==================== ex_mem_skid_reg
### Metal layers overlaid, ex_mem_skid_reg

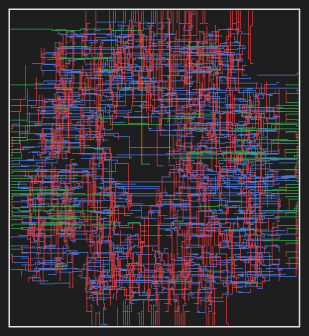
===== src/rtl/ex_mem_skid_reg_pkg.sv =====
// Shared definitions for the EX/MEM pipeline register: default widths,
// stall counter width and the occupancy state encoding.
package ex_mem_pkg;

    localparam int DATA_W_DEF  = 32;
    localparam int DEST_W_DEF  = 4;
    localparam int STALL_CNT_W = 16;

    typedef enum logic [1:0] {
        EMPTY = 2'd0,
        ONE   = 2'd1,
        FULL  = 2'd2
    } ex_mem_state_e;

endpackage


===== src/rtl/ex_mem_payload_reg.sv =====
// Load-enabled payload register with its own valid bit. Clearing drops the
// valid bit but keeps the data, so downstream data outputs hold their value.
module ex_mem_payload_reg #(
    parameter int W = 8
) (
    input  logic         clk,
    input  logic         rst,
    input  logic         i_load,
    input  logic         i_clear,
    input  logic [W-1:0] i_data,
    output logic         o_valid,
    output logic [W-1:0] o_data
);

    logic         r_valid;
    logic [W-1:0] r_data;

    always_ff @(posedge clk or posedge rst) begin
        if (rst) begin
            r_valid <= 1'b0;
            r_data  <= '0;
        end else if (i_clear) begin
            r_valid <= 1'b0;
        end else if (i_load) begin
            r_valid <= 1'b1;
            r_data  <= i_data;
        end
    end

    assign o_valid = r_valid;
    assign o_data  = r_data;

endmodule


===== src/rtl/ex_mem_skid_reg.sv =====
// EX/MEM pipeline register with an optional skid entry so that in_ready can
// come straight from a flop instead of depending on out_ready.
module ex_mem_skid_reg
    import ex_mem_pkg::*;
#(
    parameter int DATA_W = DATA_W_DEF,
    parameter int DEST_W = DEST_W_DEF,
    parameter int SKID   = 1
) (
    input  logic                   clk,
    input  logic                   rst,
    input  logic                   in_valid,
    output logic                   in_ready,
    input  logic                   wb_en,
    input  logic                   mem_read_en,
    input  logic                   mem_write_en,
    input  logic [DATA_W-1:0]      alu_res,
    input  logic [DATA_W-1:0]      val_rm,
    input  logic [DEST_W-1:0]      dest,
    input  logic                   flush,
    output logic                   out_valid,
    input  logic                   out_ready,
    output logic                   wb_en_out,
    output logic                   mem_read_en_out,
    output logic                   mem_write_en_out,
    output logic [DATA_W-1:0]      alu_res_out,
    output logic [DATA_W-1:0]      val_rm_out,
    output logic [DEST_W-1:0]      dest_out,
    output logic [1:0]             occupancy,
    output logic [STALL_CNT_W-1:0] stall_cnt
);

    localparam int PAY_W = 3 + 2 * DATA_W + DEST_W;

    logic [PAY_W-1:0]       w_in_pay;
    logic [PAY_W-1:0]       w_m_pay;
    logic [PAY_W-1:0]       w_s_pay;
    logic [PAY_W-1:0]       w_m_d;
    logic                   w_m_valid;
    logic                   w_s_valid;
    logic                   w_accept;
    logic                   w_xfer;
    logic                   w_m_load;
    logic                   w_m_clear;
    logic                   w_m_from_s;
    logic                   w_s_load;
    logic                   w_s_clear;
    logic                   w_wb;
    logic                   w_rd;
    logic                   w_wr;
    ex_mem_state_e          w_state;
    logic [STALL_CNT_W-1:0] r_stall_cnt;

    assign w_in_pay = {wb_en, mem_read_en, mem_write_en, alu_res, val_rm, dest};

    // With the skid entry, readiness depends only on the skid valid flop.
    assign in_ready = (SKID != 0) ? !w_s_valid : (!w_m_valid || out_ready);
    assign w_accept = in_valid && in_ready;
    assign w_xfer   = w_m_valid && out_ready;

    always_comb begin
        w_state = EMPTY;
        if (w_s_valid) begin
            w_state = FULL;
        end else if (w_m_valid) begin
            w_state = ONE;
        end
    end

    always_comb begin
        w_m_load   = 1'b0;
        w_m_clear  = 1'b0;
        w_m_from_s = 1'b0;
        w_s_load   = 1'b0;
        w_s_clear  = 1'b0;
        if (flush) begin
            w_m_clear = 1'b1;
            w_s_clear = 1'b1;
        end else begin
            case (w_state)
                EMPTY: begin
                    w_m_load = w_accept;
                end
                ONE: begin
                    if (w_accept && w_xfer) begin
                        w_m_load = 1'b1;
                    end else if (w_xfer) begin
                        w_m_clear = 1'b1;
                    end else if (w_accept) begin
                        w_s_load = 1'b1;
                    end
                end
                FULL: begin
                    if (w_xfer) begin
                        w_m_load   = 1'b1;
                        w_m_from_s = 1'b1;
                        w_s_clear  = 1'b1;
                    end
                end
                default: begin
                    w_m_clear = 1'b1;
                    w_s_clear = 1'b1;
                end
            endcase
        end
    end

    assign w_m_d = w_m_from_s ? w_s_pay : w_in_pay;

    ex_mem_payload_reg #(.W(PAY_W)) u_main (
        .clk     (clk),
        .rst     (rst),
        .i_load  (w_m_load),
        .i_clear (w_m_clear),
        .i_data  (w_m_d),
        .o_valid (w_m_valid),
        .o_data  (w_m_pay)
    );

    generate
        if (SKID != 0) begin : g_skid
            ex_mem_payload_reg #(.W(PAY_W)) u_skid (
                .clk     (clk),
                .rst     (rst),
                .i_load  (w_s_load),
                .i_clear (w_s_clear),
                .i_data  (w_in_pay),
                .o_valid (w_s_valid),
                .o_data  (w_s_pay)
            );
        end else begin : g_no_skid
            assign w_s_valid = 1'b0;
            assign w_s_pay   = '0;
        end
    endgenerate

    assign {w_wb, w_rd, w_wr, alu_res_out, val_rm_out, dest_out} = w_m_pay;
    assign out_valid        = w_m_valid;
    assign wb_en_out        = w_wb && w_m_valid;
    assign mem_read_en_out  = w_rd && w_m_valid;
    assign mem_write_en_out = w_wr && w_m_valid;
    assign occupancy        = {1'b0, w_m_valid} + {1'b0, w_s_valid};

    // Back-pressure counter saturates rather than wrapping; flush leaves it alone.
    always_ff @(posedge clk or posedge rst) begin
        if (rst) begin
            r_stall_cnt <= '0;
        end else if (w_m_valid && !out_ready && (r_stall_cnt != {STALL_CNT_W{1'b1}})) begin
            r_stall_cnt <= r_stall_cnt + 1'b1;
        end
    end

    assign stall_cnt = r_stall_cnt;

endmodule


===== config.mk =====
export PLATFORM = sky130hd
export DESIGN_NAME = ex_mem_skid_reg
export DESIGN_NICKNAME = d
export VERILOG_FILES = /design/src/rtl/ex_mem_skid_reg_pkg.sv /design/src/rtl/ex_mem_payload_reg.sv /design/src/rtl/ex_mem_skid_reg.sv
export SDC_FILE = /design/constraint.sdc
export NUM_CORES = 1
export LEC_CHECK = 0
export ABC_AREA = 1
export CAP_MARGIN = 10
export CORE_ASPECT_RATIO = 1.1
export CORE_MARGIN = 4
export CORE_UTILIZATION = 47
export CTS_CLUSTER_SIZE = 8
export DETAILED_ROUTE_END_ITERATION = 16
export GPL_ROUTABILITY_DRIVEN = 0
export PLACE_DENSITY = 0.77
export SKIP_LAST_GASP = 1
export SYNTH_ARGS = -nofsm -noshare
export SYNTH_HDL_FRONTEND = slang
export SYNTH_SLANG_ARGS = --single-unit
export TNS_END_PERCENT = 20

===== constraint.sdc =====
create_clock -name clk -period 5.21 [get_ports clk]
set_clock_uncertainty 0.1 [all_clocks]
set_input_delay 0.7815 -clock clk [delete_from_list [all_inputs] [get_ports clk]]
set_output_delay 0.7815 -clock clk [all_outputs]
set_load 0.005 [all_outputs]

==> reports/summary.rpt <==
POWER
--------------------------------------------------------------------------------------------------------
Fraction of power spent switching nets                                                             32.2%
Worst vdd rail ir drop                                                                          0.426 mV
P_leak                                                                                           5.24 nW
Switching power of the nets                                                                      1.63 mW

WORST SETUP PATH
--------------------------------------------------------------------------------------------------------
Ordered list of cells on the worst path                                                     inv_1 > ha_1 > clkdlybuf4s50_1
Register-to-Register Setup Slack                                                                 2.69 ns
CP max stage cell                                                                           sky130_fd_sc_hd__dfrtp_1

DETAILED ROUTING
--------------------------------------------------------------------------------------------------------
Residual DRC                                                                                           0

SYNTHESIS
--------------------------------------------------------------------------------------------------------
Cell area after technology mapping                                                          0.00821 mm^2
Simple-gate share of the synthesized area                                                          31.0%
Most common cell in the synthesized netlist                                                 sky130_fd_sc_hd__nand2_1
Synth flops                                                                                          160
Number of cell instances after yosys synthesis                                                      1090
Number of standard cells after synthesis                                                            1090

LAYOUT
--------------------------------------------------------------------------------------------------------
Area share of buffers outside the clock network                                                    17.5%
Number of filler cells placed in the layout                                                         1562
Count of flip-flops and latches                                                                      160
Commonest non-fill, non-tap cell in the layout                                              sky130_fd_sc_hd__nand2_1
Post-layout net count                                                                               1240
Final Cell Area                                                                              0.0101 mm^2
Multi-input comb cells                                                                               710

FLOORPLANNING
--------------------------------------------------------------------------------------------------------
Die Area                                                                                     0.0196 mm^2
Starting density of the core                                                                       48.1%

CLOCKING
--------------------------------------------------------------------------------------------------------
H-tree level count                                                                                     4
Post-CTS clock slew at the launch and capture registers of the worst setup and hold paths        0.06 ns

GLOBAL ROUTE
--------------------------------------------------------------------------------------------------------
Met2 global-route usage                                                                            33.0%
GRT Resource Usage Total                                                                           21.3%

STA
--------------------------------------------------------------------------------------------------------
Post-Route Hold Slack                                                                           0.376 ns
Post-route minimum period                                                                        2.80 ns

PLACED DESIGN
--------------------------------------------------------------------------------------------------------
Number of buffers inserted by port buffering                                                         166
HPWL after detailed placement                                                                   12300 um

OUTCOME
--------------------------------------------------------------------------------------------------------
Outcome                                                                                     finished, final reports clean

RUN
--------------------------------------------------------------------------------------------------------
Number of warnings in the stage logs                                                                  31

## Picture notes: 'Metal layers overlaid' of ex_mem_skid_reg
- blue: M1 (wire length 9310 um)
- orange: M4 (wire length 190 um)
- red: M2 (wire length 9350 um)
- green: M3 (wire length 1590 um)


==================== load_addr_gen
### The metal 2 layer, load_addr_gen

Cells faint in the background.
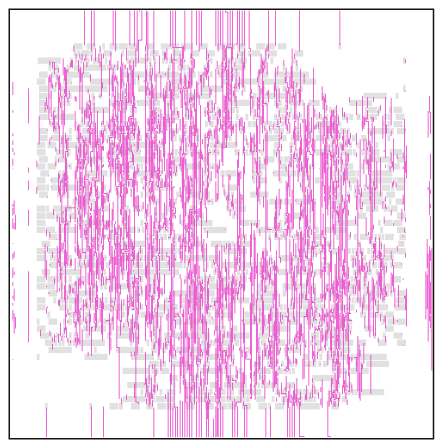
**config.mk**
```make
export PLATFORM = sky130hd
export DESIGN_NAME = load_addr_gen
export DESIGN_NICKNAME = d
export VERILOG_FILES = /design/src/rtl/vlsu_pkg.sv /design/src/rtl/load_addr_gen_burst_calc.sv /design/src/rtl/load_addr_gen.sv
export SDC_FILE = /design/constraint.sdc
export NUM_CORES = 1
export LEC_CHECK = 0
export ABC_AREA = 1
export CAP_MARGIN = 25
export CORE_AREA = 10 10 153 155
export DETAILED_ROUTE_END_ITERATION = 10
export DIE_AREA = 0 0 163 165
export HOLD_SLACK_MARGIN = 0.08
export PLACE_DENSITY = 0.71
export SYNTH_ARGS = -nofsm -noshare
export SYNTH_HDL_FRONTEND = slang
export SYNTH_SLANG_ARGS = --single-unit
```
**constraint.sdc**
```tcl
create_clock -name clk_i -period 10.44 [get_ports clk_i]
set_input_delay 2.088 -clock clk_i [delete_from_list [all_inputs] [get_ports clk_i]]
set_output_delay 2.088 -clock clk_i [all_outputs]
set_load 0.1 [all_outputs]
```
**src/rtl/vlsu_pkg.sv**
```systemverilog
// Shared definitions for the vector load/store unit: AXI burst encodings,
// page geometry and the transaction-control record passed to the load unit.
package vlsu_pkg;

    localparam logic [1:0] AXI_BURST_FIXED = 2'b00;
    localparam logic [1:0] AXI_BURST_INCR  = 2'b01;
    localparam logic [1:0] AXI_BURST_WRAP  = 2'b10;

    localparam int unsigned PAGE_BYTES     = 4096;
    localparam int unsigned PAGE_BITS      = 12;

    localparam int unsigned DEF_AXI_DATA_WIDTH = 128;
    localparam int unsigned TXN_OFF_WIDTH      = $clog2(DEF_AXI_DATA_WIDTH / 8);
    localparam int unsigned TXN_NBYTES_WIDTH   = 13;

    typedef struct packed {
        logic [TXN_OFF_WIDTH-1:0]    offset;
        logic [TXN_NBYTES_WIDTH-1:0] nbytes;
        logic                        last;
    } txn_ctrl_t;

    typedef enum logic {
        LAG_IDLE  = 1'b0,
        LAG_ISSUE = 1'b1
    } lag_state_t;

endpackage

```
**src/rtl/load_addr_gen_burst_calc.sv**
```systemverilog
// Combinational burst sizing: from the current page offset and remaining bytes,
// derive the bytes carried by the next burst and the beats it needs.
module burst_calc
    import vlsu_pkg::*;
#(
    parameter int unsigned B           = 16,
    parameter int unsigned MaxBurstLen = 256,
    parameter int unsigned LenWidth    = 16
) (
    input  logic [PAGE_BITS-1:0]  i_page_addr,
    input  logic [LenWidth-1:0]   i_rem,
    output logic [12:0]           o_chunk,
    output logic [8:0]            o_beats,
    output logic [$clog2(B)-1:0]  o_off,
    output logic                  o_last
);
    localparam int unsigned OffW     = $clog2(B);
    // A burst can never carry more than a page, so cap the burst byte limit there.
    localparam int unsigned MaxBytes = (MaxBurstLen * B > PAGE_BYTES) ? PAGE_BYTES : MaxBurstLen * B;

    logic [12:0] w_to4k;
    logic [12:0] w_maxb;
    logic [12:0] w_lim;
    logic [12:0] w_chunk;
    logic [13:0] w_span;
    logic [13:0] w_beats;

    always_comb begin
        w_to4k  = 13'(PAGE_BYTES) - {1'b0, i_page_addr};
        w_maxb  = 13'(MaxBytes) - 13'(i_page_addr[OffW-1:0]);
        w_lim   = (w_maxb < w_to4k) ? w_maxb : w_to4k;
        w_chunk = (32'(i_rem) > 32'(w_lim)) ? w_lim : 13'(i_rem);
        w_span  = 14'(i_page_addr[OffW-1:0]) + 14'(w_chunk) + 14'(B - 1);
        w_beats = w_span >> OffW;
    end

    assign o_chunk = w_chunk;
    assign o_beats = 9'(w_beats);
    assign o_off   = i_page_addr[OffW-1:0];
    assign o_last  = (32'(i_rem) == 32'(w_chunk));

endmodule

```
**src/rtl/load_addr_gen.sv**
```systemverilog
// Splits a unit-stride vector load into 4 KiB-safe AXI INCR read bursts and
// emits one AR beat plus one matching transaction-control record per burst.
module load_addr_gen
    import vlsu_pkg::*;
#(
    parameter int unsigned AxiDataWidth = 128,
    parameter int unsigned AxiAddrWidth = 64,
    parameter int unsigned MaxBurstLen  = 256,
    parameter int unsigned LenWidth     = 16,
    localparam int unsigned B           = AxiDataWidth / 8,
    localparam int unsigned OffW        = $clog2(B)
) (
    input  logic                    clk_i,
    input  logic                    rst_i,
    input  logic                    req_valid_i,
    output logic                    req_ready_o,
    input  logic [AxiAddrWidth-1:0] req_addr_i,
    input  logic [LenWidth-1:0]     req_nbytes_i,
    output logic                    ar_valid_o,
    input  logic                    ar_ready_i,
    output logic [AxiAddrWidth-1:0] ar_addr_o,
    output logic [7:0]              ar_len_o,
    output logic [2:0]              ar_size_o,
    output logic [1:0]              ar_burst_o,
    output logic                    txn_valid_o,
    input  logic                    txn_ready_i,
    output logic [OffW-1:0]         txn_offset_o,
    output logic [12:0]             txn_nbytes_o,
    output logic                    txn_last_o,
    output lag_state_t              dbg_state_o
);
    // Handshake rule on every channel: a transfer happens on a rising edge where
    // valid and ready are both high; once valid rises, it and its payload hold
    // until that edge, and valid never depends on ready.

    lag_state_t              r_state, w_state_nxt;
    logic [AxiAddrWidth-1:0] r_cur_addr, w_cur_addr_nxt;
    logic [LenWidth-1:0]     r_rem, w_rem_nxt;
    logic                    r_ar_done, w_ar_done_nxt;
    logic                    r_txn_done, w_txn_done_nxt;

    logic [12:0]             w_chunk;
    logic [8:0]              w_beats;
    logic [OffW-1:0]         w_off;
    logic                    w_last;
    logic                    w_issue;
    logic                    w_ar_ok;
    logic                    w_txn_ok;

    burst_calc #(
        .B           (B),
        .MaxBurstLen (MaxBurstLen),
        .LenWidth    (LenWidth)
    ) u_burst_calc (
        .i_page_addr (r_cur_addr[PAGE_BITS-1:0]),
        .i_rem       (r_rem),
        .o_chunk     (w_chunk),
        .o_beats     (w_beats),
        .o_off       (w_off),
        .o_last      (w_last)
    );

    assign w_issue  = (r_state == LAG_ISSUE);
    assign w_ar_ok  = r_ar_done  | (ar_valid_o  & ar_ready_i);
    assign w_txn_ok = r_txn_done | (txn_valid_o & txn_ready_i);

    // Payload is a pure function of registers, so it holds while a side stalls.
    assign req_ready_o  = (r_state == LAG_IDLE);
    assign ar_valid_o   = w_issue & ~r_ar_done;
    assign txn_valid_o  = w_issue & ~r_txn_done;
    assign ar_addr_o    = w_issue ? {r_cur_addr[AxiAddrWidth-1:OffW], {OffW{1'b0}}} : '0;
    assign ar_len_o     = w_issue ? 8'(w_beats - 9'd1) : 8'd0;
    assign ar_size_o    = 3'(OffW);
    assign ar_burst_o   = AXI_BURST_INCR;
    assign txn_offset_o = w_issue ? w_off : '0;
    assign txn_nbytes_o = w_issue ? w_chunk : 13'd0;
    assign txn_last_o   = w_issue & w_last;
    assign dbg_state_o  = r_state;

    always_comb begin
        w_state_nxt    = r_state;
        w_cur_addr_nxt = r_cur_addr;
        w_rem_nxt      = r_rem;
        w_ar_done_nxt  = r_ar_done;
        w_txn_done_nxt = r_txn_done;
        case (r_state)
            LAG_IDLE: begin
                if (req_valid_i && (req_nbytes_i != '0)) begin
                    w_cur_addr_nxt = req_addr_i;
                    w_rem_nxt      = req_nbytes_i;
                    w_state_nxt    = LAG_ISSUE;
                end
            end
            LAG_ISSUE: begin
                if (w_ar_ok && w_txn_ok) begin
                    w_ar_done_nxt  = 1'b0;
                    w_txn_done_nxt = 1'b0;
                    w_cur_addr_nxt = r_cur_addr + AxiAddrWidth'(w_chunk);
                    w_rem_nxt      = r_rem - LenWidth'(w_chunk);
                    if (w_last) begin
                        w_state_nxt = LAG_IDLE;
                    end
                end else begin
                    w_ar_done_nxt  = w_ar_ok;
                    w_txn_done_nxt = w_txn_ok;
                end
            end
            default: w_state_nxt = LAG_IDLE;
        endcase
    end

    always_ff @(posedge clk_i or posedge rst_i) begin
        if (rst_i) begin
            r_state    <= LAG_IDLE;
            r_cur_addr <= '0;
            r_rem      <= '0;
            r_ar_done  <= 1'b0;
            r_txn_done <= 1'b0;
        end else begin
            r_state    <= w_state_nxt;
            r_cur_addr <= w_cur_addr_nxt;
            r_rem      <= w_rem_nxt;
            r_ar_done  <= w_ar_done_nxt;
            r_txn_done <= w_txn_done_nxt;
        end
    end

endmodule

```
==> reports/summary.rpt <==
FLOORPLANNING
------------------------------------------------------------------------------
Die X                                                                   163 um
Number of ports placed on the die boundary                                 184
Total core area                                                    0.0202 mm^2
Starting density of the core                                             44.6%
Die Area                                                           0.0269 mm^2

DETAILED ROUTING
------------------------------------------------------------------------------
Post-detailed-route wirelength per cell                                17.1 um
Number of iterations in the first detailed-routing pass                      6
Count of nets left with antenna violations after detail routing              0
Number of DRC markers in iteration 0                                       731

GLOBAL ROUTE
------------------------------------------------------------------------------
Initial antenna violation count                                              0
Met3 routing resource usage after global routing                         4.63%
Global-route wire length before repair                                50200 um
Most utilized layer in the global route result                            met2
Met1 demand-to-capacity share in global routing                          30.2%

RUN
------------------------------------------------------------------------------
Number of warnings in the stage logs                                        30

PLACED DESIGN
------------------------------------------------------------------------------
Number of buffers inserted by port buffering                               174
Setup slack at placement                                               1.00 ns
Number of cells after detailed placement                                  1847

LAYOUT
------------------------------------------------------------------------------
Flip-flop and latch area                                          0.00208 mm^2
Number of filler cells placed in the layout                               2083
Number of signal-net inverters in the final layout                         255
Final Cell Area                                                    0.0112 mm^2
Utilization of the core after routing                                    55.6%
Area added between synthesis and finish                                  24.8%
Proportion of layout cells with a drive suffix above 1                   6.09%
Flop share of the area                                                   18.5%
Clock-cell share of area                                                 2.79%
Commonest non-fill, non-tap cell in the layout                    sky130_fd_sc_hd__nand2_1

WORST SETUP PATH
------------------------------------------------------------------------------
Critical path startpoint category                                     register
Max FO, Critical Path                                                       23
Register-to-Register Setup Slack                                       3.56 ns
Worst reg2reg path endpoint                                       r_cur_addr[41]$_DFFE_PP0P_
Required time at the worst-slack endpoint                              8.35 ns
End of the critical path                                           ar_len_o[3]

SYNTHESIS
------------------------------------------------------------------------------
Number of flops mapped to enable cells by yosys                              0
Synth flops                                                                 83
Synthesized-area fraction occupied by ao, oa, aoi and oai cells          17.0%
Distinct cell type count after synthesis                                    60
Number of standard cells after synthesis                                  1444
Simple-gate share of the synthesized area                                34.7%
Cell area after technology mapping                                0.00899 mm^2
Cell types occupying the most area after synthesis                sky130_fd_sc_hd__dfrtp_1, sky130_fd_sc_hd__nand2_1, sky130_fd_sc_hd__inv_1, sky130_fd_sc_hd__ha_1, sky130_fd_sc_hd__nor2_1
Post-synth area from yosys stat                                   0.00899 mm^2

MIN PATH
------------------------------------------------------------------------------
Hold path cells                                                              2

OUTCOME
------------------------------------------------------------------------------
Outcome                                                           finished, final reports clean

STA
------------------------------------------------------------------------------
Post-route clock skew                                               0.00863 ns
Number of max-slew violations in the final report                            0
Setup repair after global routing missed its margin                         no
Final TNS setup                                                           0 ns

CLOCKING
------------------------------------------------------------------------------
Clock tree from TritonCTS                                                  yes
H-tree level count                                                           3

About 'The metal 2 layer' of load_addr_gen:
- nets with wire on the layer: 1371
- wire length on this layer: 14700 um
- main direction: vertical
total wire length: 31900 um
via total after detailed routing: 9910
met2 global-route usage: 37.8%


==================== trigger_sequence_generator
`src/rtl/trigger_sequence_generator.sv`:
```
// Programmable multi-step trigger pulse generator.
// A start in IDLE snapshots the delay, pulse-width and last-step settings and
// then emits one pulse per output line. Consecutive rising edges are spaced by
// the per-step delays. At most one output bit is high in any cycle.
// FSM state is visible as state_q for checkers bound into this module.
// Handshake: I_start is a level. It is accepted only on an edge where the FSM
// is in IDLE with I_enable high. It is ignored while O_busy is high.
// O_done is a single-cycle completion pulse.
`timescale 1ns/1ps

module trigger_sequence_generator #(
  parameter int pNUM_TRIGGERS  = 4,
  parameter int pCOUNTER_WIDTH = 16,
  parameter int pPULSE_WIDTH   = 8
) (
  input  logic                                          adc_clk,
  input  logic                                          reset,
  input  logic                                          I_enable,
  input  logic                                          I_start,
  input  logic [(pNUM_TRIGGERS-1)*pCOUNTER_WIDTH-1:0]   I_delay,
  input  logic [pPULSE_WIDTH-1:0]                       I_pulse_width,
  input  logic [3:0]                                    I_last_trigger,
  output logic [pNUM_TRIGGERS-1:0]                      O_trigger,
  output logic                                          O_busy,
  output logic                                          O_done,
  output logic [3:0]                                    O_slot
);

  localparam int NF = pNUM_TRIGGERS - 1;
  localparam int CW = pCOUNTER_WIDTH;
  localparam int PW = pPULSE_WIDTH;
  // Compare width wide enough for both the counter and the pulse width.
  localparam int MW = ((CW > PW) ? CW : PW) + 1;

  typedef enum logic [1:0] {
    IDLE  = 2'd0,
    PULSE = 2'd1,
    GAP   = 2'd2
  } state_t;

  state_t                   state_q, state_d;
  logic [CW-1:0]            cnt_q, cnt_d;
  logic [3:0]               slot_q, slot_d;
  logic [pNUM_TRIGGERS-1:0] trig_q, trig_d;
  logic                     busy_q, busy_d;
  logic                     done_q, done_d;

  // Snapshot of the sequence settings, already clamped to effective values.
  logic [NF-1:0][CW-1:0]    delay_q, delay_snap;
  logic [PW-1:0]            pw_q, pw_snap;
  logic [3:0]               last_q, last_snap;

  logic                     start_accept;
  logic [CW-1:0]            d_next;
  logic                     is_last;
  logic                     cnt_at_d;
  logic                     cnt_at_pw;

  assign O_trigger = trig_q;
  assign O_busy    = busy_q;
  assign O_done    = done_q;
  assign O_slot    = slot_q;

  assign start_accept = (state_q == IDLE) && I_enable && I_start;

  // Effective settings to capture on start: zero delays/width count as 1,
  // and the last index is clamped to the highest output line.
  always_comb begin
    delay_snap = '0;
    for (int k = 0; k < NF; k++) begin
      delay_snap[k] = (I_delay[k*CW +: CW] == '0) ? CW'(1) : I_delay[k*CW +: CW];
    end
    pw_snap   = (I_pulse_width == '0) ? PW'(1) : I_pulse_width;
    last_snap = (I_last_trigger > 4'(NF)) ? 4'(NF) : I_last_trigger;
  end

  // Delay from the current step's rising edge to the next one.
  always_comb begin
    d_next = '0;
    for (int k = 0; k < NF; k++) begin
      if (slot_q == 4'(k)) d_next = delay_q[k];
    end
  end

  assign is_last   = (slot_q == last_q);
  assign cnt_at_d  = (MW'(cnt_q) == (MW'(d_next) - MW'(1)));
  assign cnt_at_pw = (MW'(cnt_q) == (MW'(pw_q) - MW'(1)));

  // Next-state and registered-output logic; slot advance beats pulse fall.
  always_comb begin
    state_d = state_q;
    cnt_d   = cnt_q;
    slot_d  = slot_q;
    trig_d  = trig_q;
    busy_d  = busy_q;
    done_d  = 1'b0;
    case (state_q)
      IDLE: begin
        trig_d = '0;
        busy_d = 1'b0;
        slot_d = '0;
        cnt_d  = '0;
        if (start_accept) begin
          state_d = PULSE;
          trig_d  = pNUM_TRIGGERS'(1);
          busy_d  = 1'b1;
        end
      end
      PULSE, GAP: begin
        if (!I_enable) begin
          state_d = IDLE;
          trig_d  = '0;
          busy_d  = 1'b0;
          slot_d  = '0;
          cnt_d   = '0;
        end else if (is_last) begin
          if (cnt_at_pw) begin
            state_d = IDLE;
            trig_d  = '0;
            busy_d  = 1'b0;
            done_d  = 1'b1;
            slot_d  = '0;
            cnt_d   = '0;
          end else begin
            cnt_d = cnt_q + CW'(1);
          end
        end else if (cnt_at_d) begin
          state_d = PULSE;
          slot_d  = slot_q + 4'd1;
          trig_d  = pNUM_TRIGGERS'(1) << (slot_q + 4'd1);
          cnt_d   = '0;
        end else if ((state_q == PULSE) && cnt_at_pw) begin
          state_d = GAP;
          trig_d  = '0;
          cnt_d   = cnt_q + CW'(1);
        end else begin
          cnt_d = cnt_q + CW'(1);
        end
      end
      default: begin
        state_d = IDLE;
        trig_d  = '0;
        busy_d  = 1'b0;
        slot_d  = '0;
        cnt_d   = '0;
      end
    endcase
  end

  // State, counter and output registers.
  always_ff @(posedge adc_clk) begin
    if (reset) begin
      state_q <= IDLE;
      cnt_q   <= '0;
      slot_q  <= '0;
      trig_q  <= '0;
      busy_q  <= 1'b0;
      done_q  <= 1'b0;
    end else begin
      state_q <= state_d;
      cnt_q   <= cnt_d;
      slot_q  <= slot_d;
      trig_q  <= trig_d;
      busy_q  <= busy_d;
      done_q  <= done_d;
    end
  end

  // Settings snapshot, loaded only when a sequence is launched.
  always_ff @(posedge adc_clk) begin
    if (reset) begin
      delay_q <= '0;
      pw_q    <= '0;
      last_q  <= '0;
    end else if (start_accept) begin
      delay_q <= delay_snap;
      pw_q    <= pw_snap;
      last_q  <= last_snap;
    end
  end

endmodule

```
`config.mk`:
```
export PLATFORM = sky130hd
export DESIGN_NAME = trigger_sequence_generator
export DESIGN_NICKNAME = d
export VERILOG_FILES = /design/src/rtl/trigger_sequence_generator.sv
export SDC_FILE = /design/constraint.sdc
export NUM_CORES = 1
export LEC_CHECK = 0
export ABC_AREA = 1
export CORE_MARGIN = 5
export CORE_UTILIZATION = 40
export CTS_BUF_LIST = sky130_fd_sc_hd__clkbuf_4 sky130_fd_sc_hd__clkbuf_8 sky130_fd_sc_hd__clkbuf_16
export CTS_CLUSTER_DIAMETER = 150
export DETAILED_ROUTE_END_ITERATION = 6
export PLACE_DENSITY = 0.74
export SETUP_SLACK_MARGIN = 0.2
export SLEW_MARGIN = 40
export SYNTH_ARGS = -nofsm -noshare
export SYNTH_HDL_FRONTEND = slang
export SYNTH_SLANG_ARGS = --single-unit
```
`constraint.sdc`:
```
create_clock -name adc_clk -period 2.7 [get_ports adc_clk]
set_input_delay 0.54 -clock adc_clk [delete_from_list [all_inputs] [get_ports adc_clk]]
set_output_delay 0.54 -clock adc_clk [all_outputs]
set_load 0.02 [all_outputs]
```
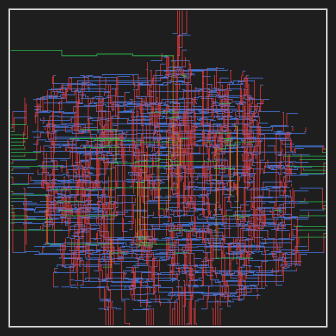
*Metal layers overlaid, trigger_sequence_generator*
- orange: M4 (wire length 369 um)
- green: M3 (wire length 744 um)
- red: M2 (wire length 6650 um)
- blue: M1 (wire length 6710 um)
GRT Resource Usage Total: 19.4%
via total after detailed routing: 5257

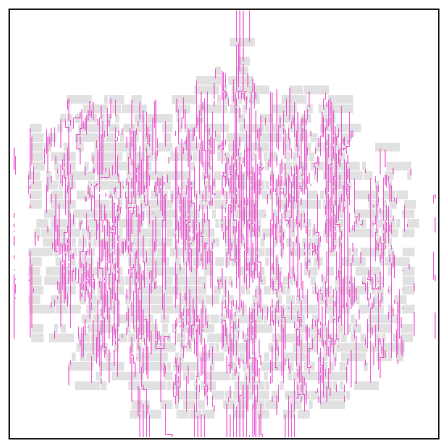
*The metal 2 layer, trigger_sequence_generator*
Cells faint in the background.
- main direction: vertical
- nets with wire on the layer: 767
- longest straight run: 43.9 um

==> reports/summary.rpt <==
OUTCOME
--------------------------------------------------------------------------------------------------------
Outcome                                                                                     finished with violations
Violated checks                                                                             max-capacitance violations, max-slew violations, negative setup slack

WORST SETUP PATH
--------------------------------------------------------------------------------------------------------
CP max stage cell                                                                           sky130_fd_sc_hd__dfxtp_4
Data arrival time of the critical path                                                           3.13 ns
Critical path class                                                                         register to register
Register-to-Register Setup Slack                                                                -0.16 ns
CP Depth                                                                                              21
Ordered list of cells on the worst path                                                     inv_4 > ha_4 > nand2_4 > buf_6 > or2_4 > nand2_4 > ha_4 > nand2_2 > nor2_4 > nand2_2 > nand3_2 > nand2_1 > nor2_1 > nand2_1 > nor2_2 > nand3_2 > nor2_4 > buf_6 > buf_16 > nand3_1 > o21ai_1
Required time at the worst-slack endpoint                                                        2.97 ns
Bufs and invs on worst path                                                                            4

POWER
--------------------------------------------------------------------------------------------------------
Share of total power in the clock network                                                          39.1%
Sequential Power Share                                                                             42.3%
Heaviest power group                                                                           registers
Combinational power share                                                                          18.6%
Total power per unit cell area                                                               484 mW/mm^2
Worst vdd rail ir drop                                                                          0.336 mV
Clk power                                                                                        1.28 mW

GLOBAL ROUTE
--------------------------------------------------------------------------------------------------------
Met2 global-route usage                                                                            32.3%
Aggregate global routing overflow                                                                      0
Global-route wire length before repair                                                          23200 um
Met1 demand-to-capacity share in global routing                                                    25.2%
Met3 routing resource usage after global routing                                                   3.85%
Most utilized layer in the global route result                                                      met2
Largest net degree at the start of global routing                                                     80

LAYOUT
--------------------------------------------------------------------------------------------------------
Clock-cell share of area                                                                           4.53%
Post-layout net count                                                                                918
Flop share of the area                                                                             26.1%
Multi-input comb cells                                                                               555
Commonest non-fill, non-tap cell in the layout                                              sky130_fd_sc_hd__nand2_1
Number of filler cells placed in the layout                                                         1215
Antenna cells                                                                                          0
Most instantiated logic cells after routing                                                 sky130_fd_sc_hd__nand2_1, sky130_fd_sc_hd__dfxtp_1, sky130_fd_sc_hd__nand3_1

CLOCKING
--------------------------------------------------------------------------------------------------------
Number of buffers inserted during clock tree synthesis                                                 9
Hold-fix buffers, CTS                                                                                  0
Clock latency on the worst-skew pair                                                             0.35 ns
Post-CTS clock slew at the launch and capture registers of the worst setup and hold paths        0.06 ns

FLOORPLANNING
--------------------------------------------------------------------------------------------------------
Number of ports placed on the die boundary                                                            74
Die X                                                                                             122 um
Starting density of the core                                                                       40.3%
Well-Tap Cells                                                                                       172
Total core area                                                                              0.0125 mm^2

STA
--------------------------------------------------------------------------------------------------------
Hold violation count in the final report                                                               0
Transition time of the tightest slew-check pin                                                   1.64 ns
Final worst-path setup slack                                                                   -0.164 ns
Period utilization                                                                                  106%
Post-route minimum period                                                                        2.86 ns
Number of failing setup endpoints in the final timing report                                          26
Post-route clock skew                                                                         0.00610 ns
Number of max-slew violations in the final report                                                     10

SYNTHESIS
--------------------------------------------------------------------------------------------------------
Most area-hungry cell type in the Yosys netlist                                             sky130_fd_sc_hd__dfxtp_1
Cell area after technology mapping                                                          0.00502 mm^2
Number of standard cells after synthesis                                                             740
Syn Nets                                                                                             814
Synthesized-area fraction occupied by ao, oa, aoi and oai cells                                    9.82%
Count of warnings emitted by yosys                                                                     0
Adder share                                                                                        2.49%
Most common cell in the synthesized netlist                                                 sky130_fd_sc_hd__nand2_1

RUN
--------------------------------------------------------------------------------------------------------
Number of maximum-capacitance constraint violations                                                    1

PLACED DESIGN
--------------------------------------------------------------------------------------------------------
HPWL after detailed placement                                                                   10500 um

DETAILED ROUTING
--------------------------------------------------------------------------------------------------------
Top Metal Used                                                                                      met4
Met2 wire length                                                                                 6650 um
Routed met1 length                                                                               6710 um
Residual DRC                                                                                           0
Via count normalized by instance count                                                              5.15

MIN PATH
--------------------------------------------------------------------------------------------------------
Class of the tightest hold or removal check                                                 register to register


==================== fetch_stage
### M3 wires, fetch_stage

Bar = 50 um. Cells faint in the background.
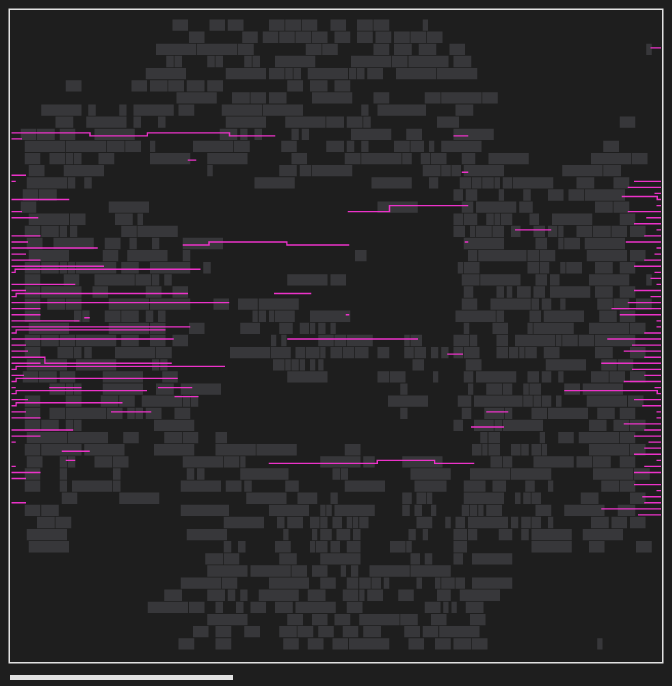
### Clock network drawn from the DEF, fetch_stage

Bar = 50 um.
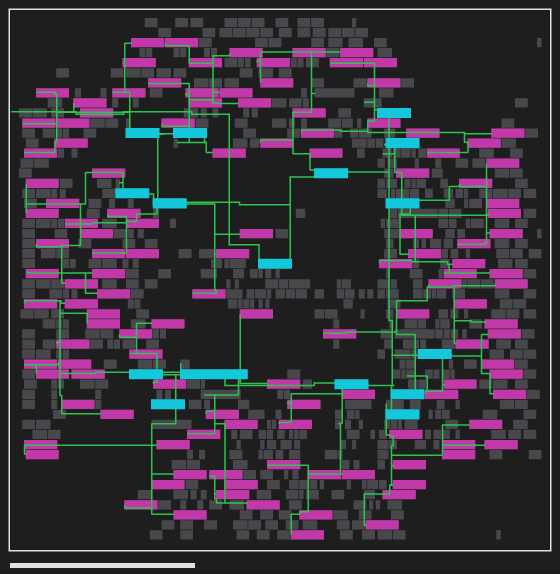
<file path="src/rtl/fetch_stage.sv">
// -----------------------------------------------------------------------------
// fetch_stage
//
// Instruction fetch front end. Issues one read at a time to instruction
// memory, waits for the word to return, and presents it together with its
// address in a single registered output slot for the decode stage. A
// downstream redirect (branch_taken) overrides everything: the slot is
// flushed and any read still in flight is marked to be discarded on return.
//
// Parameters
//   PC_WIDTH    - program counter / instruction-memory address width
//   INSTR_WIDTH - instruction word width (at least 8)
//   RESET_PC    - PC loaded on reset (word aligned)
//
// Ports
//   clk           in   clock, rising edge
//   rst_n         in   asynchronous active-low reset
//   imem_req      out  one-cycle read request pulse
//   imem_addr     out  read address, meaningful while imem_req=1
//   imem_rvalid   in   read data valid (one per request, >=1 cycle later)
//   imem_rdata    in   read data
//   stall         in   decode cannot accept; output slot holds
//   branch_taken  in   redirect pulse
//   branch_target in   redirect address (low 2 bits ignored)
//   if_valid      out  output slot holds a live instruction
//   if_instr      out  fetched instruction word
//   if_pc         out  address of if_instr
//   opcode        out  top 8 bits of if_instr (combinational)
// -----------------------------------------------------------------------------
module fetch_stage #(
  parameter int                  PC_WIDTH    = 32,
  parameter int                  INSTR_WIDTH = 32,
  parameter logic [PC_WIDTH-1:0] RESET_PC    = '0
) (
  input  logic                   clk,
  input  logic                   rst_n,
  output logic                   imem_req,
  output logic [PC_WIDTH-1:0]    imem_addr,
  input  logic                   imem_rvalid,
  input  logic [INSTR_WIDTH-1:0] imem_rdata,
  input  logic                   stall,
  input  logic                   branch_taken,
  input  logic [PC_WIDTH-1:0]    branch_target,
  output logic                   if_valid,
  output logic [INSTR_WIDTH-1:0] if_instr,
  output logic [PC_WIDTH-1:0]    if_pc,
  output logic [7:0]             opcode
);

  typedef enum logic [1:0] {
    S_IDLE  = 2'd0,
    S_FETCH = 2'd1,
    S_WAIT  = 2'd2,
    S_HOLD  = 2'd3
  } state_e;

  state_e                 state_q, state_d;
  logic [PC_WIDTH-1:0]    pc_q, pc_d;
  logic                   kill_q, kill_d;
  logic                   if_valid_q, if_valid_d;
  logic [INSTR_WIDTH-1:0] if_instr_q, if_instr_d;
  logic [PC_WIDTH-1:0]    if_pc_q, if_pc_d;
  logic [INSTR_WIDTH-1:0] hold_q, hold_d;

  logic [PC_WIDTH-1:0]    pc_inc;
  logic [PC_WIDTH-1:0]    redirect_pc;
  logic                   slot_free;
  logic                   resp_arrives;

  // Wraps naturally at 2^PC_WIDTH.
  assign pc_inc       = pc_q + PC_WIDTH'(4);
  assign redirect_pc  = branch_target & ~PC_WIDTH'(3);
  assign slot_free    = !if_valid_q || !stall;
  // Responses are only meaningful while a request is outstanding.
  assign resp_arrives = (state_q == S_WAIT) && imem_rvalid;

  // State register
  always_ff @(posedge clk or negedge rst_n) begin
    if (!rst_n) begin
      state_q <= S_IDLE;
    end else begin
      state_q <= state_d;
    end
  end

  // Next-state logic
  always_comb begin
    state_d = state_q;
    unique case (state_q)
      S_IDLE:  state_d = S_FETCH;
      S_FETCH: state_d = S_WAIT;
      S_WAIT: begin
        if (imem_rvalid) begin
          // Dropped responses and loads into a free slot both refetch at once.
          if (branch_taken || kill_q || slot_free) state_d = S_FETCH;
          else                                      state_d = S_HOLD;
        end
      end
      S_HOLD: begin
        if (branch_taken || !stall) state_d = S_FETCH;
      end
      default: state_d = S_IDLE;
    endcase
  end

  // Output logic
  always_comb begin
    imem_req  = (state_q == S_FETCH);
    imem_addr = pc_q;
  end

  // Datapath next-state
  always_comb begin
    pc_d       = pc_q;
    kill_d     = kill_q;
    if_valid_d = if_valid_q;
    if_instr_d = if_instr_q;
    if_pc_d    = if_pc_q;
    hold_d     = hold_q;

    // A presented instruction is consumed when decode is not stalled;
    // a load below re-asserts valid in the same cycle.
    if (if_valid_q && !stall) if_valid_d = 1'b0;

    // The outstanding response is retired whenever it shows up.
    if (resp_arrives) kill_d = 1'b0;

    if (branch_taken) begin
      pc_d       = redirect_pc;
      if_valid_d = 1'b0;
      // A read already issued will still come back and must be discarded.
      if (state_q == S_FETCH || (state_q == S_WAIT && !imem_rvalid)) kill_d = 1'b1;
    end else begin
      if (resp_arrives && !kill_q) begin
        if (slot_free) begin
          if_instr_d = imem_rdata;
          if_pc_d    = pc_q;
          if_valid_d = 1'b1;
          pc_d       = pc_inc;
        end else begin
          hold_d = imem_rdata;
        end
      end else if (state_q == S_HOLD && !stall) begin
        if_instr_d = hold_q;
        if_pc_d    = pc_q;
        if_valid_d = 1'b1;
        pc_d       = pc_inc;
      end
    end
  end

  always_ff @(posedge clk or negedge rst_n) begin
    if (!rst_n) begin
      pc_q       <= RESET_PC;
      kill_q     <= 1'b0;
      if_valid_q <= 1'b0;
      if_instr_q <= '0;
      if_pc_q    <= '0;
      hold_q     <= '0;
    end else begin
      pc_q       <= pc_d;
      kill_q     <= kill_d;
      if_valid_q <= if_valid_d;
      if_instr_q <= if_instr_d;
      if_pc_q    <= if_pc_d;
      hold_q     <= hold_d;
    end
  end

  assign if_valid = if_valid_q;
  assign if_instr = if_instr_q;
  assign if_pc    = if_pc_q;
  assign opcode   = if_instr_q[INSTR_WIDTH-1 -: 8];

endmodule

</file>
<file path="config.mk">
export PLATFORM = sky130hd
export DESIGN_NAME = fetch_stage
export DESIGN_NICKNAME = d
export VERILOG_FILES = /design/src/rtl/fetch_stage.sv
export SDC_FILE = /design/constraint.sdc
export NUM_CORES = 1
export LEC_CHECK = 0
export CAP_MARGIN = 20
export CORE_MARGIN = 2
export CORE_UTILIZATION = 30
export DETAILED_ROUTE_END_ITERATION = 7
export PLACE_DENSITY = 0.66
export SLEW_MARGIN = 20
export SYNTH_ARGS = -nofsm -noshare
export SYNTH_HDL_FRONTEND = slang
export SYNTH_SLANG_ARGS = --single-unit
</file>
<file path="constraint.sdc">
create_clock -name clk -period 3.35 [get_ports clk]
set_clock_uncertainty 0.2 [all_clocks]
set_input_delay 0.335 -clock clk [delete_from_list [all_inputs] [get_ports clk]]
set_output_delay 0.335 -clock clk [all_outputs]
set_load 0.05 [all_outputs]
</file>
==> reports/summary.rpt <==
OUTCOME
------------------------------------------------------------------------------
Outcome                                                           finished, final reports clean

LAYOUT
------------------------------------------------------------------------------
Clock-cell share of area                                                 7.55%
Number of signal-net inverters in the final layout                           8
Number of filler cells placed in the layout                               1992
Logic share of the area                                                  30.0%
Area share of buffers outside the clock network                          20.8%
Flop share of the area                                                   37.4%
Utilization of the core after routing                                    42.8%
Post-layout net count                                                      766
Final Cell Area                                                   0.00857 mm^2
Multi-input comb cells                                                     357

DETAILED ROUTING
------------------------------------------------------------------------------
Post-detailed-route wirelength per cell                                16.2 um
Top Metal Used                                                            met4
Total wire length                                                     15800 um
Routed met1 length                                                     7150 um

WORST SETUP PATH
------------------------------------------------------------------------------
Critical path class                                               register to output port
Start point of the critical path                                  state_q[1]$_DFFE_PN0P_
Kind of cell adding the most delay to the critical path           buffers and inverters
Critical path startpoint category                                     register
Worst reg2reg path endpoint                                       if_pc[31]$_DFFE_PN0P_
CP max stage cell                                                 sky130_fd_sc_hd__clkdlybuf4s50_1
Sort of element at the end of the critical path                    output port

GLOBAL ROUTE
------------------------------------------------------------------------------
Met3 routing resource usage after global routing                         5.50%
Most utilized layer in the global route result                            met2
GRT Resource Usage Total                                                 15.2%
Aggregate global routing overflow                                            0

SYNTHESIS
------------------------------------------------------------------------------
Seq/Total Area, Yosys                                                    52.8%
Most common cell in the synthesized netlist                       sky130_fd_sc_hd__dfrtp_1
Number of flops mapped to enable cells by yosys                              0
Count of warnings emitted by yosys                                           0
Synthesized-area fraction occupied by ao, oa, aoi and oai cells          13.2%
Simple-gate share of the synthesized area                                10.8%
Avg Cell Area, Syn                                                   11.2 um^2
Post-synth area from yosys stat                                   0.00607 mm^2
Synth flops                                                                128
Share of flip-flops with an asynchronous set or reset                     100%
Synth top cells by count                                          sky130_fd_sc_hd__dfrtp_1, sky130_fd_sc_hd__o21ai_0, sky130_fd_sc_hd__mux2i_1, sky130_fd_sc_hd__mux2_2, sky130_fd_sc_hd__nand2_1

FLOORPLANNING
------------------------------------------------------------------------------
Starting density of the core                                             30.3%
Total core area                                                    0.0200 mm^2
Number of ports placed on the die boundary                                 175

STA
------------------------------------------------------------------------------
Period utilization                                                       74.4%
Number of failing setup endpoints in the final timing report                 0
Post-route minimum period                                              2.49 ns
Hold violation count in the final report                                     0

POWER
------------------------------------------------------------------------------
Switching power of the nets                                            2.20 mW
Total power per unit cell area                                     709 mW/mm^2
Flop+latch power                                                       1.99 mW
Overall power consumption                                              6.08 mW

MIN PATH
------------------------------------------------------------------------------
WHS Endpoint                                                      imem_addr[28]$_DFFE_PN0P_
Class of the tightest hold or removal check                       input pin to register

PLACED DESIGN
------------------------------------------------------------------------------
Placer congestion estimate                                               0.747
Number of cells after detailed placement                                   942

RUN
------------------------------------------------------------------------------
Number of warnings in the stage logs                                        31

CLOCKING
------------------------------------------------------------------------------
Hold-fix buffers, CTS                                                        1

About 'M3 wires' of fetch_stage:
- nets with wire on the layer: 110
- longest straight run: 48.5 um
- main direction: horizontal

About 'Clock network drawn from the DEF' of fetch_stage:
- magenta: flip-flops (count 128)
- green: clock wires (length 1950 um)
- cyan: clock-net drivers (count 17)
- flops lie: widely spread
- routed clock nets: 18
Clk power: 2.05 mW
clock latency on the worst-skew pair: 0.41 ns
share of total power in the clock network: 33.7%


==================== data_mem_port
`src/rtl/data_mem_port.sv`:
```
// Byte-addressed load/store front end for one RAM256x32; loads respond 2 cycles after accept, stores 1 (split accesses +1 with MISALIGNED_EN).
// Requests accepted only in IDLE via req_ready; responses are single-cycle pulses and never back-pressured.
module data_mem_port #(
   parameter int ADDR_W = 8
) (
   input  logic              CLK,
   input  logic              RST,
   input  logic              req_valid,
   output logic              req_ready,
   input  logic              req_we,
   input  logic [1:0]        req_size,
   input  logic              req_unsigned,
   input  logic [31:0]       req_addr,
   input  logic [31:0]       req_wdata,
   output logic              rsp_valid,
   output logic              rsp_err,
   output logic [31:0]       rsp_rdata,
   output logic              RAM_RE,
   output logic [ADDR_W-1:0] RAM_RADDR,
   output logic              RAM_WE,
   output logic [ADDR_W-1:0] RAM_WADDR,
   output logic [31:0]       RAM_MASK,
   output logic [31:0]       RAM_WDATA,
   input  logic [31:0]       RAM_RDATA
);

   typedef enum logic [2:0] {
      IDLE  = 3'd0,
      RD_LO = 3'd1,
      RD_HI = 3'd2,
      WR_HI = 3'd3,
      RESP  = 3'd4
   } state_t;

   state_t            r_state, w_next;
   logic [ADDR_W-1:0] w_req_word;
   logic [1:0]        w_off, r_off, r_size;
   logic              r_uns, w_mis, w_err, w_acc, w_rsp_set;
   logic              r_rsp_vld, r_rsp_err;
   logic [31:0]       r_rsp_rdata, w_rd_al, w_wd_lo, w_bm_lo;
   logic              w_unused_addr;

   function automatic logic [3:0] f_szmask(input logic [1:0] sz);
      case (sz)
         2'b00:   f_szmask = 4'b0001;
         2'b01:   f_szmask = 4'b0011;
         default: f_szmask = 4'b1111;
      endcase
   endfunction

   function automatic logic [31:0] f_extend(input logic [31:0] d, input logic [1:0] sz, input logic uns);
      case (sz)
         2'b00:   f_extend = {{24{~uns & d[7]}}, d[7:0]};
         2'b01:   f_extend = {{16{~uns & d[15]}}, d[15:0]};
         default: f_extend = d;
      endcase
   endfunction

   assign w_req_word    = req_addr[ADDR_W+1:2];
   assign w_off         = req_addr[1:0];
   assign w_unused_addr = ^req_addr[31:ADDR_W+2];
   assign w_mis = (req_size == 2'b01 && w_off == 2'd3) || (req_size == 2'b10 && w_off != 2'd0);
   assign w_acc = req_valid && req_ready;

`ifdef MISALIGNED_EN
   logic [ADDR_W-1:0] r_word, w_word_nx;
   logic [31:0]       r_wdata, r_lo, w_wdat, w_wd_hi, w_bm_hi;
   logic              r_mis;
   logic [1:0]        w_wsz, w_woff;
   logic [7:0]        w_lanes8;
   logic [63:0]       w_wd64, w_bm64, w_rd64;

   assign w_err     = (req_size == 2'b11);
   assign w_word_nx = r_word + {{(ADDR_W-1){1'b0}}, 1'b1};

   // In IDLE the lanes come straight from the request; in WR_HI from the latched copy.
   assign w_wsz    = (r_state == IDLE) ? req_size  : r_size;
   assign w_woff   = (r_state == IDLE) ? w_off     : r_off;
   assign w_wdat   = (r_state == IDLE) ? req_wdata : r_wdata;
   assign w_lanes8 = {4'b0000, f_szmask(w_wsz)} << w_woff;
   assign w_wd64   = {32'b0, w_wdat} << {w_woff, 3'b000};
   always_comb begin
      w_bm64 = '0;
      for (int i = 0; i < 8; i++) w_bm64[8*i +: 8] = {8{w_lanes8[i]}};
   end
   assign w_wd_lo = w_wd64[31:0];
   assign w_wd_hi = w_wd64[63:32];
   assign w_bm_lo = w_bm64[31:0];
   assign w_bm_hi = w_bm64[63:32];

   assign w_rd64  = (r_state == RD_HI) ? {RAM_RDATA, r_lo} : {32'b0, RAM_RDATA};
   assign w_rd_al = 32'(w_rd64 >> {r_off, 3'b000});

   always_ff @(posedge CLK or posedge RST) begin
      if (RST) begin
         r_word  <= '0;
         r_wdata <= '0;
         r_mis   <= 1'b0;
         r_lo    <= '0;
      end else begin
         if (w_acc) begin
            r_word  <= w_req_word;
            r_wdata <= req_wdata;
            r_mis   <= w_mis;
         end
         if (r_state == RD_LO) r_lo <= RAM_RDATA;
      end
   end
`else
   logic [3:0] w_lanes4;

   assign w_err    = (req_size == 2'b11) || w_mis;
   assign w_lanes4 = f_szmask(req_size) << w_off;
   assign w_wd_lo  = req_wdata << {w_off, 3'b000};
   always_comb begin
      w_bm_lo = '0;
      for (int i = 0; i < 4; i++) w_bm_lo[8*i +: 8] = {8{w_lanes4[i]}};
   end
   assign w_rd_al = RAM_RDATA >> {r_off, 3'b000};
`endif

   always_ff @(posedge CLK or posedge RST) begin
      if (RST) r_state <= IDLE;
      else     r_state <= w_next;
   end

   always_comb begin
      w_next = r_state;
      case (r_state)
         IDLE: if (w_acc) begin
            if (w_err)       w_next = RESP;
`ifdef MISALIGNED_EN
            else if (req_we) w_next = w_mis ? WR_HI : RESP;
`else
            else if (req_we) w_next = RESP;
`endif
            else             w_next = RD_LO;
         end
`ifdef MISALIGNED_EN
         RD_LO:   w_next = r_mis ? RD_HI : IDLE;
         RD_HI:   w_next = IDLE;
         WR_HI:   w_next = RESP;
`else
         RD_LO:   w_next = IDLE;
`endif
         RESP:    w_next = IDLE;
         default: w_next = IDLE;
      endcase
   end

   always_comb begin
      req_ready = (r_state == IDLE) && !RST;
      RAM_RE    = 1'b0;
      RAM_WE    = 1'b0;
      RAM_RADDR = w_req_word;
      RAM_WADDR = w_req_word;
      RAM_MASK  = '1;
      RAM_WDATA = w_wd_lo;
      w_rsp_set = ((r_state != RESP) && (w_next == RESP)) ||
                  ((r_state == RD_LO || r_state == RD_HI) && (w_next == IDLE));
      case (r_state)
         IDLE: begin
            RAM_RE = w_acc && !req_we && !w_err;
            RAM_WE = w_acc && req_we && !w_err;
            if (w_acc && req_we && !w_err) RAM_MASK = ~w_bm_lo;
         end
`ifdef MISALIGNED_EN
         RD_LO: begin
            RAM_RE    = r_mis;
            RAM_RADDR = w_word_nx;
         end
         WR_HI: begin
            RAM_WE    = 1'b1;
            RAM_WADDR = w_word_nx;
            RAM_MASK  = ~w_bm_hi;
            RAM_WDATA = w_wd_hi;
         end
`endif
         default: ;
      endcase
   end

   always_ff @(posedge CLK or posedge RST) begin
      if (RST) begin
         r_off       <= '0;
         r_size      <= '0;
         r_uns       <= 1'b0;
         r_rsp_vld   <= 1'b0;
         r_rsp_err   <= 1'b0;
         r_rsp_rdata <= '0;
      end else begin
         if (w_acc) begin
            r_off  <= w_off;
            r_size <= req_size;
            r_uns  <= req_unsigned;
         end
         r_rsp_vld <= w_rsp_set;
         r_rsp_err <= (r_state == IDLE) && w_acc && w_err;
         if ((r_state == IDLE) && w_acc && w_err)
            r_rsp_rdata <= '0;
         else if ((r_state == RD_LO || r_state == RD_HI) && (w_next == IDLE))
            r_rsp_rdata <= f_extend(w_rd_al, r_size, r_uns);
      end
   end

   assign rsp_valid = r_rsp_vld;
   assign rsp_err   = r_rsp_err;
   assign rsp_rdata = r_rsp_rdata;

endmodule
```
`config.mk`:
```
export PLATFORM = sky130hd
export DESIGN_NAME = data_mem_port
export DESIGN_NICKNAME = d
export VERILOG_FILES = /design/src/rtl/data_mem_port.sv
export SDC_FILE = /design/constraint.sdc
export NUM_CORES = 1
export LEC_CHECK = 0
export ABC_AREA = 1
export CAP_MARGIN = 0
export CORE_MARGIN = 2
export CORE_UTILIZATION = 40
export DETAILED_ROUTE_END_ITERATION = 8
export PLACE_DENSITY = 0.88
export SETUP_SLACK_MARGIN = 0.2
export SLEW_MARGIN = 0
export SYNTH_ARGS = -nofsm -noshare
export SYNTH_HDL_FRONTEND = slang
export SYNTH_SLANG_ARGS = --single-unit
```
`constraint.sdc`:
```
create_clock -name CLK -period 6.3 [get_ports CLK]
set_input_delay 0.63 -clock CLK [delete_from_list [all_inputs] [get_ports CLK]]
set_output_delay 0.63 -clock CLK [all_outputs]
set_load 0.02 [all_outputs]
```
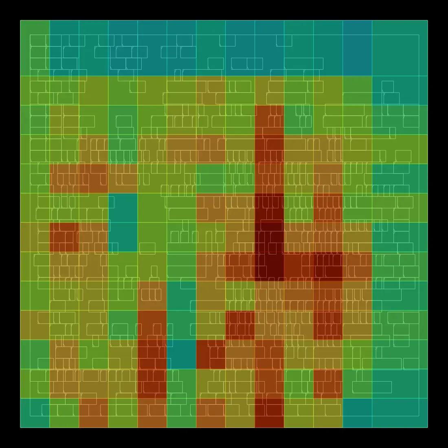
*Track usage over the die, data_mem_port*
GRT Resource Usage Total: 23.4%
most utilized layer in the global route result: met2

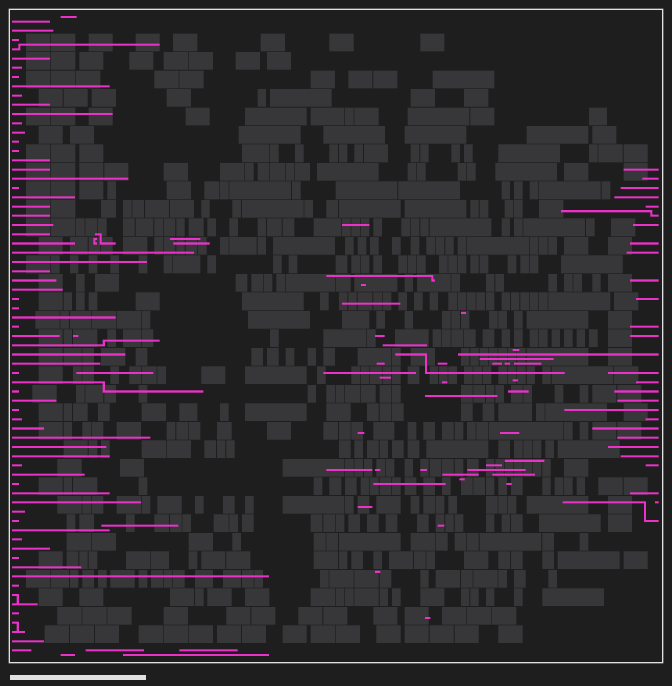
*M3 wires, data_mem_port*
Bar = 20 um. Cells faint in the background.
- wire length on this layer: 928 um
- longest straight run: 37.5 um
- main direction: horizontal

==> reports/summary.rpt <==
GLOBAL ROUTE
--------------------------------------------------------------------------------------------------------
Met2 global-route usage                                                                            43.3%
Via count of the first global-routing pass                                                          3749
Initial antenna violation count                                                                        0
Largest net degree at the start of global routing                                                     45

SYNTHESIS
--------------------------------------------------------------------------------------------------------
Area share of the largest cell type after synthesis                                                31.1%
Cell area after technology mapping                                                          0.00338 mm^2
Seq/Total Area, Yosys                                                                              31.1%
Distinct cell type count after synthesis                                                              29
Cell types occupying the most area after synthesis                                          sky130_fd_sc_hd__dfrtp_1, sky130_fd_sc_hd__nand2_1, sky130_fd_sc_hd__buf_4, sky130_fd_sc_hd__o21ai_0, sky130_fd_sc_hd__nor2_1
Simple-gate share of the synthesized area                                                          34.9%
Adder share                                                                                           0%
Main synth FF type                                                                          sky130_fd_sc_hd__dfrtp_1
Post-synth area from yosys stat                                                             0.00338 mm^2
Multiplexer share of the synthesized area                                                             0%

LAYOUT
--------------------------------------------------------------------------------------------------------
Clock-cell share of area                                                                           2.31%
Biggest Area Class                                                                          non-clock buffers
Multi-input comb cells                                                                               379
Logic share of the area                                                                            34.9%
Post-layout net count                                                                                738
Final Cell Area                                                                             0.00487 mm^2
Commonest non-fill, non-tap cell in the layout                                              sky130_fd_sc_hd__nand2_1
Antenna cells                                                                                          0
Number of flip-flops in the largest register                                                          32

DETAILED ROUTING
--------------------------------------------------------------------------------------------------------
Met3 routed wirelength                                                                            928 um
Top Metal Used                                                                                      met4
Number of DRC markers in iteration 0                                                                 204

FLOORPLANNING
--------------------------------------------------------------------------------------------------------
Total core area                                                                             0.00822 mm^2
Number of ports placed on the die boundary                                                           220
Die X                                                                                            95.9 um

RUN
--------------------------------------------------------------------------------------------------------
Number of warnings in the stage logs                                                                  48

CLOCKING
--------------------------------------------------------------------------------------------------------
Post-CTS setup-driven buffer insertion count                                                           0
Post-CTS clock slew at the launch and capture registers of the worst setup and hold paths        0.08 ns
Buffers from clock root to sink, at most                                                               2
Sinks on Clock Net                                                                                    42
Clock tree from TritonCTS                                                                            yes
Buffer type at the clock tree root                                                          sky130_fd_sc_hd__clkbuf_8
Hold-fix buffers, CTS                                                                                  0

WORST SETUP PATH
--------------------------------------------------------------------------------------------------------
Logic depth of the worst register-to-register path                                                     7
Critical path startpoint category                                                              input pin
Ordered list of cells on the worst path                                                     clkdlybuf4s50_1 > buf_4 > clkinv_1 > nand2_1 > o21ai_0 > nand2_1 > clkdlybuf4s50_1
Sort of element at the end of the critical path                                              output port
CP max stage cell                                                                           sky130_fd_sc_hd__clkdlybuf4s50_1
End of the critical path                                                                    RAM_MASK[22]
Kind of cell adding the most delay to the critical path                                     buffers and inverters
Required time at the worst-slack endpoint                                                        5.67 ns
Data arrival time of the critical path                                                           3.55 ns

POWER
--------------------------------------------------------------------------------------------------------
Total power per unit cell area                                                               246 mW/mm^2
P_leak                                                                                           2.33 nW
Clk power                                                                                       0.218 mW
Switching power of the nets                                                                     0.483 mW

PLACED DESIGN
--------------------------------------------------------------------------------------------------------
Setup slack at placement                                                                         2.15 ns
Number of cells after detailed placement                                                             733

OUTCOME
--------------------------------------------------------------------------------------------------------
Outcome                                                                                     finished, final reports clean

MIN PATH
--------------------------------------------------------------------------------------------------------
Hold Crit Start                                                                             rsp_rdata[27]$_DFFE_PP0P_


==================== ifetch_unit
### Metal layers overlaid, ifetch_unit

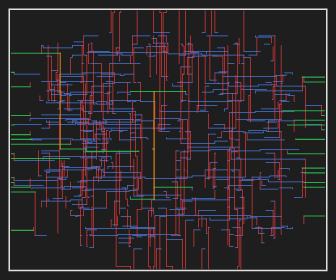
### M3 wires, ifetch_unit

Bar = 20 um. Cells faint in the background.
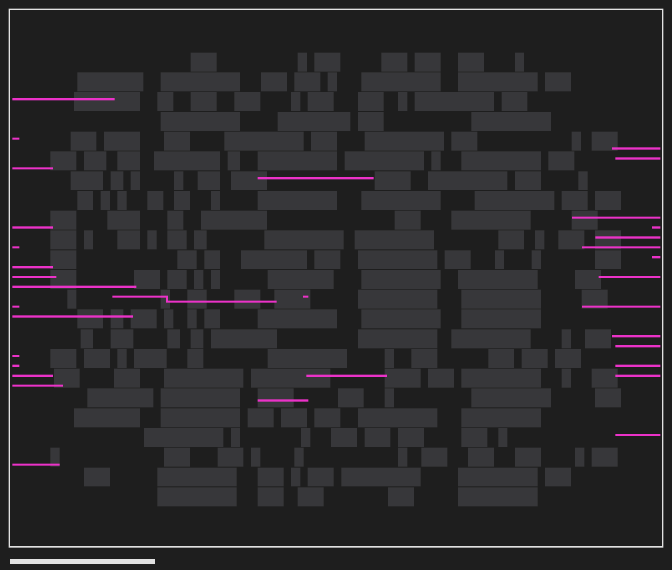
### Track usage over the die, ifetch_unit

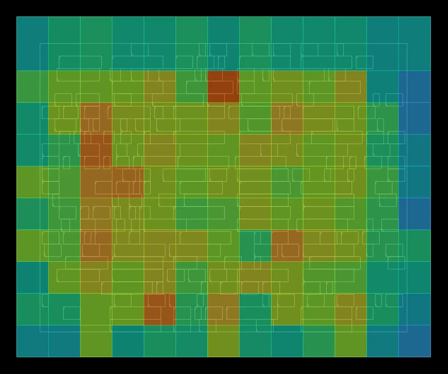
**src/rtl/ifetch_unit.sv**
```systemverilog
// Instruction fetch unit: drives the ROM address, buffers {pc, instr} pairs in a small
// prefetch FIFO and hands them to decode. Optional fetch halt via macro IFETCH_HALT_EN.
module ifetch_unit #(
    parameter int             n         = 16,
    parameter int             r         = 5,
    parameter int             DEPTH     = 2,
    parameter logic [r-1:0]   RESET_PC  = '0,
    parameter logic [n-1:0]   HALT_WORD = {n{1'b1}}
) (
    input  logic                     clk,
    input  logic                     rst_n,
    output logic [r-1:0]             pc,
    input  logic [n-1:0]             instr,
    input  logic                     redirect,
    input  logic [r-1:0]             redirect_pc,
    output logic                     out_valid,
    input  logic                     out_ready,
    output logic [n-1:0]             out_instr,
    output logic [r-1:0]             out_pc,
    output logic [$clog2(DEPTH):0]   count,
    output logic                     halted
);

    localparam int AW = $clog2(DEPTH);
    localparam logic [AW:0] FULL = (AW+1)'(DEPTH);

    logic [n-1:0]  mem_instr [DEPTH];
    logic [r-1:0]  mem_pc    [DEPTH];
    logic [AW-1:0] head;
    logic [AW-1:0] tail;
    logic          pop;
    logic          fetch;
    logic          halt_hit;

    assign out_valid = (count != '0);
    assign pop       = out_valid & out_ready;
    // Gate storage with valid so the outputs read zero (never stale or X) while empty.
    assign out_instr = out_valid ? mem_instr[head] : '0;
    assign out_pc    = out_valid ? mem_pc[head]    : '0;

`ifdef IFETCH_HALT_EN
    typedef enum logic {FETCH, HALTED} state_t;
    state_t state;
    state_t state_nxt;

    always_ff @(posedge clk or negedge rst_n) begin
        if (!rst_n) state <= FETCH;
        else        state <= state_nxt;
    end

    always_comb begin
        state_nxt = state;
        if (redirect)      state_nxt = FETCH;
        else if (halt_hit) state_nxt = HALTED;
    end

    assign fetch    = (state == FETCH) && !redirect && ((count < FULL) || pop);
    assign halt_hit = fetch && (instr == HALT_WORD);
    assign halted   = (state == HALTED);
`else
    assign fetch    = !redirect && ((count < FULL) || pop);
    assign halt_hit = 1'b0;
    // Reference HALT_WORD so the parameter list is identical in both builds.
    assign halted   = 1'b0 & (|HALT_WORD);
`endif

    // Control: pc, pointers and occupancy; redirect overrides fetch and pop.
    always_ff @(posedge clk or negedge rst_n) begin
        if (!rst_n) begin
            pc    <= RESET_PC;
            head  <= '0;
            tail  <= '0;
            count <= '0;
        end else if (redirect) begin
            pc    <= redirect_pc;
            head  <= '0;
            tail  <= '0;
            count <= '0;
        end else begin
            if (pop)               head <= head + AW'(1);
            if (fetch)             tail <= tail + AW'(1);
            if (fetch && !halt_hit) pc  <= pc + r'(1);
            count <= count + (AW+1)'(fetch) - (AW+1)'(pop);
        end
    end

    // Data storage carries no reset; out_valid qualifies it.
    always_ff @(posedge clk) begin
        if (fetch) begin
            mem_instr[tail] <= instr;
            mem_pc[tail]    <= pc;
        end
    end

endmodule

```
**config.mk**
```make
export PLATFORM = sky130hd
export DESIGN_NAME = ifetch_unit
export DESIGN_NICKNAME = d
export VERILOG_FILES = /design/src/rtl/ifetch_unit.sv
export SDC_FILE = /design/constraint.sdc
export NUM_CORES = 1
export LEC_CHECK = 0
export CAP_MARGIN = 15
export CELL_PAD_IN_SITES_DETAIL_PLACEMENT = 1
export CELL_PAD_IN_SITES_GLOBAL_PLACEMENT = 1
export CORE_ASPECT_RATIO = 0.8
export CORE_MARGIN = 5
export CORE_UTILIZATION = 41
export DETAILED_ROUTE_END_ITERATION = 10
export GPL_ROUTABILITY_DRIVEN = 0
export PLACE_DENSITY_LB_ADDON = 0.1
export SYNTH_ARGS = -nofsm -noshare
export SYNTH_HDL_FRONTEND = slang
export SYNTH_SLANG_ARGS = --single-unit
export TNS_END_PERCENT = 20
```
**constraint.sdc**
```tcl
create_clock -name clk -period 5.4 [get_ports clk]
set_input_delay 1.08 -clock clk [delete_from_list [all_inputs] [get_ports clk]]
set_output_delay 1.08 -clock clk [all_outputs]
set_load 0.02 [all_outputs]
```
==> reports/summary.rpt <==
OUTCOME
------------------------------------------------------------------------------
Outcome                                                           finished, final reports clean

POWER
------------------------------------------------------------------------------
Design internal power                                                 0.879 mW
Total power per unit cell area                                     468 mW/mm^2

SYNTHESIS
------------------------------------------------------------------------------
Cell area after technology mapping                                0.00209 mm^2
Syn Nets                                                                   173
Seq/Total Area, Yosys                                                    71.2%
Xor-xnor portion of the synthesized cell area                            2.10%
Avg Cell Area, Syn                                                   14.4 um^2
Main synth FF type                                                sky130_fd_sc_hd__edfxtp_1
Top comb family, area                                             multiplexers

STA
------------------------------------------------------------------------------
Final TNS setup                                                           0 ns
Number of max-slew violations in the final report                            0
Setup repair after global routing missed its margin                         no

LAYOUT
------------------------------------------------------------------------------
Area added between synthesis and finish                                  33.9%
Logic share of the area                                                  19.4%
Final non-filler cell total                                                261
Antenna cells                                                                0
Commonest non-fill, non-tap cell in the layout                    sky130_fd_sc_hd__clkdlybuf4s50_1
Register containing the most flip-flops in the final layout          mem_instr

CLOCKING
------------------------------------------------------------------------------
Buffer type at the clock tree root                                sky130_fd_sc_hd__clkbuf_8

FLOORPLANNING
------------------------------------------------------------------------------
Well-Tap Cells                                                              62
Die height                                                             73.8 um

WORST SETUP PATH
------------------------------------------------------------------------------
Kind of cell adding the most delay to the critical path           simple AND/OR/NAND/NOR gates
Critical path's largest stage delay                                    0.71 ns
Data arrival time of the critical path                                 2.17 ns

DETAILED ROUTING
------------------------------------------------------------------------------
Residual DRC                                                                 0
Top Metal Used                                                            met4
Count of nets left with antenna violations after detail routing              0

Notes on 'Metal layers overlaid' of ifetch_unit above:
- red: M2 (wire length 2020 um)
- blue: M1 (wire length 1700 um)
- orange: M4 (wire length 57.8 um)
- green: M3 (wire length 240 um)
total wire length: 4020 um
post-detailed-route wirelength per cell: 15.4 um
via total after detailed routing: 1270

Notes on 'M3 wires' of ifetch_unit above:
- nets with wire on the layer: 30
- wire length on this layer: 240 um

Notes on 'Track usage over the die' of ifetch_unit above:
met2 global-route usage: 23.2%
utilization of the core after routing: 56.1%
most utilized layer in the global route result: met2


==================== seg7_counter_multi
==> src/rtl/seg7_pkg.sv <==
// Shared constants for the 7-segment display path: digit width, segment
// patterns (bit order a..g,dp with a in the MSB) and the dp bit position.
package seg7_pkg;

  localparam int BCD_W      = 4;
  localparam int SEG_W      = 8;
  localparam int SEG_DP_BIT = 0;

  localparam logic [SEG_W-1:0] SEG7_0     = 8'b11111100;
  localparam logic [SEG_W-1:0] SEG7_1     = 8'b01100000;
  localparam logic [SEG_W-1:0] SEG7_2     = 8'b11011010;
  localparam logic [SEG_W-1:0] SEG7_3     = 8'b11110010;
  localparam logic [SEG_W-1:0] SEG7_4     = 8'b01100110;
  localparam logic [SEG_W-1:0] SEG7_5     = 8'b10110110;
  localparam logic [SEG_W-1:0] SEG7_6     = 8'b10111110;
  localparam logic [SEG_W-1:0] SEG7_7     = 8'b11100000;
  localparam logic [SEG_W-1:0] SEG7_8     = 8'b11111110;
  localparam logic [SEG_W-1:0] SEG7_9     = 8'b11100110;
  localparam logic [SEG_W-1:0] SEG7_BLANK = 8'b00000000;

endpackage

==> src/rtl/seg7_decode.sv <==
// Combinational BCD digit to 7-segment pattern decoder with a blanking input.
// Codes above 9 decode as blank; the decimal point is always off.
module seg7_decode
  import seg7_pkg::*;
(
  input  logic [BCD_W-1:0] bcd,
  input  logic             blank,
  output logic [SEG_W-1:0] seg
);

  always_comb begin
    seg = SEG7_BLANK;
    if (!blank) begin
      case (bcd)
        4'd0:    seg = SEG7_0;
        4'd1:    seg = SEG7_1;
        4'd2:    seg = SEG7_2;
        4'd3:    seg = SEG7_3;
        4'd4:    seg = SEG7_4;
        4'd5:    seg = SEG7_5;
        4'd6:    seg = SEG7_6;
        4'd7:    seg = SEG7_7;
        4'd8:    seg = SEG7_8;
        4'd9:    seg = SEG7_9;
        default: seg = SEG7_BLANK;
      endcase
    end
    seg[SEG_DP_BIT] = 1'b0;
  end

endmodule

==> src/rtl/seg7_counter_multi.sv <==
// Multi-digit BCD up/down counter with tick prescaler, programmable wrap,
// checked parallel load, leading-zero blanking and registered segment outputs.
module seg7_counter_multi
  import seg7_pkg::*;
#(
  parameter int N_DIGITS  = 3,
  parameter int TICK_DIV  = 4,
  parameter int MAX_VALUE = 999
) (
  input  logic                      clk,
  input  logic                      rst,
  input  logic                      en,
  input  logic                      up_dn,
  input  logic                      load,
  input  logic [BCD_W*N_DIGITS-1:0] load_val,
  input  logic                      blank_lz,
  output logic [BCD_W*N_DIGITS-1:0] count_bcd,
  output logic [SEG_W*N_DIGITS-1:0] seg,
  output logic                      wrap,
  output logic                      load_err
);

  localparam int CW = BCD_W * N_DIGITS;
  localparam int SW = SEG_W * N_DIGITS;
  localparam int PW = (TICK_DIV > 1) ? $clog2(TICK_DIV) : 1;
  localparam logic [PW-1:0] PRESC_LAST = PW'(TICK_DIV - 1);

  function automatic logic [CW-1:0] to_bcd(input int value);
    int v;
    v = value;
    to_bcd = '0;
    for (int i = 0; i < N_DIGITS; i++) begin
      to_bcd[BCD_W*i +: BCD_W] = BCD_W'(v % 10);
      v = v / 10;
    end
  endfunction

  localparam logic [CW-1:0] MAX_BCD = to_bcd(MAX_VALUE);

  function automatic logic [CW-1:0] bcd_inc(input logic [CW-1:0] v);
    logic carry;
    bcd_inc = v;
    carry   = 1'b1;
    for (int i = 0; i < N_DIGITS; i++) begin
      if (carry) begin
        if (bcd_inc[BCD_W*i +: BCD_W] == 4'd9) begin
          bcd_inc[BCD_W*i +: BCD_W] = 4'd0;
        end else begin
          bcd_inc[BCD_W*i +: BCD_W] = bcd_inc[BCD_W*i +: BCD_W] + 4'd1;
          carry = 1'b0;
        end
      end
    end
  endfunction

  function automatic logic [CW-1:0] bcd_dec(input logic [CW-1:0] v);
    logic borrow;
    bcd_dec = v;
    borrow  = 1'b1;
    for (int i = 0; i < N_DIGITS; i++) begin
      if (borrow) begin
        if (bcd_dec[BCD_W*i +: BCD_W] == 4'd0) begin
          bcd_dec[BCD_W*i +: BCD_W] = 4'd9;
        end else begin
          bcd_dec[BCD_W*i +: BCD_W] = bcd_dec[BCD_W*i +: BCD_W] - 4'd1;
          borrow = 1'b0;
        end
      end
    end
  endfunction

  function automatic logic digits_valid(input logic [CW-1:0] v);
    digits_valid = 1'b1;
    for (int i = 0; i < N_DIGITS; i++) begin
      if (v[BCD_W*i +: BCD_W] > 4'd9) digits_valid = 1'b0;
    end
  endfunction

  logic [PW-1:0] presc_p1;
  logic          step_p0;
  logic          load_ok_p0;
  logic [CW-1:0] count_p1;
  logic          wrap_p1;
  logic          load_err_p1;
  logic [N_DIGITS-1:0] blank_p1;
  logic [SW-1:0] seg_dec_p1;
  logic [SW-1:0] seg_p2;

  // p0: step and load qualification from inputs and current state
  assign step_p0 = en && (presc_p1 == PRESC_LAST);
  // With all digits valid, BCD ordering matches decimal ordering.
  assign load_ok_p0 = digits_valid(load_val) && (load_val <= MAX_BCD);

  // p1: count, prescaler and event pulses
  always_ff @(posedge clk) begin
    if (!rst) begin
      count_p1    <= '0;
      presc_p1    <= '0;
      wrap_p1     <= 1'b0;
      load_err_p1 <= 1'b0;
    end else begin
      wrap_p1     <= 1'b0;
      load_err_p1 <= 1'b0;
      if (load) begin
        if (load_ok_p0) begin
          count_p1 <= load_val;
          presc_p1 <= '0;
        end else begin
          load_err_p1 <= 1'b1;
        end
      end else if (en) begin
        if (step_p0) begin
          presc_p1 <= '0;
          if (up_dn) begin
            if (count_p1 == MAX_BCD) begin
              count_p1 <= '0;
              wrap_p1  <= 1'b1;
            end else begin
              count_p1 <= bcd_inc(count_p1);
            end
          end else begin
            if (count_p1 == '0) begin
              count_p1 <= MAX_BCD;
              wrap_p1  <= 1'b1;
            end else begin
              count_p1 <= bcd_dec(count_p1);
            end
          end
        end else begin
          presc_p1 <= presc_p1 + PW'(1);
        end
      end
    end
  end

  always_comb begin
    logic seen;
    seen     = 1'b0;
    blank_p1 = '0;
    for (int i = N_DIGITS - 1; i >= 1; i--) begin
      if (count_p1[BCD_W*i +: BCD_W] != 4'd0) seen = 1'b1;
      blank_p1[i] = blank_lz && !seen;
    end
  end

  for (genvar g = 0; g < N_DIGITS; g++) begin : g_dec
    seg7_decode u_dec (
      .bcd   (count_p1[BCD_W*g +: BCD_W]),
      .blank (blank_p1[g]),
      .seg   (seg_dec_p1[SEG_W*g +: SEG_W])
    );
  end

  // p2: registered segment patterns
  always_ff @(posedge clk) begin
    if (!rst) begin
      seg_p2 <= {N_DIGITS{SEG7_0}};
    end else begin
      seg_p2 <= seg_dec_p1;
    end
  end

  assign count_bcd = count_p1;
  assign wrap      = wrap_p1;
  assign load_err  = load_err_p1;
  assign seg       = seg_p2;

endmodule

==> config.mk <==
export PLATFORM = sky130hd
export DESIGN_NAME = seg7_counter_multi
export DESIGN_NICKNAME = d
export VERILOG_FILES = /design/src/rtl/seg7_pkg.sv /design/src/rtl/seg7_decode.sv /design/src/rtl/seg7_counter_multi.sv
export SDC_FILE = /design/constraint.sdc
export NUM_CORES = 1
export LEC_CHECK = 0
export CORE_UTILIZATION = 31
export CTS_BUF_LIST = sky130_fd_sc_hd__clkbuf_8
export CTS_CLUSTER_SIZE = 24
export DETAILED_ROUTE_END_ITERATION = 8
export PLACE_DENSITY = 0.56
export SLEW_MARGIN = 10
export SYNTH_ARGS = -nofsm -noshare
export SYNTH_HDL_FRONTEND = slang
export SYNTH_HIERARCHICAL = 1
export SYNTH_SLANG_ARGS = --single-unit
==> constraint.sdc <==
create_clock -name clk -period 5.9 [get_ports clk]
set_input_delay 0.59 -clock clk [delete_from_list [all_inputs] [get_ports clk]]
set_output_delay 0.59 -clock clk [all_outputs]
set_load 0.05 [all_outputs]
==> reports/summary.rpt <==
GLOBAL ROUTE
--------------------------------------------------------------------------------------------------------
Largest net degree at the start of global routing                                                     43
GRT Resource Usage Total                                                                           14.7%
Aggregate global routing overflow                                                                      0
Met2 global-route usage                                                                            23.4%
Initial antenna violation count                                                                        0
Met3 routing resource usage after global routing                                                   2.71%
Via count of the first global-routing pass                                                          2213

FLOORPLANNING
--------------------------------------------------------------------------------------------------------
Total core area                                                                             0.00830 mm^2
Well-Tap Cells                                                                                       105
Die X                                                                                            95.3 um
Die height                                                                                       95.3 um

DETAILED ROUTING
--------------------------------------------------------------------------------------------------------
Via count normalized by instance count                                                              4.92
Number of DRC markers in iteration 0                                                                 151

STA
--------------------------------------------------------------------------------------------------------
Number of failing setup endpoints in the final timing report                                           0
Highest achievable clock rate                                                                    347 MHz
Post-route clock skew                                                                          0.0101 ns
Period utilization                                                                                 48.8%
Post-route minimum period                                                                        2.88 ns

POWER
--------------------------------------------------------------------------------------------------------
Flop+latch power                                                                                0.311 mW
Share of total power in the clock network                                                          29.5%
Power drawn by the combinational cells                                                          0.236 mW
Overall power consumption                                                                       0.776 mW

WORST SETUP PATH
--------------------------------------------------------------------------------------------------------
Worst reg2reg path endpoint                                                                 count_bcd[11]$_SDFFE_PN0P_
Worst R2R Start                                                                             count_bcd[0]$_SDFFE_PN0P_
Sort of element at the end of the critical path                                                 register
Data arrival time of the critical path                                                           3.07 ns
Critical path startpoint category                                                              input pin
Critical path class                                                                         input pin to register
Logic depth of the worst register-to-register path                                                     6
Required time at the worst-slack endpoint                                                        6.09 ns
CP Depth                                                                                               5
Register-to-Register Setup Slack                                                                 3.56 ns
End of the critical path                                                                    count_bcd[11]$_SDFFE_PN0P_
Bufs and invs on worst path                                                                            1
Max FO, Critical Path                                                                                 29
Ordered list of cells on the worst path                                                     clkdlybuf4s50_1 > or3b_1 > a211o_1 > o31a_1 > o311a_1

LAYOUT
--------------------------------------------------------------------------------------------------------
Combinational gate area                                                                     0.00169 mm^2
Count of plain and timing-repair buffers in the layout                                                56
Antenna cells                                                                                          0
Utilization of the core after routing                                                              40.8%
Multi-input comb cells                                                                               259
Commonest non-fill, non-tap cell in the layout                                              sky130_fd_sc_hd__clkdlybuf4s50_1

MIN PATH
--------------------------------------------------------------------------------------------------------
Hold path cells                                                                                        2
Class of the tightest hold or removal check                                                 register to register

SYNTHESIS
--------------------------------------------------------------------------------------------------------
Synth top cells by count                                                                    sky130_fd_sc_hd__dfxtp_1, sky130_fd_sc_hd__nor2_1, sky130_fd_sc_hd__ha_1, sky130_fd_sc_hd__inv_1
Top comb family, area                                                                       AND-OR/OR-AND gates
Xor-xnor portion of the synthesized cell area                                                         0%
Count of warnings emitted by yosys                                                                     6
Share of flip-flops with an asynchronous set or reset                                                 0%
Cell area after technology mapping                                                          0.00270 mm^2
Number of flops mapped to enable cells by yosys                                                        0
Most area-hungry cell type in the Yosys netlist                                             sky130_fd_sc_hd__dfxtp_1
Number of standard cells after synthesis                                                             342
Distinct cell type count after synthesis                                                              51
Most common cell in the synthesized netlist                                                 sky130_fd_sc_hd__dfxtp_1
Avg Cell Area, Syn                                                                             7.88 um^2
Post-synth area from yosys stat                                                             0.00270 mm^2

PLACED DESIGN
--------------------------------------------------------------------------------------------------------
Placed instance area                                                                        0.00327 mm^2
Setup slack at placement                                                                         2.71 ns
HPWL after detailed placement                                                                    4340 um

CLOCKING
--------------------------------------------------------------------------------------------------------
Post-CTS setup-driven buffer insertion count                                                           0
Post-CTS clock slew at the launch and capture registers of the worst setup and hold paths        0.09 ns
Buffer type at the clock tree root                                                          sky130_fd_sc_hd__clkbuf_8
Post-cts repair resize count                                                                           0
Clock tree from TritonCTS                                                                            yes
H-tree level count                                                                                     2
Number of buffers inserted during clock tree synthesis                                                 5
Sinks on Clock Net                                                                                    40

OUTCOME
--------------------------------------------------------------------------------------------------------
Outcome                                                                                     finished, final reports clean

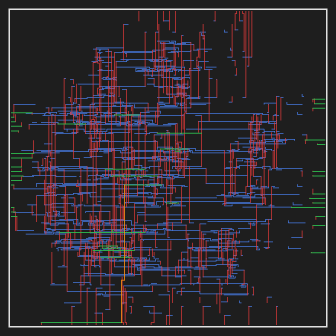
*Metal layers overlaid, seg7_counter_multi*
- blue: M1 (wire length 3100 um)
- green: M3 (wire length 262 um)
- orange: M4 (wire length 42.4 um)
- red: M2 (wire length 2760 um)
via total after detailed routing: 2419
post-detailed-route wirelength per cell: 12.5 um

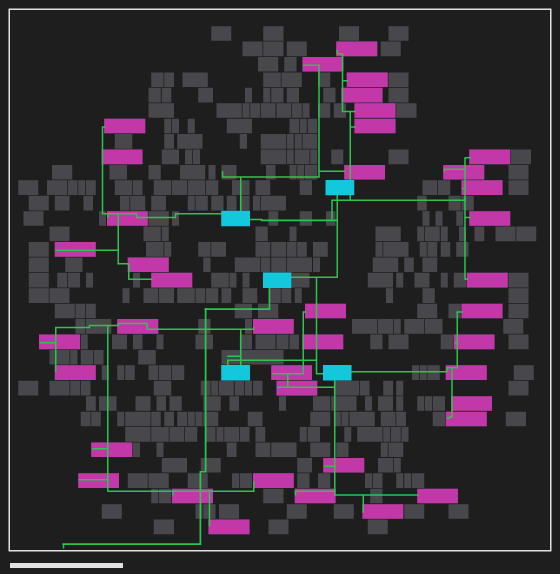
*Clock network drawn from the DEF, seg7_counter_multi*
Bar = 20 um.
- green: clock wires (length 629 um)
- magenta: flip-flops (count 40)
- cyan: clock-net drivers (count 5)
- routed clock nets: 6


==================== showtank_patrol_flat
$ cat config.mk
export PLATFORM = sky130hd
export DESIGN_NAME = showtank_patrol_flat
export DESIGN_NICKNAME = d
export VERILOG_FILES = /design/src/rtl/showtank_patrol_if.sv /design/src/rtl/showtank_patrol.sv /design/src/flat_wrapper.sv
export SDC_FILE = /design/constraint.sdc
export NUM_CORES = 1
export LEC_CHECK = 0
export CORE_ASPECT_RATIO = 0.75
export CORE_UTILIZATION = 52
export DETAILED_ROUTE_END_ITERATION = 10
export PLACE_DENSITY_LB_ADDON = 0.2
export SYNTH_ARGS = -nofsm -noshare
export SYNTH_HDL_FRONTEND = slang
export SYNTH_SLANG_ARGS = --single-unit
$ cat constraint.sdc
create_clock -name clk -period 3.95 [get_ports clk]
set_input_delay 0.79 -clock clk [delete_from_list [all_inputs] [get_ports clk]]
set_output_delay 0.79 -clock clk [all_outputs]
set_load 0.05 [all_outputs]
$ cat src/rtl/showtank_patrol_if.sv
// Show-sequencer <-> demo-tank bundle: start values and tick in, tank pose and fire pulse out.
interface showtank_patrol_if #(
  parameter int POS_W = 5
);
  logic             enable;
  logic             step_tick;
  logic [POS_W-1:0] start_x;
  logic [POS_W-1:0] start_y;
  logic [1:0]       start_dir;
  logic             shell_state_feedback;
  logic [POS_W-1:0] x_rel_pos_out;
  logic [POS_W-1:0] y_rel_pos_out;
  logic [1:0]       tank_dir_out;
  logic             shell_sht;
  logic             moving;

  modport master (
    output enable, step_tick, start_x, start_y, start_dir, shell_state_feedback,
    input  x_rel_pos_out, y_rel_pos_out, tank_dir_out, shell_sht, moving
  );

  modport slave (
    input  enable, step_tick, start_x, start_y, start_dir, shell_state_feedback,
    output x_rel_pos_out, y_rel_pos_out, tank_dir_out, shell_sht, moving
  );
endinterface

$ cat src/rtl/showtank_patrol.sv
// Attract-mode tank driver: IDLE/LOAD/RUN walker with wrap or bounce edges.
// Optional periodic shell firing is compiled in with `define SHOWTANK_FIRE_EN.
module showtank_patrol #(
  parameter int GRID_W      = 25,
  parameter int GRID_H      = 13,
  parameter int POS_W       = 5,
  parameter int EDGE_MODE   = 0,
  parameter int FIRE_PERIOD = 8
) (
  input  logic             clk,
  input  logic             rst,
  showtank_patrol_if.slave bus
);
  typedef enum logic [1:0] {
    S_IDLE = 2'd0,
    S_LOAD = 2'd1,
    S_RUN  = 2'd2
  } state_t;

  localparam int X_MAX_I = GRID_W - 1;
  localparam int Y_MAX_I = GRID_H - 1;
  localparam int ONE_I   = 1;
  localparam logic [POS_W:0] C_X_MAX = X_MAX_I[POS_W:0];
  localparam logic [POS_W:0] C_Y_MAX = Y_MAX_I[POS_W:0];
  localparam logic [POS_W:0] C_ONE   = ONE_I[POS_W:0];

  state_t           r_state;
  logic [POS_W-1:0] r_x;
  logic [POS_W-1:0] r_y;
  logic [1:0]       r_dir;
  logic             r_moving;

  logic [POS_W:0]   w_x_step;
  logic [POS_W:0]   w_y_step;
  logic [POS_W-1:0] w_x_next;
  logic [POS_W-1:0] w_y_next;
  logic [1:0]       w_dir_next;
  logic [POS_W-1:0] w_x_start;
  logic [POS_W-1:0] w_y_start;

  // Next cell one bit wider than the port so a step below 0 lands above the max.
  always_comb begin
    w_x_step   = {1'b0, r_x};
    w_y_step   = {1'b0, r_y};
    w_x_next   = r_x;
    w_y_next   = r_y;
    w_dir_next = r_dir;
    case (r_dir)
      2'b00:   w_y_step = {1'b0, r_y} - C_ONE;
      2'b01:   w_y_step = {1'b0, r_y} + C_ONE;
      2'b10:   w_x_step = {1'b0, r_x} - C_ONE;
      2'b11:   w_x_step = {1'b0, r_x} + C_ONE;
      default: w_x_step = {1'b0, r_x};
    endcase
    if (w_x_step > C_X_MAX) begin
      if (EDGE_MODE == 0) begin
        w_x_next = (r_dir == 2'b10) ? C_X_MAX[POS_W-1:0] : {POS_W{1'b0}};
      end else begin
        w_dir_next = r_dir ^ 2'b01;
      end
    end else if (w_y_step > C_Y_MAX) begin
      if (EDGE_MODE == 0) begin
        w_y_next = (r_dir == 2'b00) ? C_Y_MAX[POS_W-1:0] : {POS_W{1'b0}};
      end else begin
        w_dir_next = r_dir ^ 2'b01;
      end
    end else begin
      w_x_next = w_x_step[POS_W-1:0];
      w_y_next = w_y_step[POS_W-1:0];
    end
    w_x_start = ({1'b0, bus.start_x} > C_X_MAX) ? C_X_MAX[POS_W-1:0] : bus.start_x;
    w_y_start = ({1'b0, bus.start_y} > C_Y_MAX) ? C_Y_MAX[POS_W-1:0] : bus.start_y;
  end

  // Mode FSM with registered pose; a tick in the cycle enable drops still moves.
  always_ff @(posedge clk or posedge rst) begin
    if (rst) begin
      r_state  <= S_IDLE;
      r_x      <= {POS_W{1'b0}};
      r_y      <= {POS_W{1'b0}};
      r_dir    <= 2'b00;
      r_moving <= 1'b0;
    end else begin
      case (r_state)
        S_IDLE: begin
          if (bus.enable) begin
            r_state <= S_LOAD;
          end
        end
        S_LOAD: begin
          r_x      <= w_x_start;
          r_y      <= w_y_start;
          r_dir    <= bus.start_dir;
          r_moving <= 1'b1;
          r_state  <= S_RUN;
        end
        S_RUN: begin
          if (bus.step_tick) begin
            r_x   <= w_x_next;
            r_y   <= w_y_next;
            r_dir <= w_dir_next;
          end
          if (!bus.enable) begin
            r_state  <= S_IDLE;
            r_moving <= 1'b0;
          end
        end
        default: begin
          r_state  <= S_IDLE;
          r_moving <= 1'b0;
        end
      endcase
    end
  end

  assign bus.x_rel_pos_out = r_x;
  assign bus.y_rel_pos_out = r_y;
  assign bus.tank_dir_out  = r_dir;
  assign bus.moving        = r_moving;

`ifdef SHOWTANK_FIRE_EN
  localparam int CNT_W       = (FIRE_PERIOD > 1) ? $clog2(FIRE_PERIOD) : 1;
  localparam int CNT_LAST_I  = FIRE_PERIOD - 1;
  localparam logic [CNT_W-1:0] C_CNT_LAST = CNT_LAST_I[CNT_W-1:0];
  localparam logic [CNT_W-1:0] C_CNT_ONE  = ONE_I[CNT_W-1:0];

  logic [CNT_W-1:0] r_fire_cnt;
  logic             r_pending;
  logic             r_shell_sht;
  logic             w_expire;
  logic             w_fire;

  // Period expiry and the request grant; gating on enable keeps pulses inside RUN.
  always_comb begin
    w_expire = (r_state == S_RUN) && bus.step_tick && (r_fire_cnt == C_CNT_LAST);
    w_fire   = (r_state == S_RUN) && bus.enable && r_pending && !bus.shell_state_feedback;
  end

  // Fire counter and single outstanding request; a fresh expiry wins over a same-cycle grant.
  always_ff @(posedge clk or posedge rst) begin
    if (rst) begin
      r_fire_cnt  <= {CNT_W{1'b0}};
      r_pending   <= 1'b0;
      r_shell_sht <= 1'b0;
    end else begin
      case (r_state)
        S_LOAD: begin
          r_fire_cnt  <= {CNT_W{1'b0}};
          r_pending   <= 1'b0;
          r_shell_sht <= 1'b0;
        end
        S_RUN: begin
          r_shell_sht <= w_fire;
          if (bus.step_tick) begin
            r_fire_cnt <= w_expire ? {CNT_W{1'b0}} : (r_fire_cnt + C_CNT_ONE);
          end
          if (!bus.enable) begin
            r_pending <= 1'b0;
          end else if (w_expire) begin
            r_pending <= 1'b1;
          end else if (w_fire) begin
            r_pending <= 1'b0;
          end
        end
        default: begin
          r_pending   <= 1'b0;
          r_shell_sht <= 1'b0;
        end
      endcase
    end
  end

  assign bus.shell_sht = r_shell_sht;
`else
  assign bus.shell_sht = 1'b0;
`endif
endmodule

$ cat src/flat_wrapper.sv
// flat-port wrapper written by rule: the top's interface ports become plain ports
module showtank_patrol_flat 
#(
  parameter int GRID_W      = 25,
  parameter int GRID_H      = 13,
  parameter int POS_W       = 5,
  parameter int EDGE_MODE   = 0,
  parameter int FIRE_PERIOD = 8
)
  (clk, rst, bus_enable, bus_step_tick, bus_start_x, bus_start_y, bus_start_dir, bus_shell_state_feedback, bus_x_rel_pos_out, bus_y_rel_pos_out, bus_tank_dir_out, bus_shell_sht, bus_moving);
  showtank_patrol_if #(.POS_W(POS_W)) bus_i ();
  input  logic clk;
  input  logic rst;
  input wire logic [$bits(bus_i.enable)-1:0] bus_enable;
  input wire logic [$bits(bus_i.step_tick)-1:0] bus_step_tick;
  input wire logic [$bits(bus_i.start_x)-1:0] bus_start_x;
  input wire logic [$bits(bus_i.start_y)-1:0] bus_start_y;
  input wire logic [$bits(bus_i.start_dir)-1:0] bus_start_dir;
  input wire logic [$bits(bus_i.shell_state_feedback)-1:0] bus_shell_state_feedback;
  output wire logic [$bits(bus_i.x_rel_pos_out)-1:0] bus_x_rel_pos_out;
  output wire logic [$bits(bus_i.y_rel_pos_out)-1:0] bus_y_rel_pos_out;
  output wire logic [$bits(bus_i.tank_dir_out)-1:0] bus_tank_dir_out;
  output wire logic [$bits(bus_i.shell_sht)-1:0] bus_shell_sht;
  output wire logic [$bits(bus_i.moving)-1:0] bus_moving;
  assign bus_i.enable = bus_enable;
  assign bus_i.step_tick = bus_step_tick;
  assign bus_i.start_x = bus_start_x;
  assign bus_i.start_y = bus_start_y;
  assign bus_i.start_dir = bus_start_dir;
  assign bus_i.shell_state_feedback = bus_shell_state_feedback;
  assign bus_x_rel_pos_out = bus_i.x_rel_pos_out;
  assign bus_y_rel_pos_out = bus_i.y_rel_pos_out;
  assign bus_tank_dir_out = bus_i.tank_dir_out;
  assign bus_shell_sht = bus_i.shell_sht;
  assign bus_moving = bus_i.moving;
  showtank_patrol #(.GRID_W(GRID_W), .GRID_H(GRID_H), .POS_W(POS_W), .EDGE_MODE(EDGE_MODE), .FIRE_PERIOD(FIRE_PERIOD)) u_core (.clk(clk), .rst(rst), .bus(bus_i));
endmodule
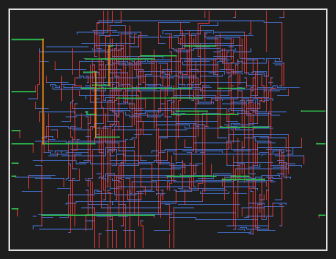
*Metal layers overlaid, showtank_patrol_flat*
- green: M3 (wire length 204 um)
- blue: M1 (wire length 1880 um)
- orange: M4 (wire length 43.5 um)
- red: M2 (wire length 1680 um)
via total after detailed routing: 1479
total wire length: 3810 um

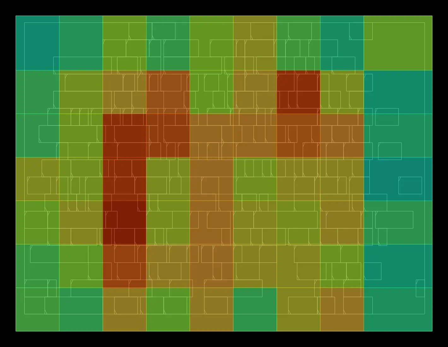
*Track usage over the die, showtank_patrol_flat*
post-detailed-route wirelength per cell: 15.5 um
GRT Resource Usage Total: 26.1%

==> reports/summary.rpt <==
OUTCOME
---------------------------------------------------------------------
Outcome                                                  finished, final reports clean

GLOBAL ROUTE
---------------------------------------------------------------------
Via count of the first global-routing pass                       1414
Largest net degree at the start of global routing                  23
Initial antenna violation count                                     0
Met1 demand-to-capacity share in global routing                 38.7%

CLOCKING
---------------------------------------------------------------------
Clock tree from TritonCTS                                         yes
Buffer type at the clock tree root                       sky130_fd_sc_hd__clkbuf_8

SYNTHESIS
---------------------------------------------------------------------
Xor-xnor portion of the synthesized cell area                   2.19%
Most common cell in the synthesized netlist              sky130_fd_sc_hd__nor2_1
Most area-hungry cell type in the Yosys netlist          sky130_fd_sc_hd__dfrtp_1
Cell area after technology mapping                       0.00160 mm^2

WORST SETUP PATH
---------------------------------------------------------------------
Ordered list of cells on the worst path                  nand2_1 > ha_1 > or3b_1 > a31oi_1 > o22a_1 > o21ai_0 > nand3_1 > o21a_4 > mux2_4
Worst R2R Start                                          u_core.bus.tank_dir_out[1]$_DFFE_PP0P_
Max FO, Critical Path                                              22
CP Depth                                                            9

FLOORPLANNING
---------------------------------------------------------------------
Die height                                                    50.0 um
Die X                                                         66.1 um
Well-Tap Cells                                                     38

LAYOUT
---------------------------------------------------------------------
Final non-filler cell total                                       245
Proportion of layout cells with a drive suffix above 1          9.18%

DETAILED ROUTING
---------------------------------------------------------------------
Top Metal Used                                                   met4

MIN PATH
---------------------------------------------------------------------
Hold path cells                                                     1

PLACED DESIGN
---------------------------------------------------------------------
Placer congestion estimate                                      0.852

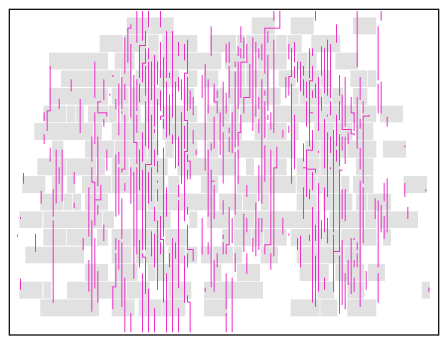
*The metal 2 layer, showtank_patrol_flat*
Cells faint in the background.
- longest straight run: 19.4 um
- main direction: vertical
met2 global-route usage: 39.3%


==================== lif_neuron_array
--- config.mk ---
export PLATFORM = sky130hd
export DESIGN_NAME = lif_neuron_array
export DESIGN_NICKNAME = d
export VERILOG_FILES = /design/src/rtl/lif_neuron_array.sv
export SDC_FILE = /design/constraint.sdc
export NUM_CORES = 1
export LEC_CHECK = 0
export CAP_MARGIN = 5
export CORE_ASPECT_RATIO = 0.5
export CORE_MARGIN = 2
export CORE_UTILIZATION = 30
export CTS_CLUSTER_SIZE = 20
export DETAILED_ROUTE_END_ITERATION = 12
export DONT_BUFFER_PORTS = 1
export PLACE_DENSITY = 0.44
export REMOVE_ABC_BUFFERS = 1
export SLEW_MARGIN = 5
export SYNTH_ARGS = -nofsm -noshare
export SYNTH_HDL_FRONTEND = slang
export SYNTH_SLANG_ARGS = --single-unit
--- constraint.sdc ---
create_clock -name clk -period 14.85 [get_ports clk]
set_clock_uncertainty 0.1 [all_clocks]
set_input_delay 1.485 -clock clk [delete_from_list [all_inputs] [get_ports clk]]
set_output_delay 1.485 -clock clk [all_outputs]
set_load 0.005 [all_outputs]
--- src/rtl/lif_neuron_array.sv ---
// Leaky integrate-and-fire neuron with masked multi-channel input,
// selectable leak, run-time threshold, refractory period and spike counter.
module lif_neuron_array #(
    parameter int N_IN       = 4,
    parameter int IN_W       = 4,
    parameter int POT_W      = 8,
    parameter int LEAK_SHIFT = 2,
    parameter int REFRACT    = 2,
    parameter int CNT_W      = 8
) (
    input  logic                   clk,
    input  logic                   rst,
    input  logic                   en,
    input  logic [N_IN*IN_W-1:0]   in_data,
    input  logic [N_IN-1:0]        in_mask,
    input  logic [POT_W-1:0]       threshold,
    input  logic [POT_W-1:0]       leak,
    input  logic                   leak_mode,
    input  logic                   reset_mode,
    output logic [POT_W-1:0]       state,
    output logic                   spike,
    output logic                   refractory,
    output logic [CNT_W-1:0]       spike_count
);

    localparam int SUM_W = IN_W + $clog2(N_IN);
    localparam int INT_W = POT_W + SUM_W;
    localparam int RC_W  = (REFRACT > 0) ? $clog2(REFRACT + 1) : 1;

    logic [POT_W-1:0] state_q, state_d;
    logic             spike_q, spike_d;
    logic [RC_W-1:0]  rc_q, rc_d;
    logic [CNT_W-1:0] cnt_q, cnt_d;

    logic [SUM_W-1:0] sum;
    logic [POT_W-1:0] leaked;
    logic [INT_W-1:0] integ_w;
    logic [POT_W-1:0] integ;
    logic             fire;

    always_comb begin
        sum = '0;
        for (int i = 0; i < N_IN; i++) begin
            if (in_mask[i]) begin
                sum = sum + SUM_W'(in_data[i*IN_W +: IN_W]);
            end
        end
    end

    always_comb begin
        leaked = '0;
        if (leak_mode) begin
            leaked = state_q - (state_q >> LEAK_SHIFT);
        end else if (state_q > leak) begin
            leaked = state_q - leak;
        end
    end

    // Widened add so saturation can be detected before the threshold compare.
    assign integ_w = {{SUM_W{1'b0}}, leaked} + {{POT_W{1'b0}}, sum};
    assign integ   = (integ_w > {{SUM_W{1'b0}}, {POT_W{1'b1}}})
                     ? {POT_W{1'b1}} : integ_w[POT_W-1:0];
    assign fire    = (threshold != '0) && (integ >= threshold);

    always_comb begin
        state_d = state_q;
        spike_d = 1'b0;
        rc_d    = rc_q;
        cnt_d   = cnt_q;
        if (en) begin
            if (rc_q != '0) begin
                state_d = leaked;
                rc_d    = rc_q - 1'b1;
            end else if (fire) begin
                spike_d = 1'b1;
                state_d = reset_mode ? (integ - threshold) : '0;
                rc_d    = RC_W'(REFRACT);
                if (cnt_q != {CNT_W{1'b1}}) begin
                    cnt_d = cnt_q + 1'b1;
                end
            end else begin
                state_d = integ;
            end
        end
    end

    always_ff @(posedge clk) begin
        if (rst) begin
            state_q <= '0;
            spike_q <= 1'b0;
            rc_q    <= '0;
            cnt_q   <= '0;
        end else begin
            state_q <= state_d;
            spike_q <= spike_d;
            rc_q    <= rc_d;
            cnt_q   <= cnt_d;
        end
    end

    assign state       = state_q;
    assign spike       = spike_q;
    assign refractory  = (rc_q != '0);
    assign spike_count = cnt_q;

endmodule
==> reports/summary.rpt <==
OUTCOME
--------------------------------------------------------------------------------------------------------
Outcome                                                                                     finished, final reports clean

WORST SETUP PATH
--------------------------------------------------------------------------------------------------------
Logic depth of the worst register-to-register path                                                    27
Bufs and invs on worst path                                                                            3
Kind of cell adding the most delay to the critical path                                     AND-OR/OR-AND gates
Register-to-Register Setup Slack                                                                 8.43 ns
Required time at the worst-slack endpoint                                                       14.90 ns
Max FO, Critical Path                                                                                 12
Critical path's largest stage delay                                                              0.63 ns
Worst reg2reg path endpoint                                                                 state[4]$_SDFFE_PP0P_

RUN
--------------------------------------------------------------------------------------------------------
Number of warnings in the stage logs                                                                  26

GLOBAL ROUTE
--------------------------------------------------------------------------------------------------------
Met3 routing resource usage after global routing                                                   2.58%

FLOORPLANNING
--------------------------------------------------------------------------------------------------------
Starting density of the core                                                                       31.1%
Number of cell rows                                                                                   25
Die height                                                                                       74.4 um

POWER
--------------------------------------------------------------------------------------------------------
Share of total power in the clock network                                                           6.5%
Fraction of power spent switching nets                                                             53.3%
Clk power                                                                                      0.0558 mW
P_leak                                                                                           1.35 nW

DETAILED ROUTING
--------------------------------------------------------------------------------------------------------
Number of iterations in the first detailed-routing pass                                                4

CLOCKING
--------------------------------------------------------------------------------------------------------
Clock latency on the worst-skew pair                                                             0.25 ns
Hold-fix buffers, CTS                                                                                  0
Post-CTS clock slew at the launch and capture registers of the worst setup and hold paths        0.06 ns
Clock tree from TritonCTS                                                                            yes
Number of buffers inserted during clock tree synthesis                                                 3

LAYOUT
--------------------------------------------------------------------------------------------------------
Logic share of the area                                                                            75.0%
Count of flip-flops and latches                                                                       19
Clock-cell share of area                                                                           2.49%
Final Cell Area                                                                             0.00317 mm^2
Number of signal-net inverters in the final layout                                                    44
Most instantiated logic cells after routing                                                 sky130_fd_sc_hd__inv_1, sky130_fd_sc_hd__ha_1, sky130_fd_sc_hd__nor2_1

SYNTHESIS
--------------------------------------------------------------------------------------------------------
Seq/Total Area, Yosys                                                                              12.8%
Adder share                                                                                        23.1%
Synth top cells by count                                                                    sky130_fd_sc_hd__ha_1, sky130_fd_sc_hd__inv_1, sky130_fd_sc_hd__nor2_1, sky130_fd_sc_hd__a21oi_1
Multiplexer share of the synthesized area                                                          4.04%
Number of standard cells after synthesis                                                             377
Distinct cell type count after synthesis                                                              63
Area share of the largest cell type after synthesis                                                17.7%
Number of cell instances after yosys synthesis                                                       377

PLACED DESIGN
--------------------------------------------------------------------------------------------------------
Placer congestion estimate                                                                         0.848
Number of cells after detailed placement                                                             503

STA
--------------------------------------------------------------------------------------------------------
Period utilization                                                                                 60.4%
Setup repair after global routing missed its margin                                                   no
Final worst-path setup slack                                                                     5.89 ns
Post-route minimum period                                                                        8.96 ns
Transition time of the tightest slew-check pin                                                  0.762 ns
Number of failing setup endpoints in the final timing report                                           0

MIN PATH
--------------------------------------------------------------------------------------------------------
Hold Crit Start                                                                             rc_q[1]$_SDFFE_PP0P_

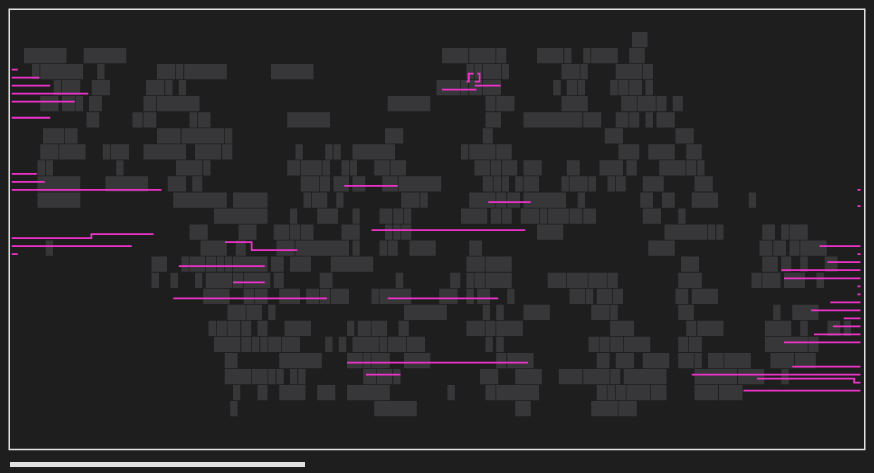
*M3 wires, lif_neuron_array*
Bar = 50 um. Cells faint in the background.
- nets with wire on the layer: 43
- wire length on this layer: 444 um
- main direction: horizontal
- share of all routed wire: 5.6%
- longest straight run: 30.4 um

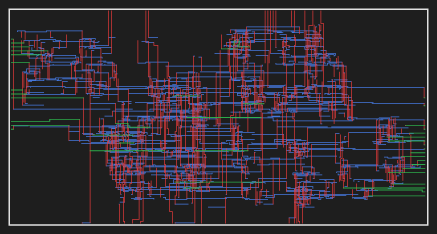
*Metal layers overlaid, lif_neuron_array*
- blue: M1 (wire length 4050 um)
- green: M3 (wire length 444 um)
- red: M2 (wire length 3430 um)
post-detailed-route wirelength per cell: 15.6 um
total wire length: 7920 um
GRT Resource Usage Total: 15.0%

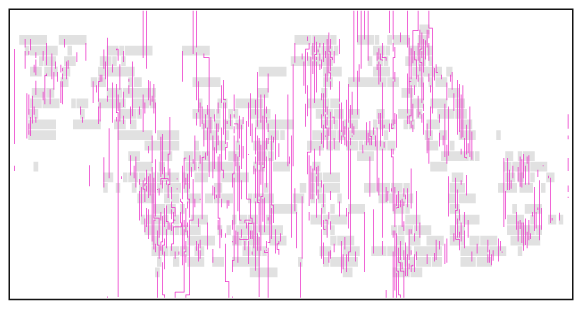
*The metal 2 layer, lif_neuron_array*
Cells faint in the background.
- nets with wire on the layer: 407
- share of all routed wire: 43%
- main direction: vertical
met2 global-route usage: 24.6%
via total after detailed routing: 2659


==================== router_fsm
### The metal 2 layer, router_fsm

Cells faint in the background.
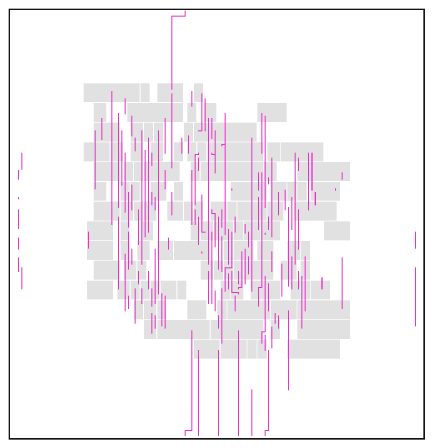
### M3 wires, router_fsm

Bar = 20 um. Cells faint in the background.
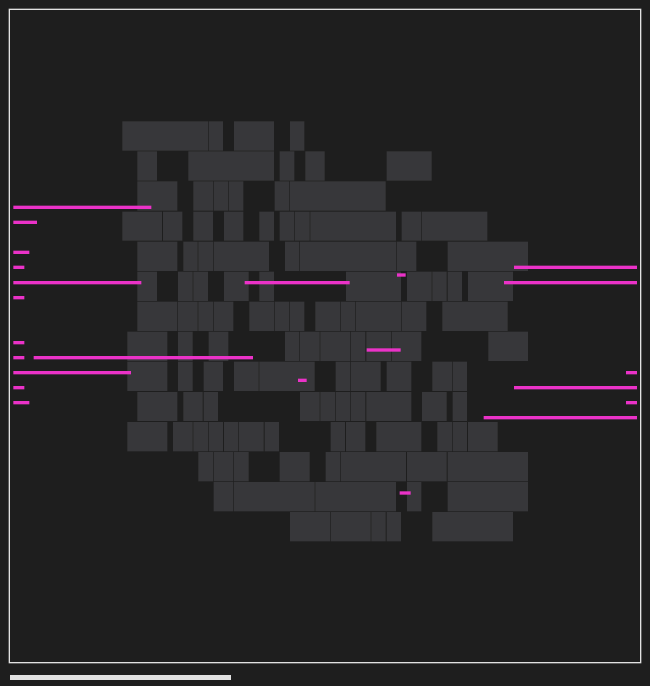
### Track usage over the die, router_fsm

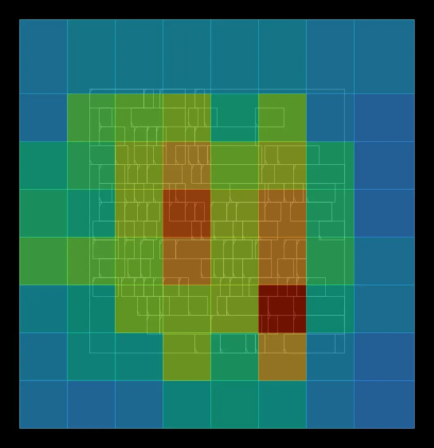
<file path="src/rtl/router_pkg.sv">
// router_pkg: state encoding and destination address constants shared by the router control logic.
package router_pkg;

    typedef enum logic [2:0] {
        DECODE_ADDRESS     = 3'd0,
        LOAD_FIRST_DATA    = 3'd1,
        LOAD_DATA          = 3'd2,
        LOAD_PARITY        = 3'd3,
        CHECK_PARITY_ERROR = 3'd4,
        FIFO_FULL_STATE    = 3'd5,
        LOAD_AFTER_FULL    = 3'd6,
        WAIT_TILL_EMPTY    = 3'd7
    } state_t;

    localparam logic [1:0] ADDR0        = 2'd0;
    localparam logic [1:0] ADDR1        = 2'd1;
    localparam logic [1:0] ADDR2        = 2'd2;
    localparam logic [1:0] ADDR_INVALID = 2'd3;

endpackage

</file>
<file path="src/rtl/router_fsm.sv">
// router_fsm: packet router control FSM; steers header decode, payload/parity loads,
// full-FIFO stalls and per-FIFO soft resets, with Moore decodes of the current state.
module router_fsm
    import router_pkg::*;
(
    input  logic       clock,
    input  logic       reset,
    input  logic       pkt_valid,
    input  logic [1:0] data_in,
    input  logic       fifo_full,
    input  logic       fifo_empty_0,
    input  logic       fifo_empty_1,
    input  logic       fifo_empty_2,
    input  logic       soft_reset_0,
    input  logic       soft_reset_1,
    input  logic       soft_reset_2,
    input  logic       parity_done,
    input  logic       low_packet_valid,
    output logic       detect_add,
    output logic       lfd_state,
    output logic       ld_state,
    output logic       laf_state,
    output logic       full_state,
    output logic       rst_int_reg,
    output logic       write_enb_reg,
    output logic       busy,
    output logic [1:0] addr_q
);

    state_t     state, next;
    logic [3:0] empty_vec, soft_vec;
    logic       hdr_ok, empty_in, empty_q, soft_q;

    // Padding the vectors to four entries keeps the invalid address index in range.
    assign empty_vec = {1'b0, fifo_empty_2, fifo_empty_1, fifo_empty_0};
    assign soft_vec  = {1'b0, soft_reset_2, soft_reset_1, soft_reset_0};
    assign hdr_ok    = pkt_valid && data_in != ADDR_INVALID;
    assign empty_in  = empty_vec[data_in];
    assign empty_q   = empty_vec[addr_q];
    assign soft_q    = soft_vec[addr_q];

    always_comb begin
        next = DECODE_ADDRESS;
        case (state)
            DECODE_ADDRESS:     next = !hdr_ok ? DECODE_ADDRESS : empty_in ? LOAD_FIRST_DATA : WAIT_TILL_EMPTY;
            WAIT_TILL_EMPTY:    next = empty_q ? LOAD_FIRST_DATA : WAIT_TILL_EMPTY;
            LOAD_FIRST_DATA:    next = LOAD_DATA;
            LOAD_DATA:          next = fifo_full ? FIFO_FULL_STATE : !pkt_valid ? LOAD_PARITY : LOAD_DATA;
            LOAD_PARITY:        next = CHECK_PARITY_ERROR;
            CHECK_PARITY_ERROR: next = fifo_full ? FIFO_FULL_STATE : DECODE_ADDRESS;
            FIFO_FULL_STATE:    next = fifo_full ? FIFO_FULL_STATE : LOAD_AFTER_FULL;
            LOAD_AFTER_FULL:    next = parity_done ? DECODE_ADDRESS : low_packet_valid ? LOAD_PARITY : LOAD_DATA;
            default:            next = DECODE_ADDRESS;
        endcase
        if (state != DECODE_ADDRESS && soft_q)
            next = DECODE_ADDRESS;
    end

    always_ff @(posedge clock) begin
        if (reset) begin
            state  <= DECODE_ADDRESS;
            addr_q <= ADDR0;
        end else begin
            state <= next;
            if (state == DECODE_ADDRESS && hdr_ok)
                addr_q <= data_in;
        end
    end

    assign detect_add    = state == DECODE_ADDRESS;
    assign lfd_state     = state == LOAD_FIRST_DATA;
    assign ld_state      = state == LOAD_DATA;
    assign laf_state     = state == LOAD_AFTER_FULL;
    assign full_state    = state == FIFO_FULL_STATE;
    assign rst_int_reg   = state == CHECK_PARITY_ERROR;
    assign write_enb_reg = state == LOAD_DATA || state == LOAD_PARITY || state == LOAD_AFTER_FULL;
    assign busy          = !(state == DECODE_ADDRESS || state == LOAD_DATA);

endmodule

</file>
<file path="config.mk">
export PLATFORM = sky130hd
export DESIGN_NAME = router_fsm
export DESIGN_NICKNAME = d
export VERILOG_FILES = /design/src/rtl/router_pkg.sv /design/src/rtl/router_fsm.sv
export SDC_FILE = /design/constraint.sdc
export NUM_CORES = 1
export LEC_CHECK = 0
export ABC_AREA = 1
export CAP_MARGIN = 20
export CORE_AREA = 10 10 47 49
export CTS_BUF_LIST = sky130_fd_sc_hd__clkbuf_8
export DETAILED_ROUTE_END_ITERATION = 7
export DIE_AREA = 0 0 57 59
export GPL_TIMING_DRIVEN = 0
export PLACE_DENSITY = 0.71
export SETUP_SLACK_MARGIN = 0.1
export SYNTH_ARGS = -nofsm -noshare
export SYNTH_HDL_FRONTEND = slang
export SYNTH_SLANG_ARGS = --single-unit
export TNS_END_PERCENT = 1
</file>
<file path="constraint.sdc">
create_clock -name clock -period 1.51 [get_ports clock]
set_input_delay 0.302 -clock clock [delete_from_list [all_inputs] [get_ports clock]]
set_output_delay 0.302 -clock clock [all_outputs]
set_load 0.1 [all_outputs]
</file>
==> reports/summary.rpt <==
OUTCOME
--------------------------------------------------------------------------------------------------------
Outcome                                                                                     finished, final reports clean

POWER
--------------------------------------------------------------------------------------------------------
Worst vdd rail ir drop                                                                           1.40 mV
Fraction of power spent switching nets                                                             57.5%
Design internal power                                                                           0.877 mW
Total power per unit cell area                                                              2290 mW/mm^2
Combinational power share                                                                          75.0%
Flop+latch power                                                                                0.276 mW

LAYOUT
--------------------------------------------------------------------------------------------------------
Utilization of the core after routing                                                              64.4%
Count of flip-flops and latches                                                                        5
Multi-input comb cells                                                                                59
Area added between synthesis and finish                                                            90.7%
Commonest non-fill, non-tap cell in the layout                                              sky130_fd_sc_hd__nand2_1
Final Cell Area                                                                                 902 um^2
Register containing the most flip-flops in the final layout                                        state
Count of plain and timing-repair buffers in the layout                                                28

WORST SETUP PATH
--------------------------------------------------------------------------------------------------------
Critical path startpoint category                                                               register
Start point of the critical path                                                            state[2]$_SDFF_PP0_
Critical path class                                                                         register to output port

PLACED DESIGN
--------------------------------------------------------------------------------------------------------
Placed instance area                                                                            761 um^2
HPWL after detailed placement                                                                    1150 um

CLOCKING
--------------------------------------------------------------------------------------------------------
Buffer type at the clock tree root                                                          sky130_fd_sc_hd__clkbuf_8
Number of buffers inserted during clock tree synthesis                                                 3
Post-CTS clock slew at the launch and capture registers of the worst setup and hold paths        0.04 ns

SYNTHESIS
--------------------------------------------------------------------------------------------------------
Synthesized-area fraction occupied by ao, oa, aoi and oai cells                                    11.1%
Share of flip-flops with an asynchronous set or reset                                                 0%
Adder share                                                                                           0%
Post-synth area from yosys stat                                                                 473 um^2
Xor-xnor portion of the synthesized cell area                                                         0%
Number of standard cells after synthesis                                                              85
Synth top cells by count                                                                    sky130_fd_sc_hd__nand2_1, sky130_fd_sc_hd__inv_1, sky130_fd_sc_hd__nand3_1, sky130_fd_sc_hd__nor2_1, sky130_fd_sc_hd__a21oi_1

FLOORPLANNING
--------------------------------------------------------------------------------------------------------
Die height                                                                                         59 um
Number of ports placed on the die boundary                                                            24
Total core area                                                                             0.00140 mm^2

GLOBAL ROUTE
--------------------------------------------------------------------------------------------------------
Met1 demand-to-capacity share in global routing                                                    8.51%
Largest net degree at the start of global routing                                                     10
Aggregate global routing overflow                                                                      0
Global-route wire length before repair                                                           2340 um

DETAILED ROUTING
--------------------------------------------------------------------------------------------------------
Count of nets left with antenna violations after detail routing                                        0
Number of iterations in the first detailed-routing pass                                                4
Top Metal Used                                                                                      met4
Met2 wire length                                                                                  725 um

STA
--------------------------------------------------------------------------------------------------------
Number of max-slew violations in the final report                                                      0
Post-route minimum period                                                                        1.45 ns
Final TNS setup                                                                                     0 ns
Post-route clock skew                                                                         0.00217 ns

MIN PATH
--------------------------------------------------------------------------------------------------------
Hold path cells                                                                                        2

## Picture notes: 'The metal 2 layer' of router_fsm
- wire length on this layer: 725 um
- share of all routed wire: 49%
- nets with wire on the layer: 105
- longest straight run: 22.4 um

## Picture notes: 'M3 wires' of router_fsm
- share of all routed wire: 8.2%
- longest straight run: 19.6 um

## Picture notes: 'Track usage over the die' of router_fsm
met3 routing resource usage after global routing: 4.72%
met2 global-route usage: 14.4%
post-detailed-route wirelength per cell: 11.3 um


==================== systolic_row_feeder
File: src/rtl/systolic_row_feeder.sv
// Skews operand columns into the diagonal wavefront a systolic PE grid
// expects. Lane k is delayed k cycles relative to lane 0, tiles of
// depth_p beats are counted, and done_o pulses once the last beat has
// drained out of the deepest lane.
module systolic_row_feeder #(
    parameter int width_p        = 8,
    parameter int array_height_p = 2,
    parameter int depth_p        = 2
) (
    input  logic                              clk_i,
    input  logic                              reset_i,
    input  logic                              en_i,
    input  logic                              flush_i,
    input  logic                              valid_i,
    output logic                              ready_o,
    input  logic [array_height_p*width_p-1:0] data_i,
    output logic [array_height_p-1:0]         row_valid_o,
    output logic [array_height_p*width_p-1:0] row_data_o,
    output logic                              busy_o,
    output logic                              done_o
);

    localparam int BW = $clog2(depth_p + 1);
    localparam int DW = $clog2(array_height_p + 1);
    localparam logic [BW-1:0] LAST_BEAT  = BW'(depth_p - 1);
    localparam logic [DW-1:0] LAST_DRAIN = DW'(array_height_p - 1);

    typedef enum logic [1:0] {IDLE = 2'd0, LOAD = 2'd1, DRAIN = 2'd2} state_t;

    state_t        r_state;
    logic [BW-1:0] r_beat_cnt;
    logic [DW-1:0] r_drain_cnt;
    logic          r_done;
    logic          w_acc;

    // ready depends only on state and control inputs, never on valid_i;
    // reset_i gates it so ready stays low while reset is held.
    assign ready_o = reset_i && en_i && !flush_i &&
                     (r_state == IDLE || r_state == LOAD);
    assign w_acc   = valid_i && ready_o;
    assign busy_o  = (r_state == LOAD) || (r_state == DRAIN);
    assign done_o  = r_done;

    // Tile sequencing: count beats in LOAD, count skew drain in DRAIN.
    always_ff @(posedge clk_i or negedge reset_i) begin
        if (!reset_i) begin
            r_state     <= IDLE;
            r_beat_cnt  <= '0;
            r_drain_cnt <= '0;
            r_done      <= 1'b0;
        end else if (en_i) begin
            r_done <= 1'b0;
            if (flush_i) begin
                r_state     <= IDLE;
                r_beat_cnt  <= '0;
                r_drain_cnt <= '0;
            end else begin
                case (r_state)
                    IDLE: begin
                        if (w_acc) begin
                            if (depth_p == 1) begin
                                r_state    <= DRAIN;
                                r_beat_cnt <= '0;
                            end else begin
                                r_state    <= LOAD;
                                r_beat_cnt <= BW'(1);
                            end
                        end
                    end
                    LOAD: begin
                        if (w_acc) begin
                            if (r_beat_cnt == LAST_BEAT) begin
                                r_state    <= DRAIN;
                                r_beat_cnt <= '0;
                            end else begin
                                r_beat_cnt <= r_beat_cnt + BW'(1);
                            end
                        end
                    end
                    DRAIN: begin
                        // The last beat is visible on the deepest lane after
                        // array_height_p-1 drain edges; leave one edge later.
                        if (r_drain_cnt == LAST_DRAIN) begin
                            r_state     <= IDLE;
                            r_drain_cnt <= '0;
                            r_done      <= 1'b1;
                        end else begin
                            r_drain_cnt <= r_drain_cnt + DW'(1);
                        end
                    end
                    default: begin
                        r_state     <= IDLE;
                        r_beat_cnt  <= '0;
                        r_drain_cnt <= '0;
                    end
                endcase
            end
        end
    end

    for (genvar k = 0; k < array_height_p; k++) begin : g_lane
        logic [k:0]         r_v;
        logic [width_p-1:0] r_d [0:k];

        // Lane k shift chain, k+1 stages; non-accept cycles inject zeros.
        always_ff @(posedge clk_i or negedge reset_i) begin
            if (!reset_i) begin
                r_v <= '0;
                for (int s = 0; s <= k; s++) r_d[s] <= '0;
            end else if (en_i) begin
                if (flush_i) begin
                    r_v <= '0;
                    for (int s = 0; s <= k; s++) r_d[s] <= '0;
                end else begin
                    r_v[0] <= w_acc;
                    r_d[0] <= w_acc ? data_i[k*width_p +: width_p] : '0;
                    for (int s = 1; s <= k; s++) begin
                        r_v[s] <= r_v[s-1];
                        r_d[s] <= r_d[s-1];
                    end
                end
            end
        end

        assign row_valid_o[k]                   = r_v[k];
        assign row_data_o[k*width_p +: width_p] = r_d[k];
    end

endmodule

File: config.mk
export PLATFORM = sky130hd
export DESIGN_NAME = systolic_row_feeder
export DESIGN_NICKNAME = d
export VERILOG_FILES = /design/src/rtl/systolic_row_feeder.sv
export SDC_FILE = /design/constraint.sdc
export NUM_CORES = 1
export LEC_CHECK = 0
export ABC_CLOCK_PERIOD_IN_PS = 2000
export CORE_ASPECT_RATIO = 2
export CORE_UTILIZATION = 30
export DETAILED_ROUTE_END_ITERATION = 10
export GPL_ROUTABILITY_DRIVEN = 0
export GPL_TIMING_DRIVEN = 0
export MAX_ROUTING_LAYER = met4
export SYNTH_ARGS = -nofsm -noshare
export SYNTH_HDL_FRONTEND = slang
export SYNTH_SLANG_ARGS = --single-unit
File: constraint.sdc
create_clock -name clk_i -period 2 [get_ports clk_i]
set_input_delay 0.4 -clock clk_i [delete_from_list [all_inputs] [get_ports clk_i]]
set_output_delay 0.4 -clock clk_i [all_outputs]
set_load 0.05 [all_outputs]
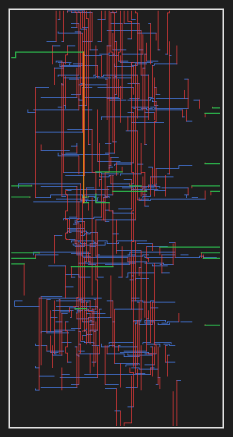
*Metal layers overlaid, systolic_row_feeder*
- red: M2 (wire length 1920 um)
- orange: M4 (wire length 36.7 um)
- blue: M1 (wire length 1220 um)
- green: M3 (wire length 125 um)

==> reports/summary.rpt <==
SYNTHESIS
---------------------------------------------------------------------
Adder share                                                     3.36%
Number of flops mapped to enable cells by yosys                     0
Avg Cell Area, Syn                                          12.9 um^2
Number of cell instances after yosys synthesis                    116
Cell area after technology mapping                       0.00149 mm^2
Simple-gate share of the synthesized area                       8.05%
Synth top cells by count                                 sky130_fd_sc_hd__dfrtp_1, sky130_fd_sc_hd__a22o_1, sky130_fd_sc_hd__buf_4, sky130_fd_sc_hd__nor2b_1
Main synth FF type                                       sky130_fd_sc_hd__dfrtp_1

STA
---------------------------------------------------------------------
Setup repair after global routing missed its margin                no
Final TNS setup                                                  0 ns
Transition time of the tightest slew-check pin               0.541 ns
Highest achievable clock rate                                 518 MHz
Post-route clock skew                                      0.00345 ns
Post-Route Hold Slack                                       0.0555 ns

DETAILED ROUTING
---------------------------------------------------------------------
Via count normalized by instance count                           4.83
Residual DRC                                                        0

LAYOUT
---------------------------------------------------------------------
Final Cell Area                                          0.00208 mm^2
Proportion of layout cells with a drive suffix above 1          21.3%
Number of filler cells placed in the layout                       447
Clock-cell share of area                                        5.59%
Area share of buffers outside the clock network                 25.0%
Number of signal-net inverters in the final layout                  5
# clk buffers                                                       7
Post-layout net count                                             188
Flop share of the area                                          39.7%
Commonest non-fill, non-tap cell in the layout           sky130_fd_sc_hd__clkdlybuf4s50_1

POWER
---------------------------------------------------------------------
Sequential Power Share                                          37.8%
Overall power consumption                                     2.07 mW
Share of total power in the clock network                       30.5%
Design internal power                                         1.40 mW

GLOBAL ROUTE
---------------------------------------------------------------------
Initial antenna violation count                                     0
Via count of the first global-routing pass                       1143

FLOORPLANNING
---------------------------------------------------------------------
Starting density of the core                                    30.9%
Number of ports placed on the die boundary                         42

WORST SETUP PATH
---------------------------------------------------------------------
Start point of the critical path                         row_data_o[11]$_DFFE_PN0P_
Critical path class                                      register to output port
Required time at the worst-slack endpoint                     1.60 ns
Logic depth of the worst register-to-register path                  8
Critical path startpoint category                            register
Ordered list of cells on the worst path                  buf_4 > clkdlybuf4s50_1

OUTCOME
---------------------------------------------------------------------
Outcome                                                  finished, final reports clean

CLOCKING
---------------------------------------------------------------------
Post-cts repair resize count                                        8
Sinks on Clock Net                                                 33
Hold-fix buffers, CTS                                               0
Number of buffers inserted during clock tree synthesis              5
H-tree level count                                                  2
Buffers from clock root to sink, at most                            2

RUN
---------------------------------------------------------------------
Number of maximum-capacitance constraint violations                 0

PLACED DESIGN
---------------------------------------------------------------------
HPWL after detailed placement                                 2510 um



==> gallery <==
The metal 2 layer.
Cells faint in the background.
image #1
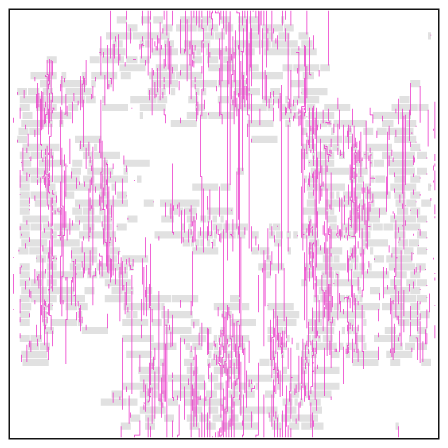
image #2
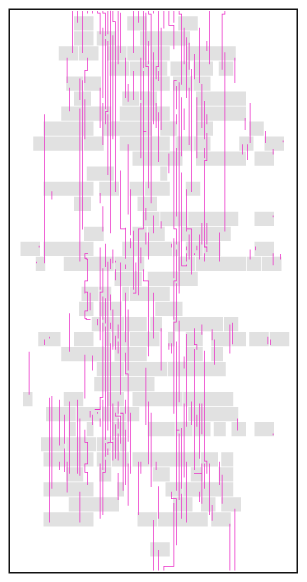
image #3
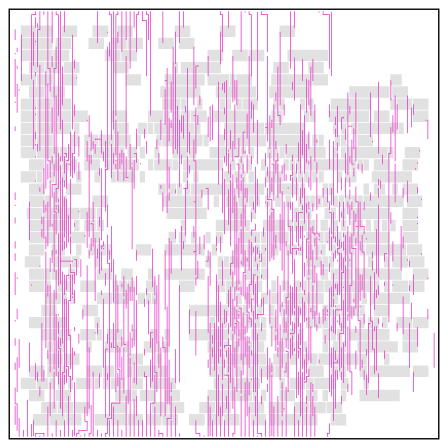
image #4
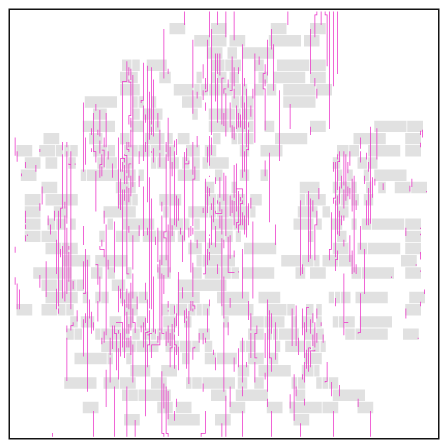
image #5
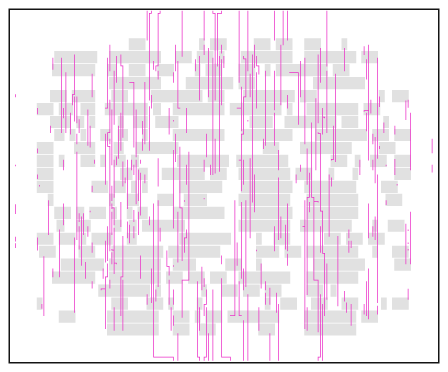
image #6
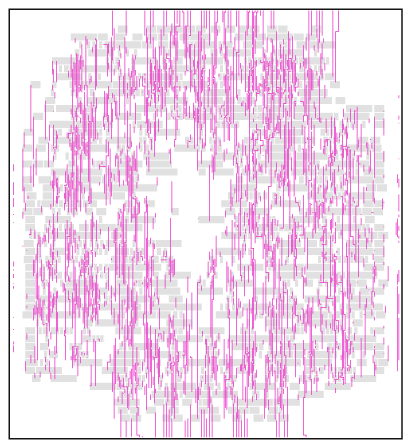
| picture | from |
|---|---|
| image #3 | data_mem_port |
| image #5 | ifetch_unit |
| image #4 | seg7_counter_multi |
| image #2 | systolic_row_feeder |
| image #1 | fetch_stage |
| image #6 | ex_mem_skid_reg |


## Gallery

Track usage over the die.
panel A
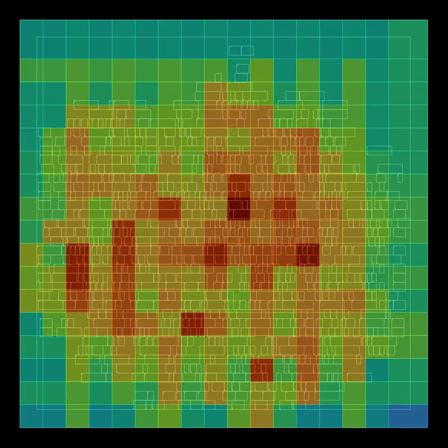
panel B
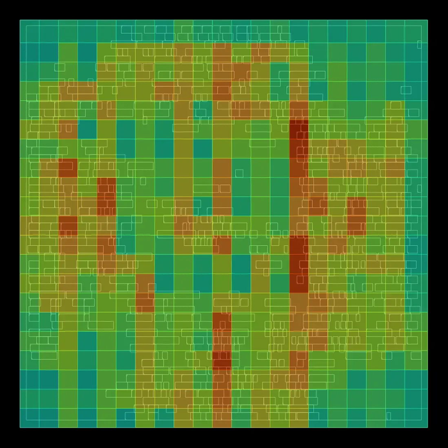
panel C
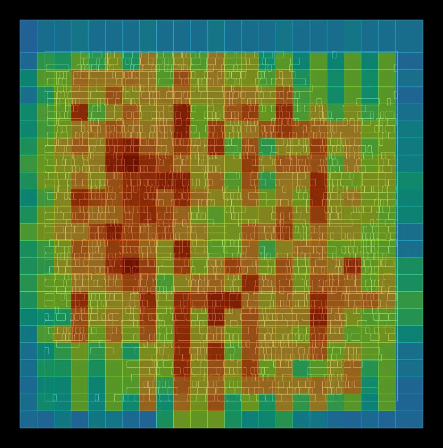
panel D
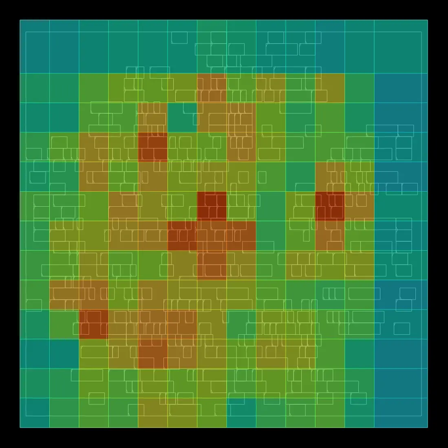
panel E
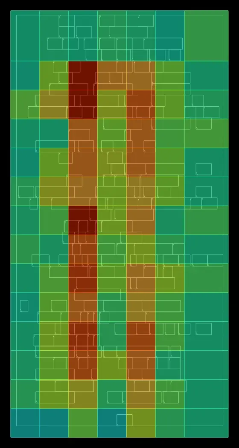
panel F
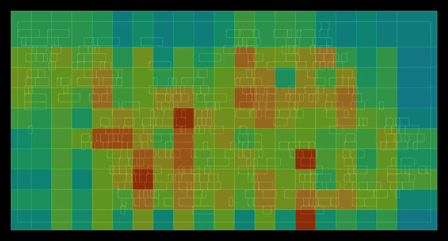
- panel C = load_addr_gen
- panel F = lif_neuron_array
- panel D = seg7_counter_multi
- panel A = trigger_sequence_generator
- panel E = systolic_row_feeder
- panel B = fetch_stage
The one with the lowest utilization is panel F.
The one with the highest track usage is panel C.

No activity file was given, so power comes from the tool's default toggle rates.
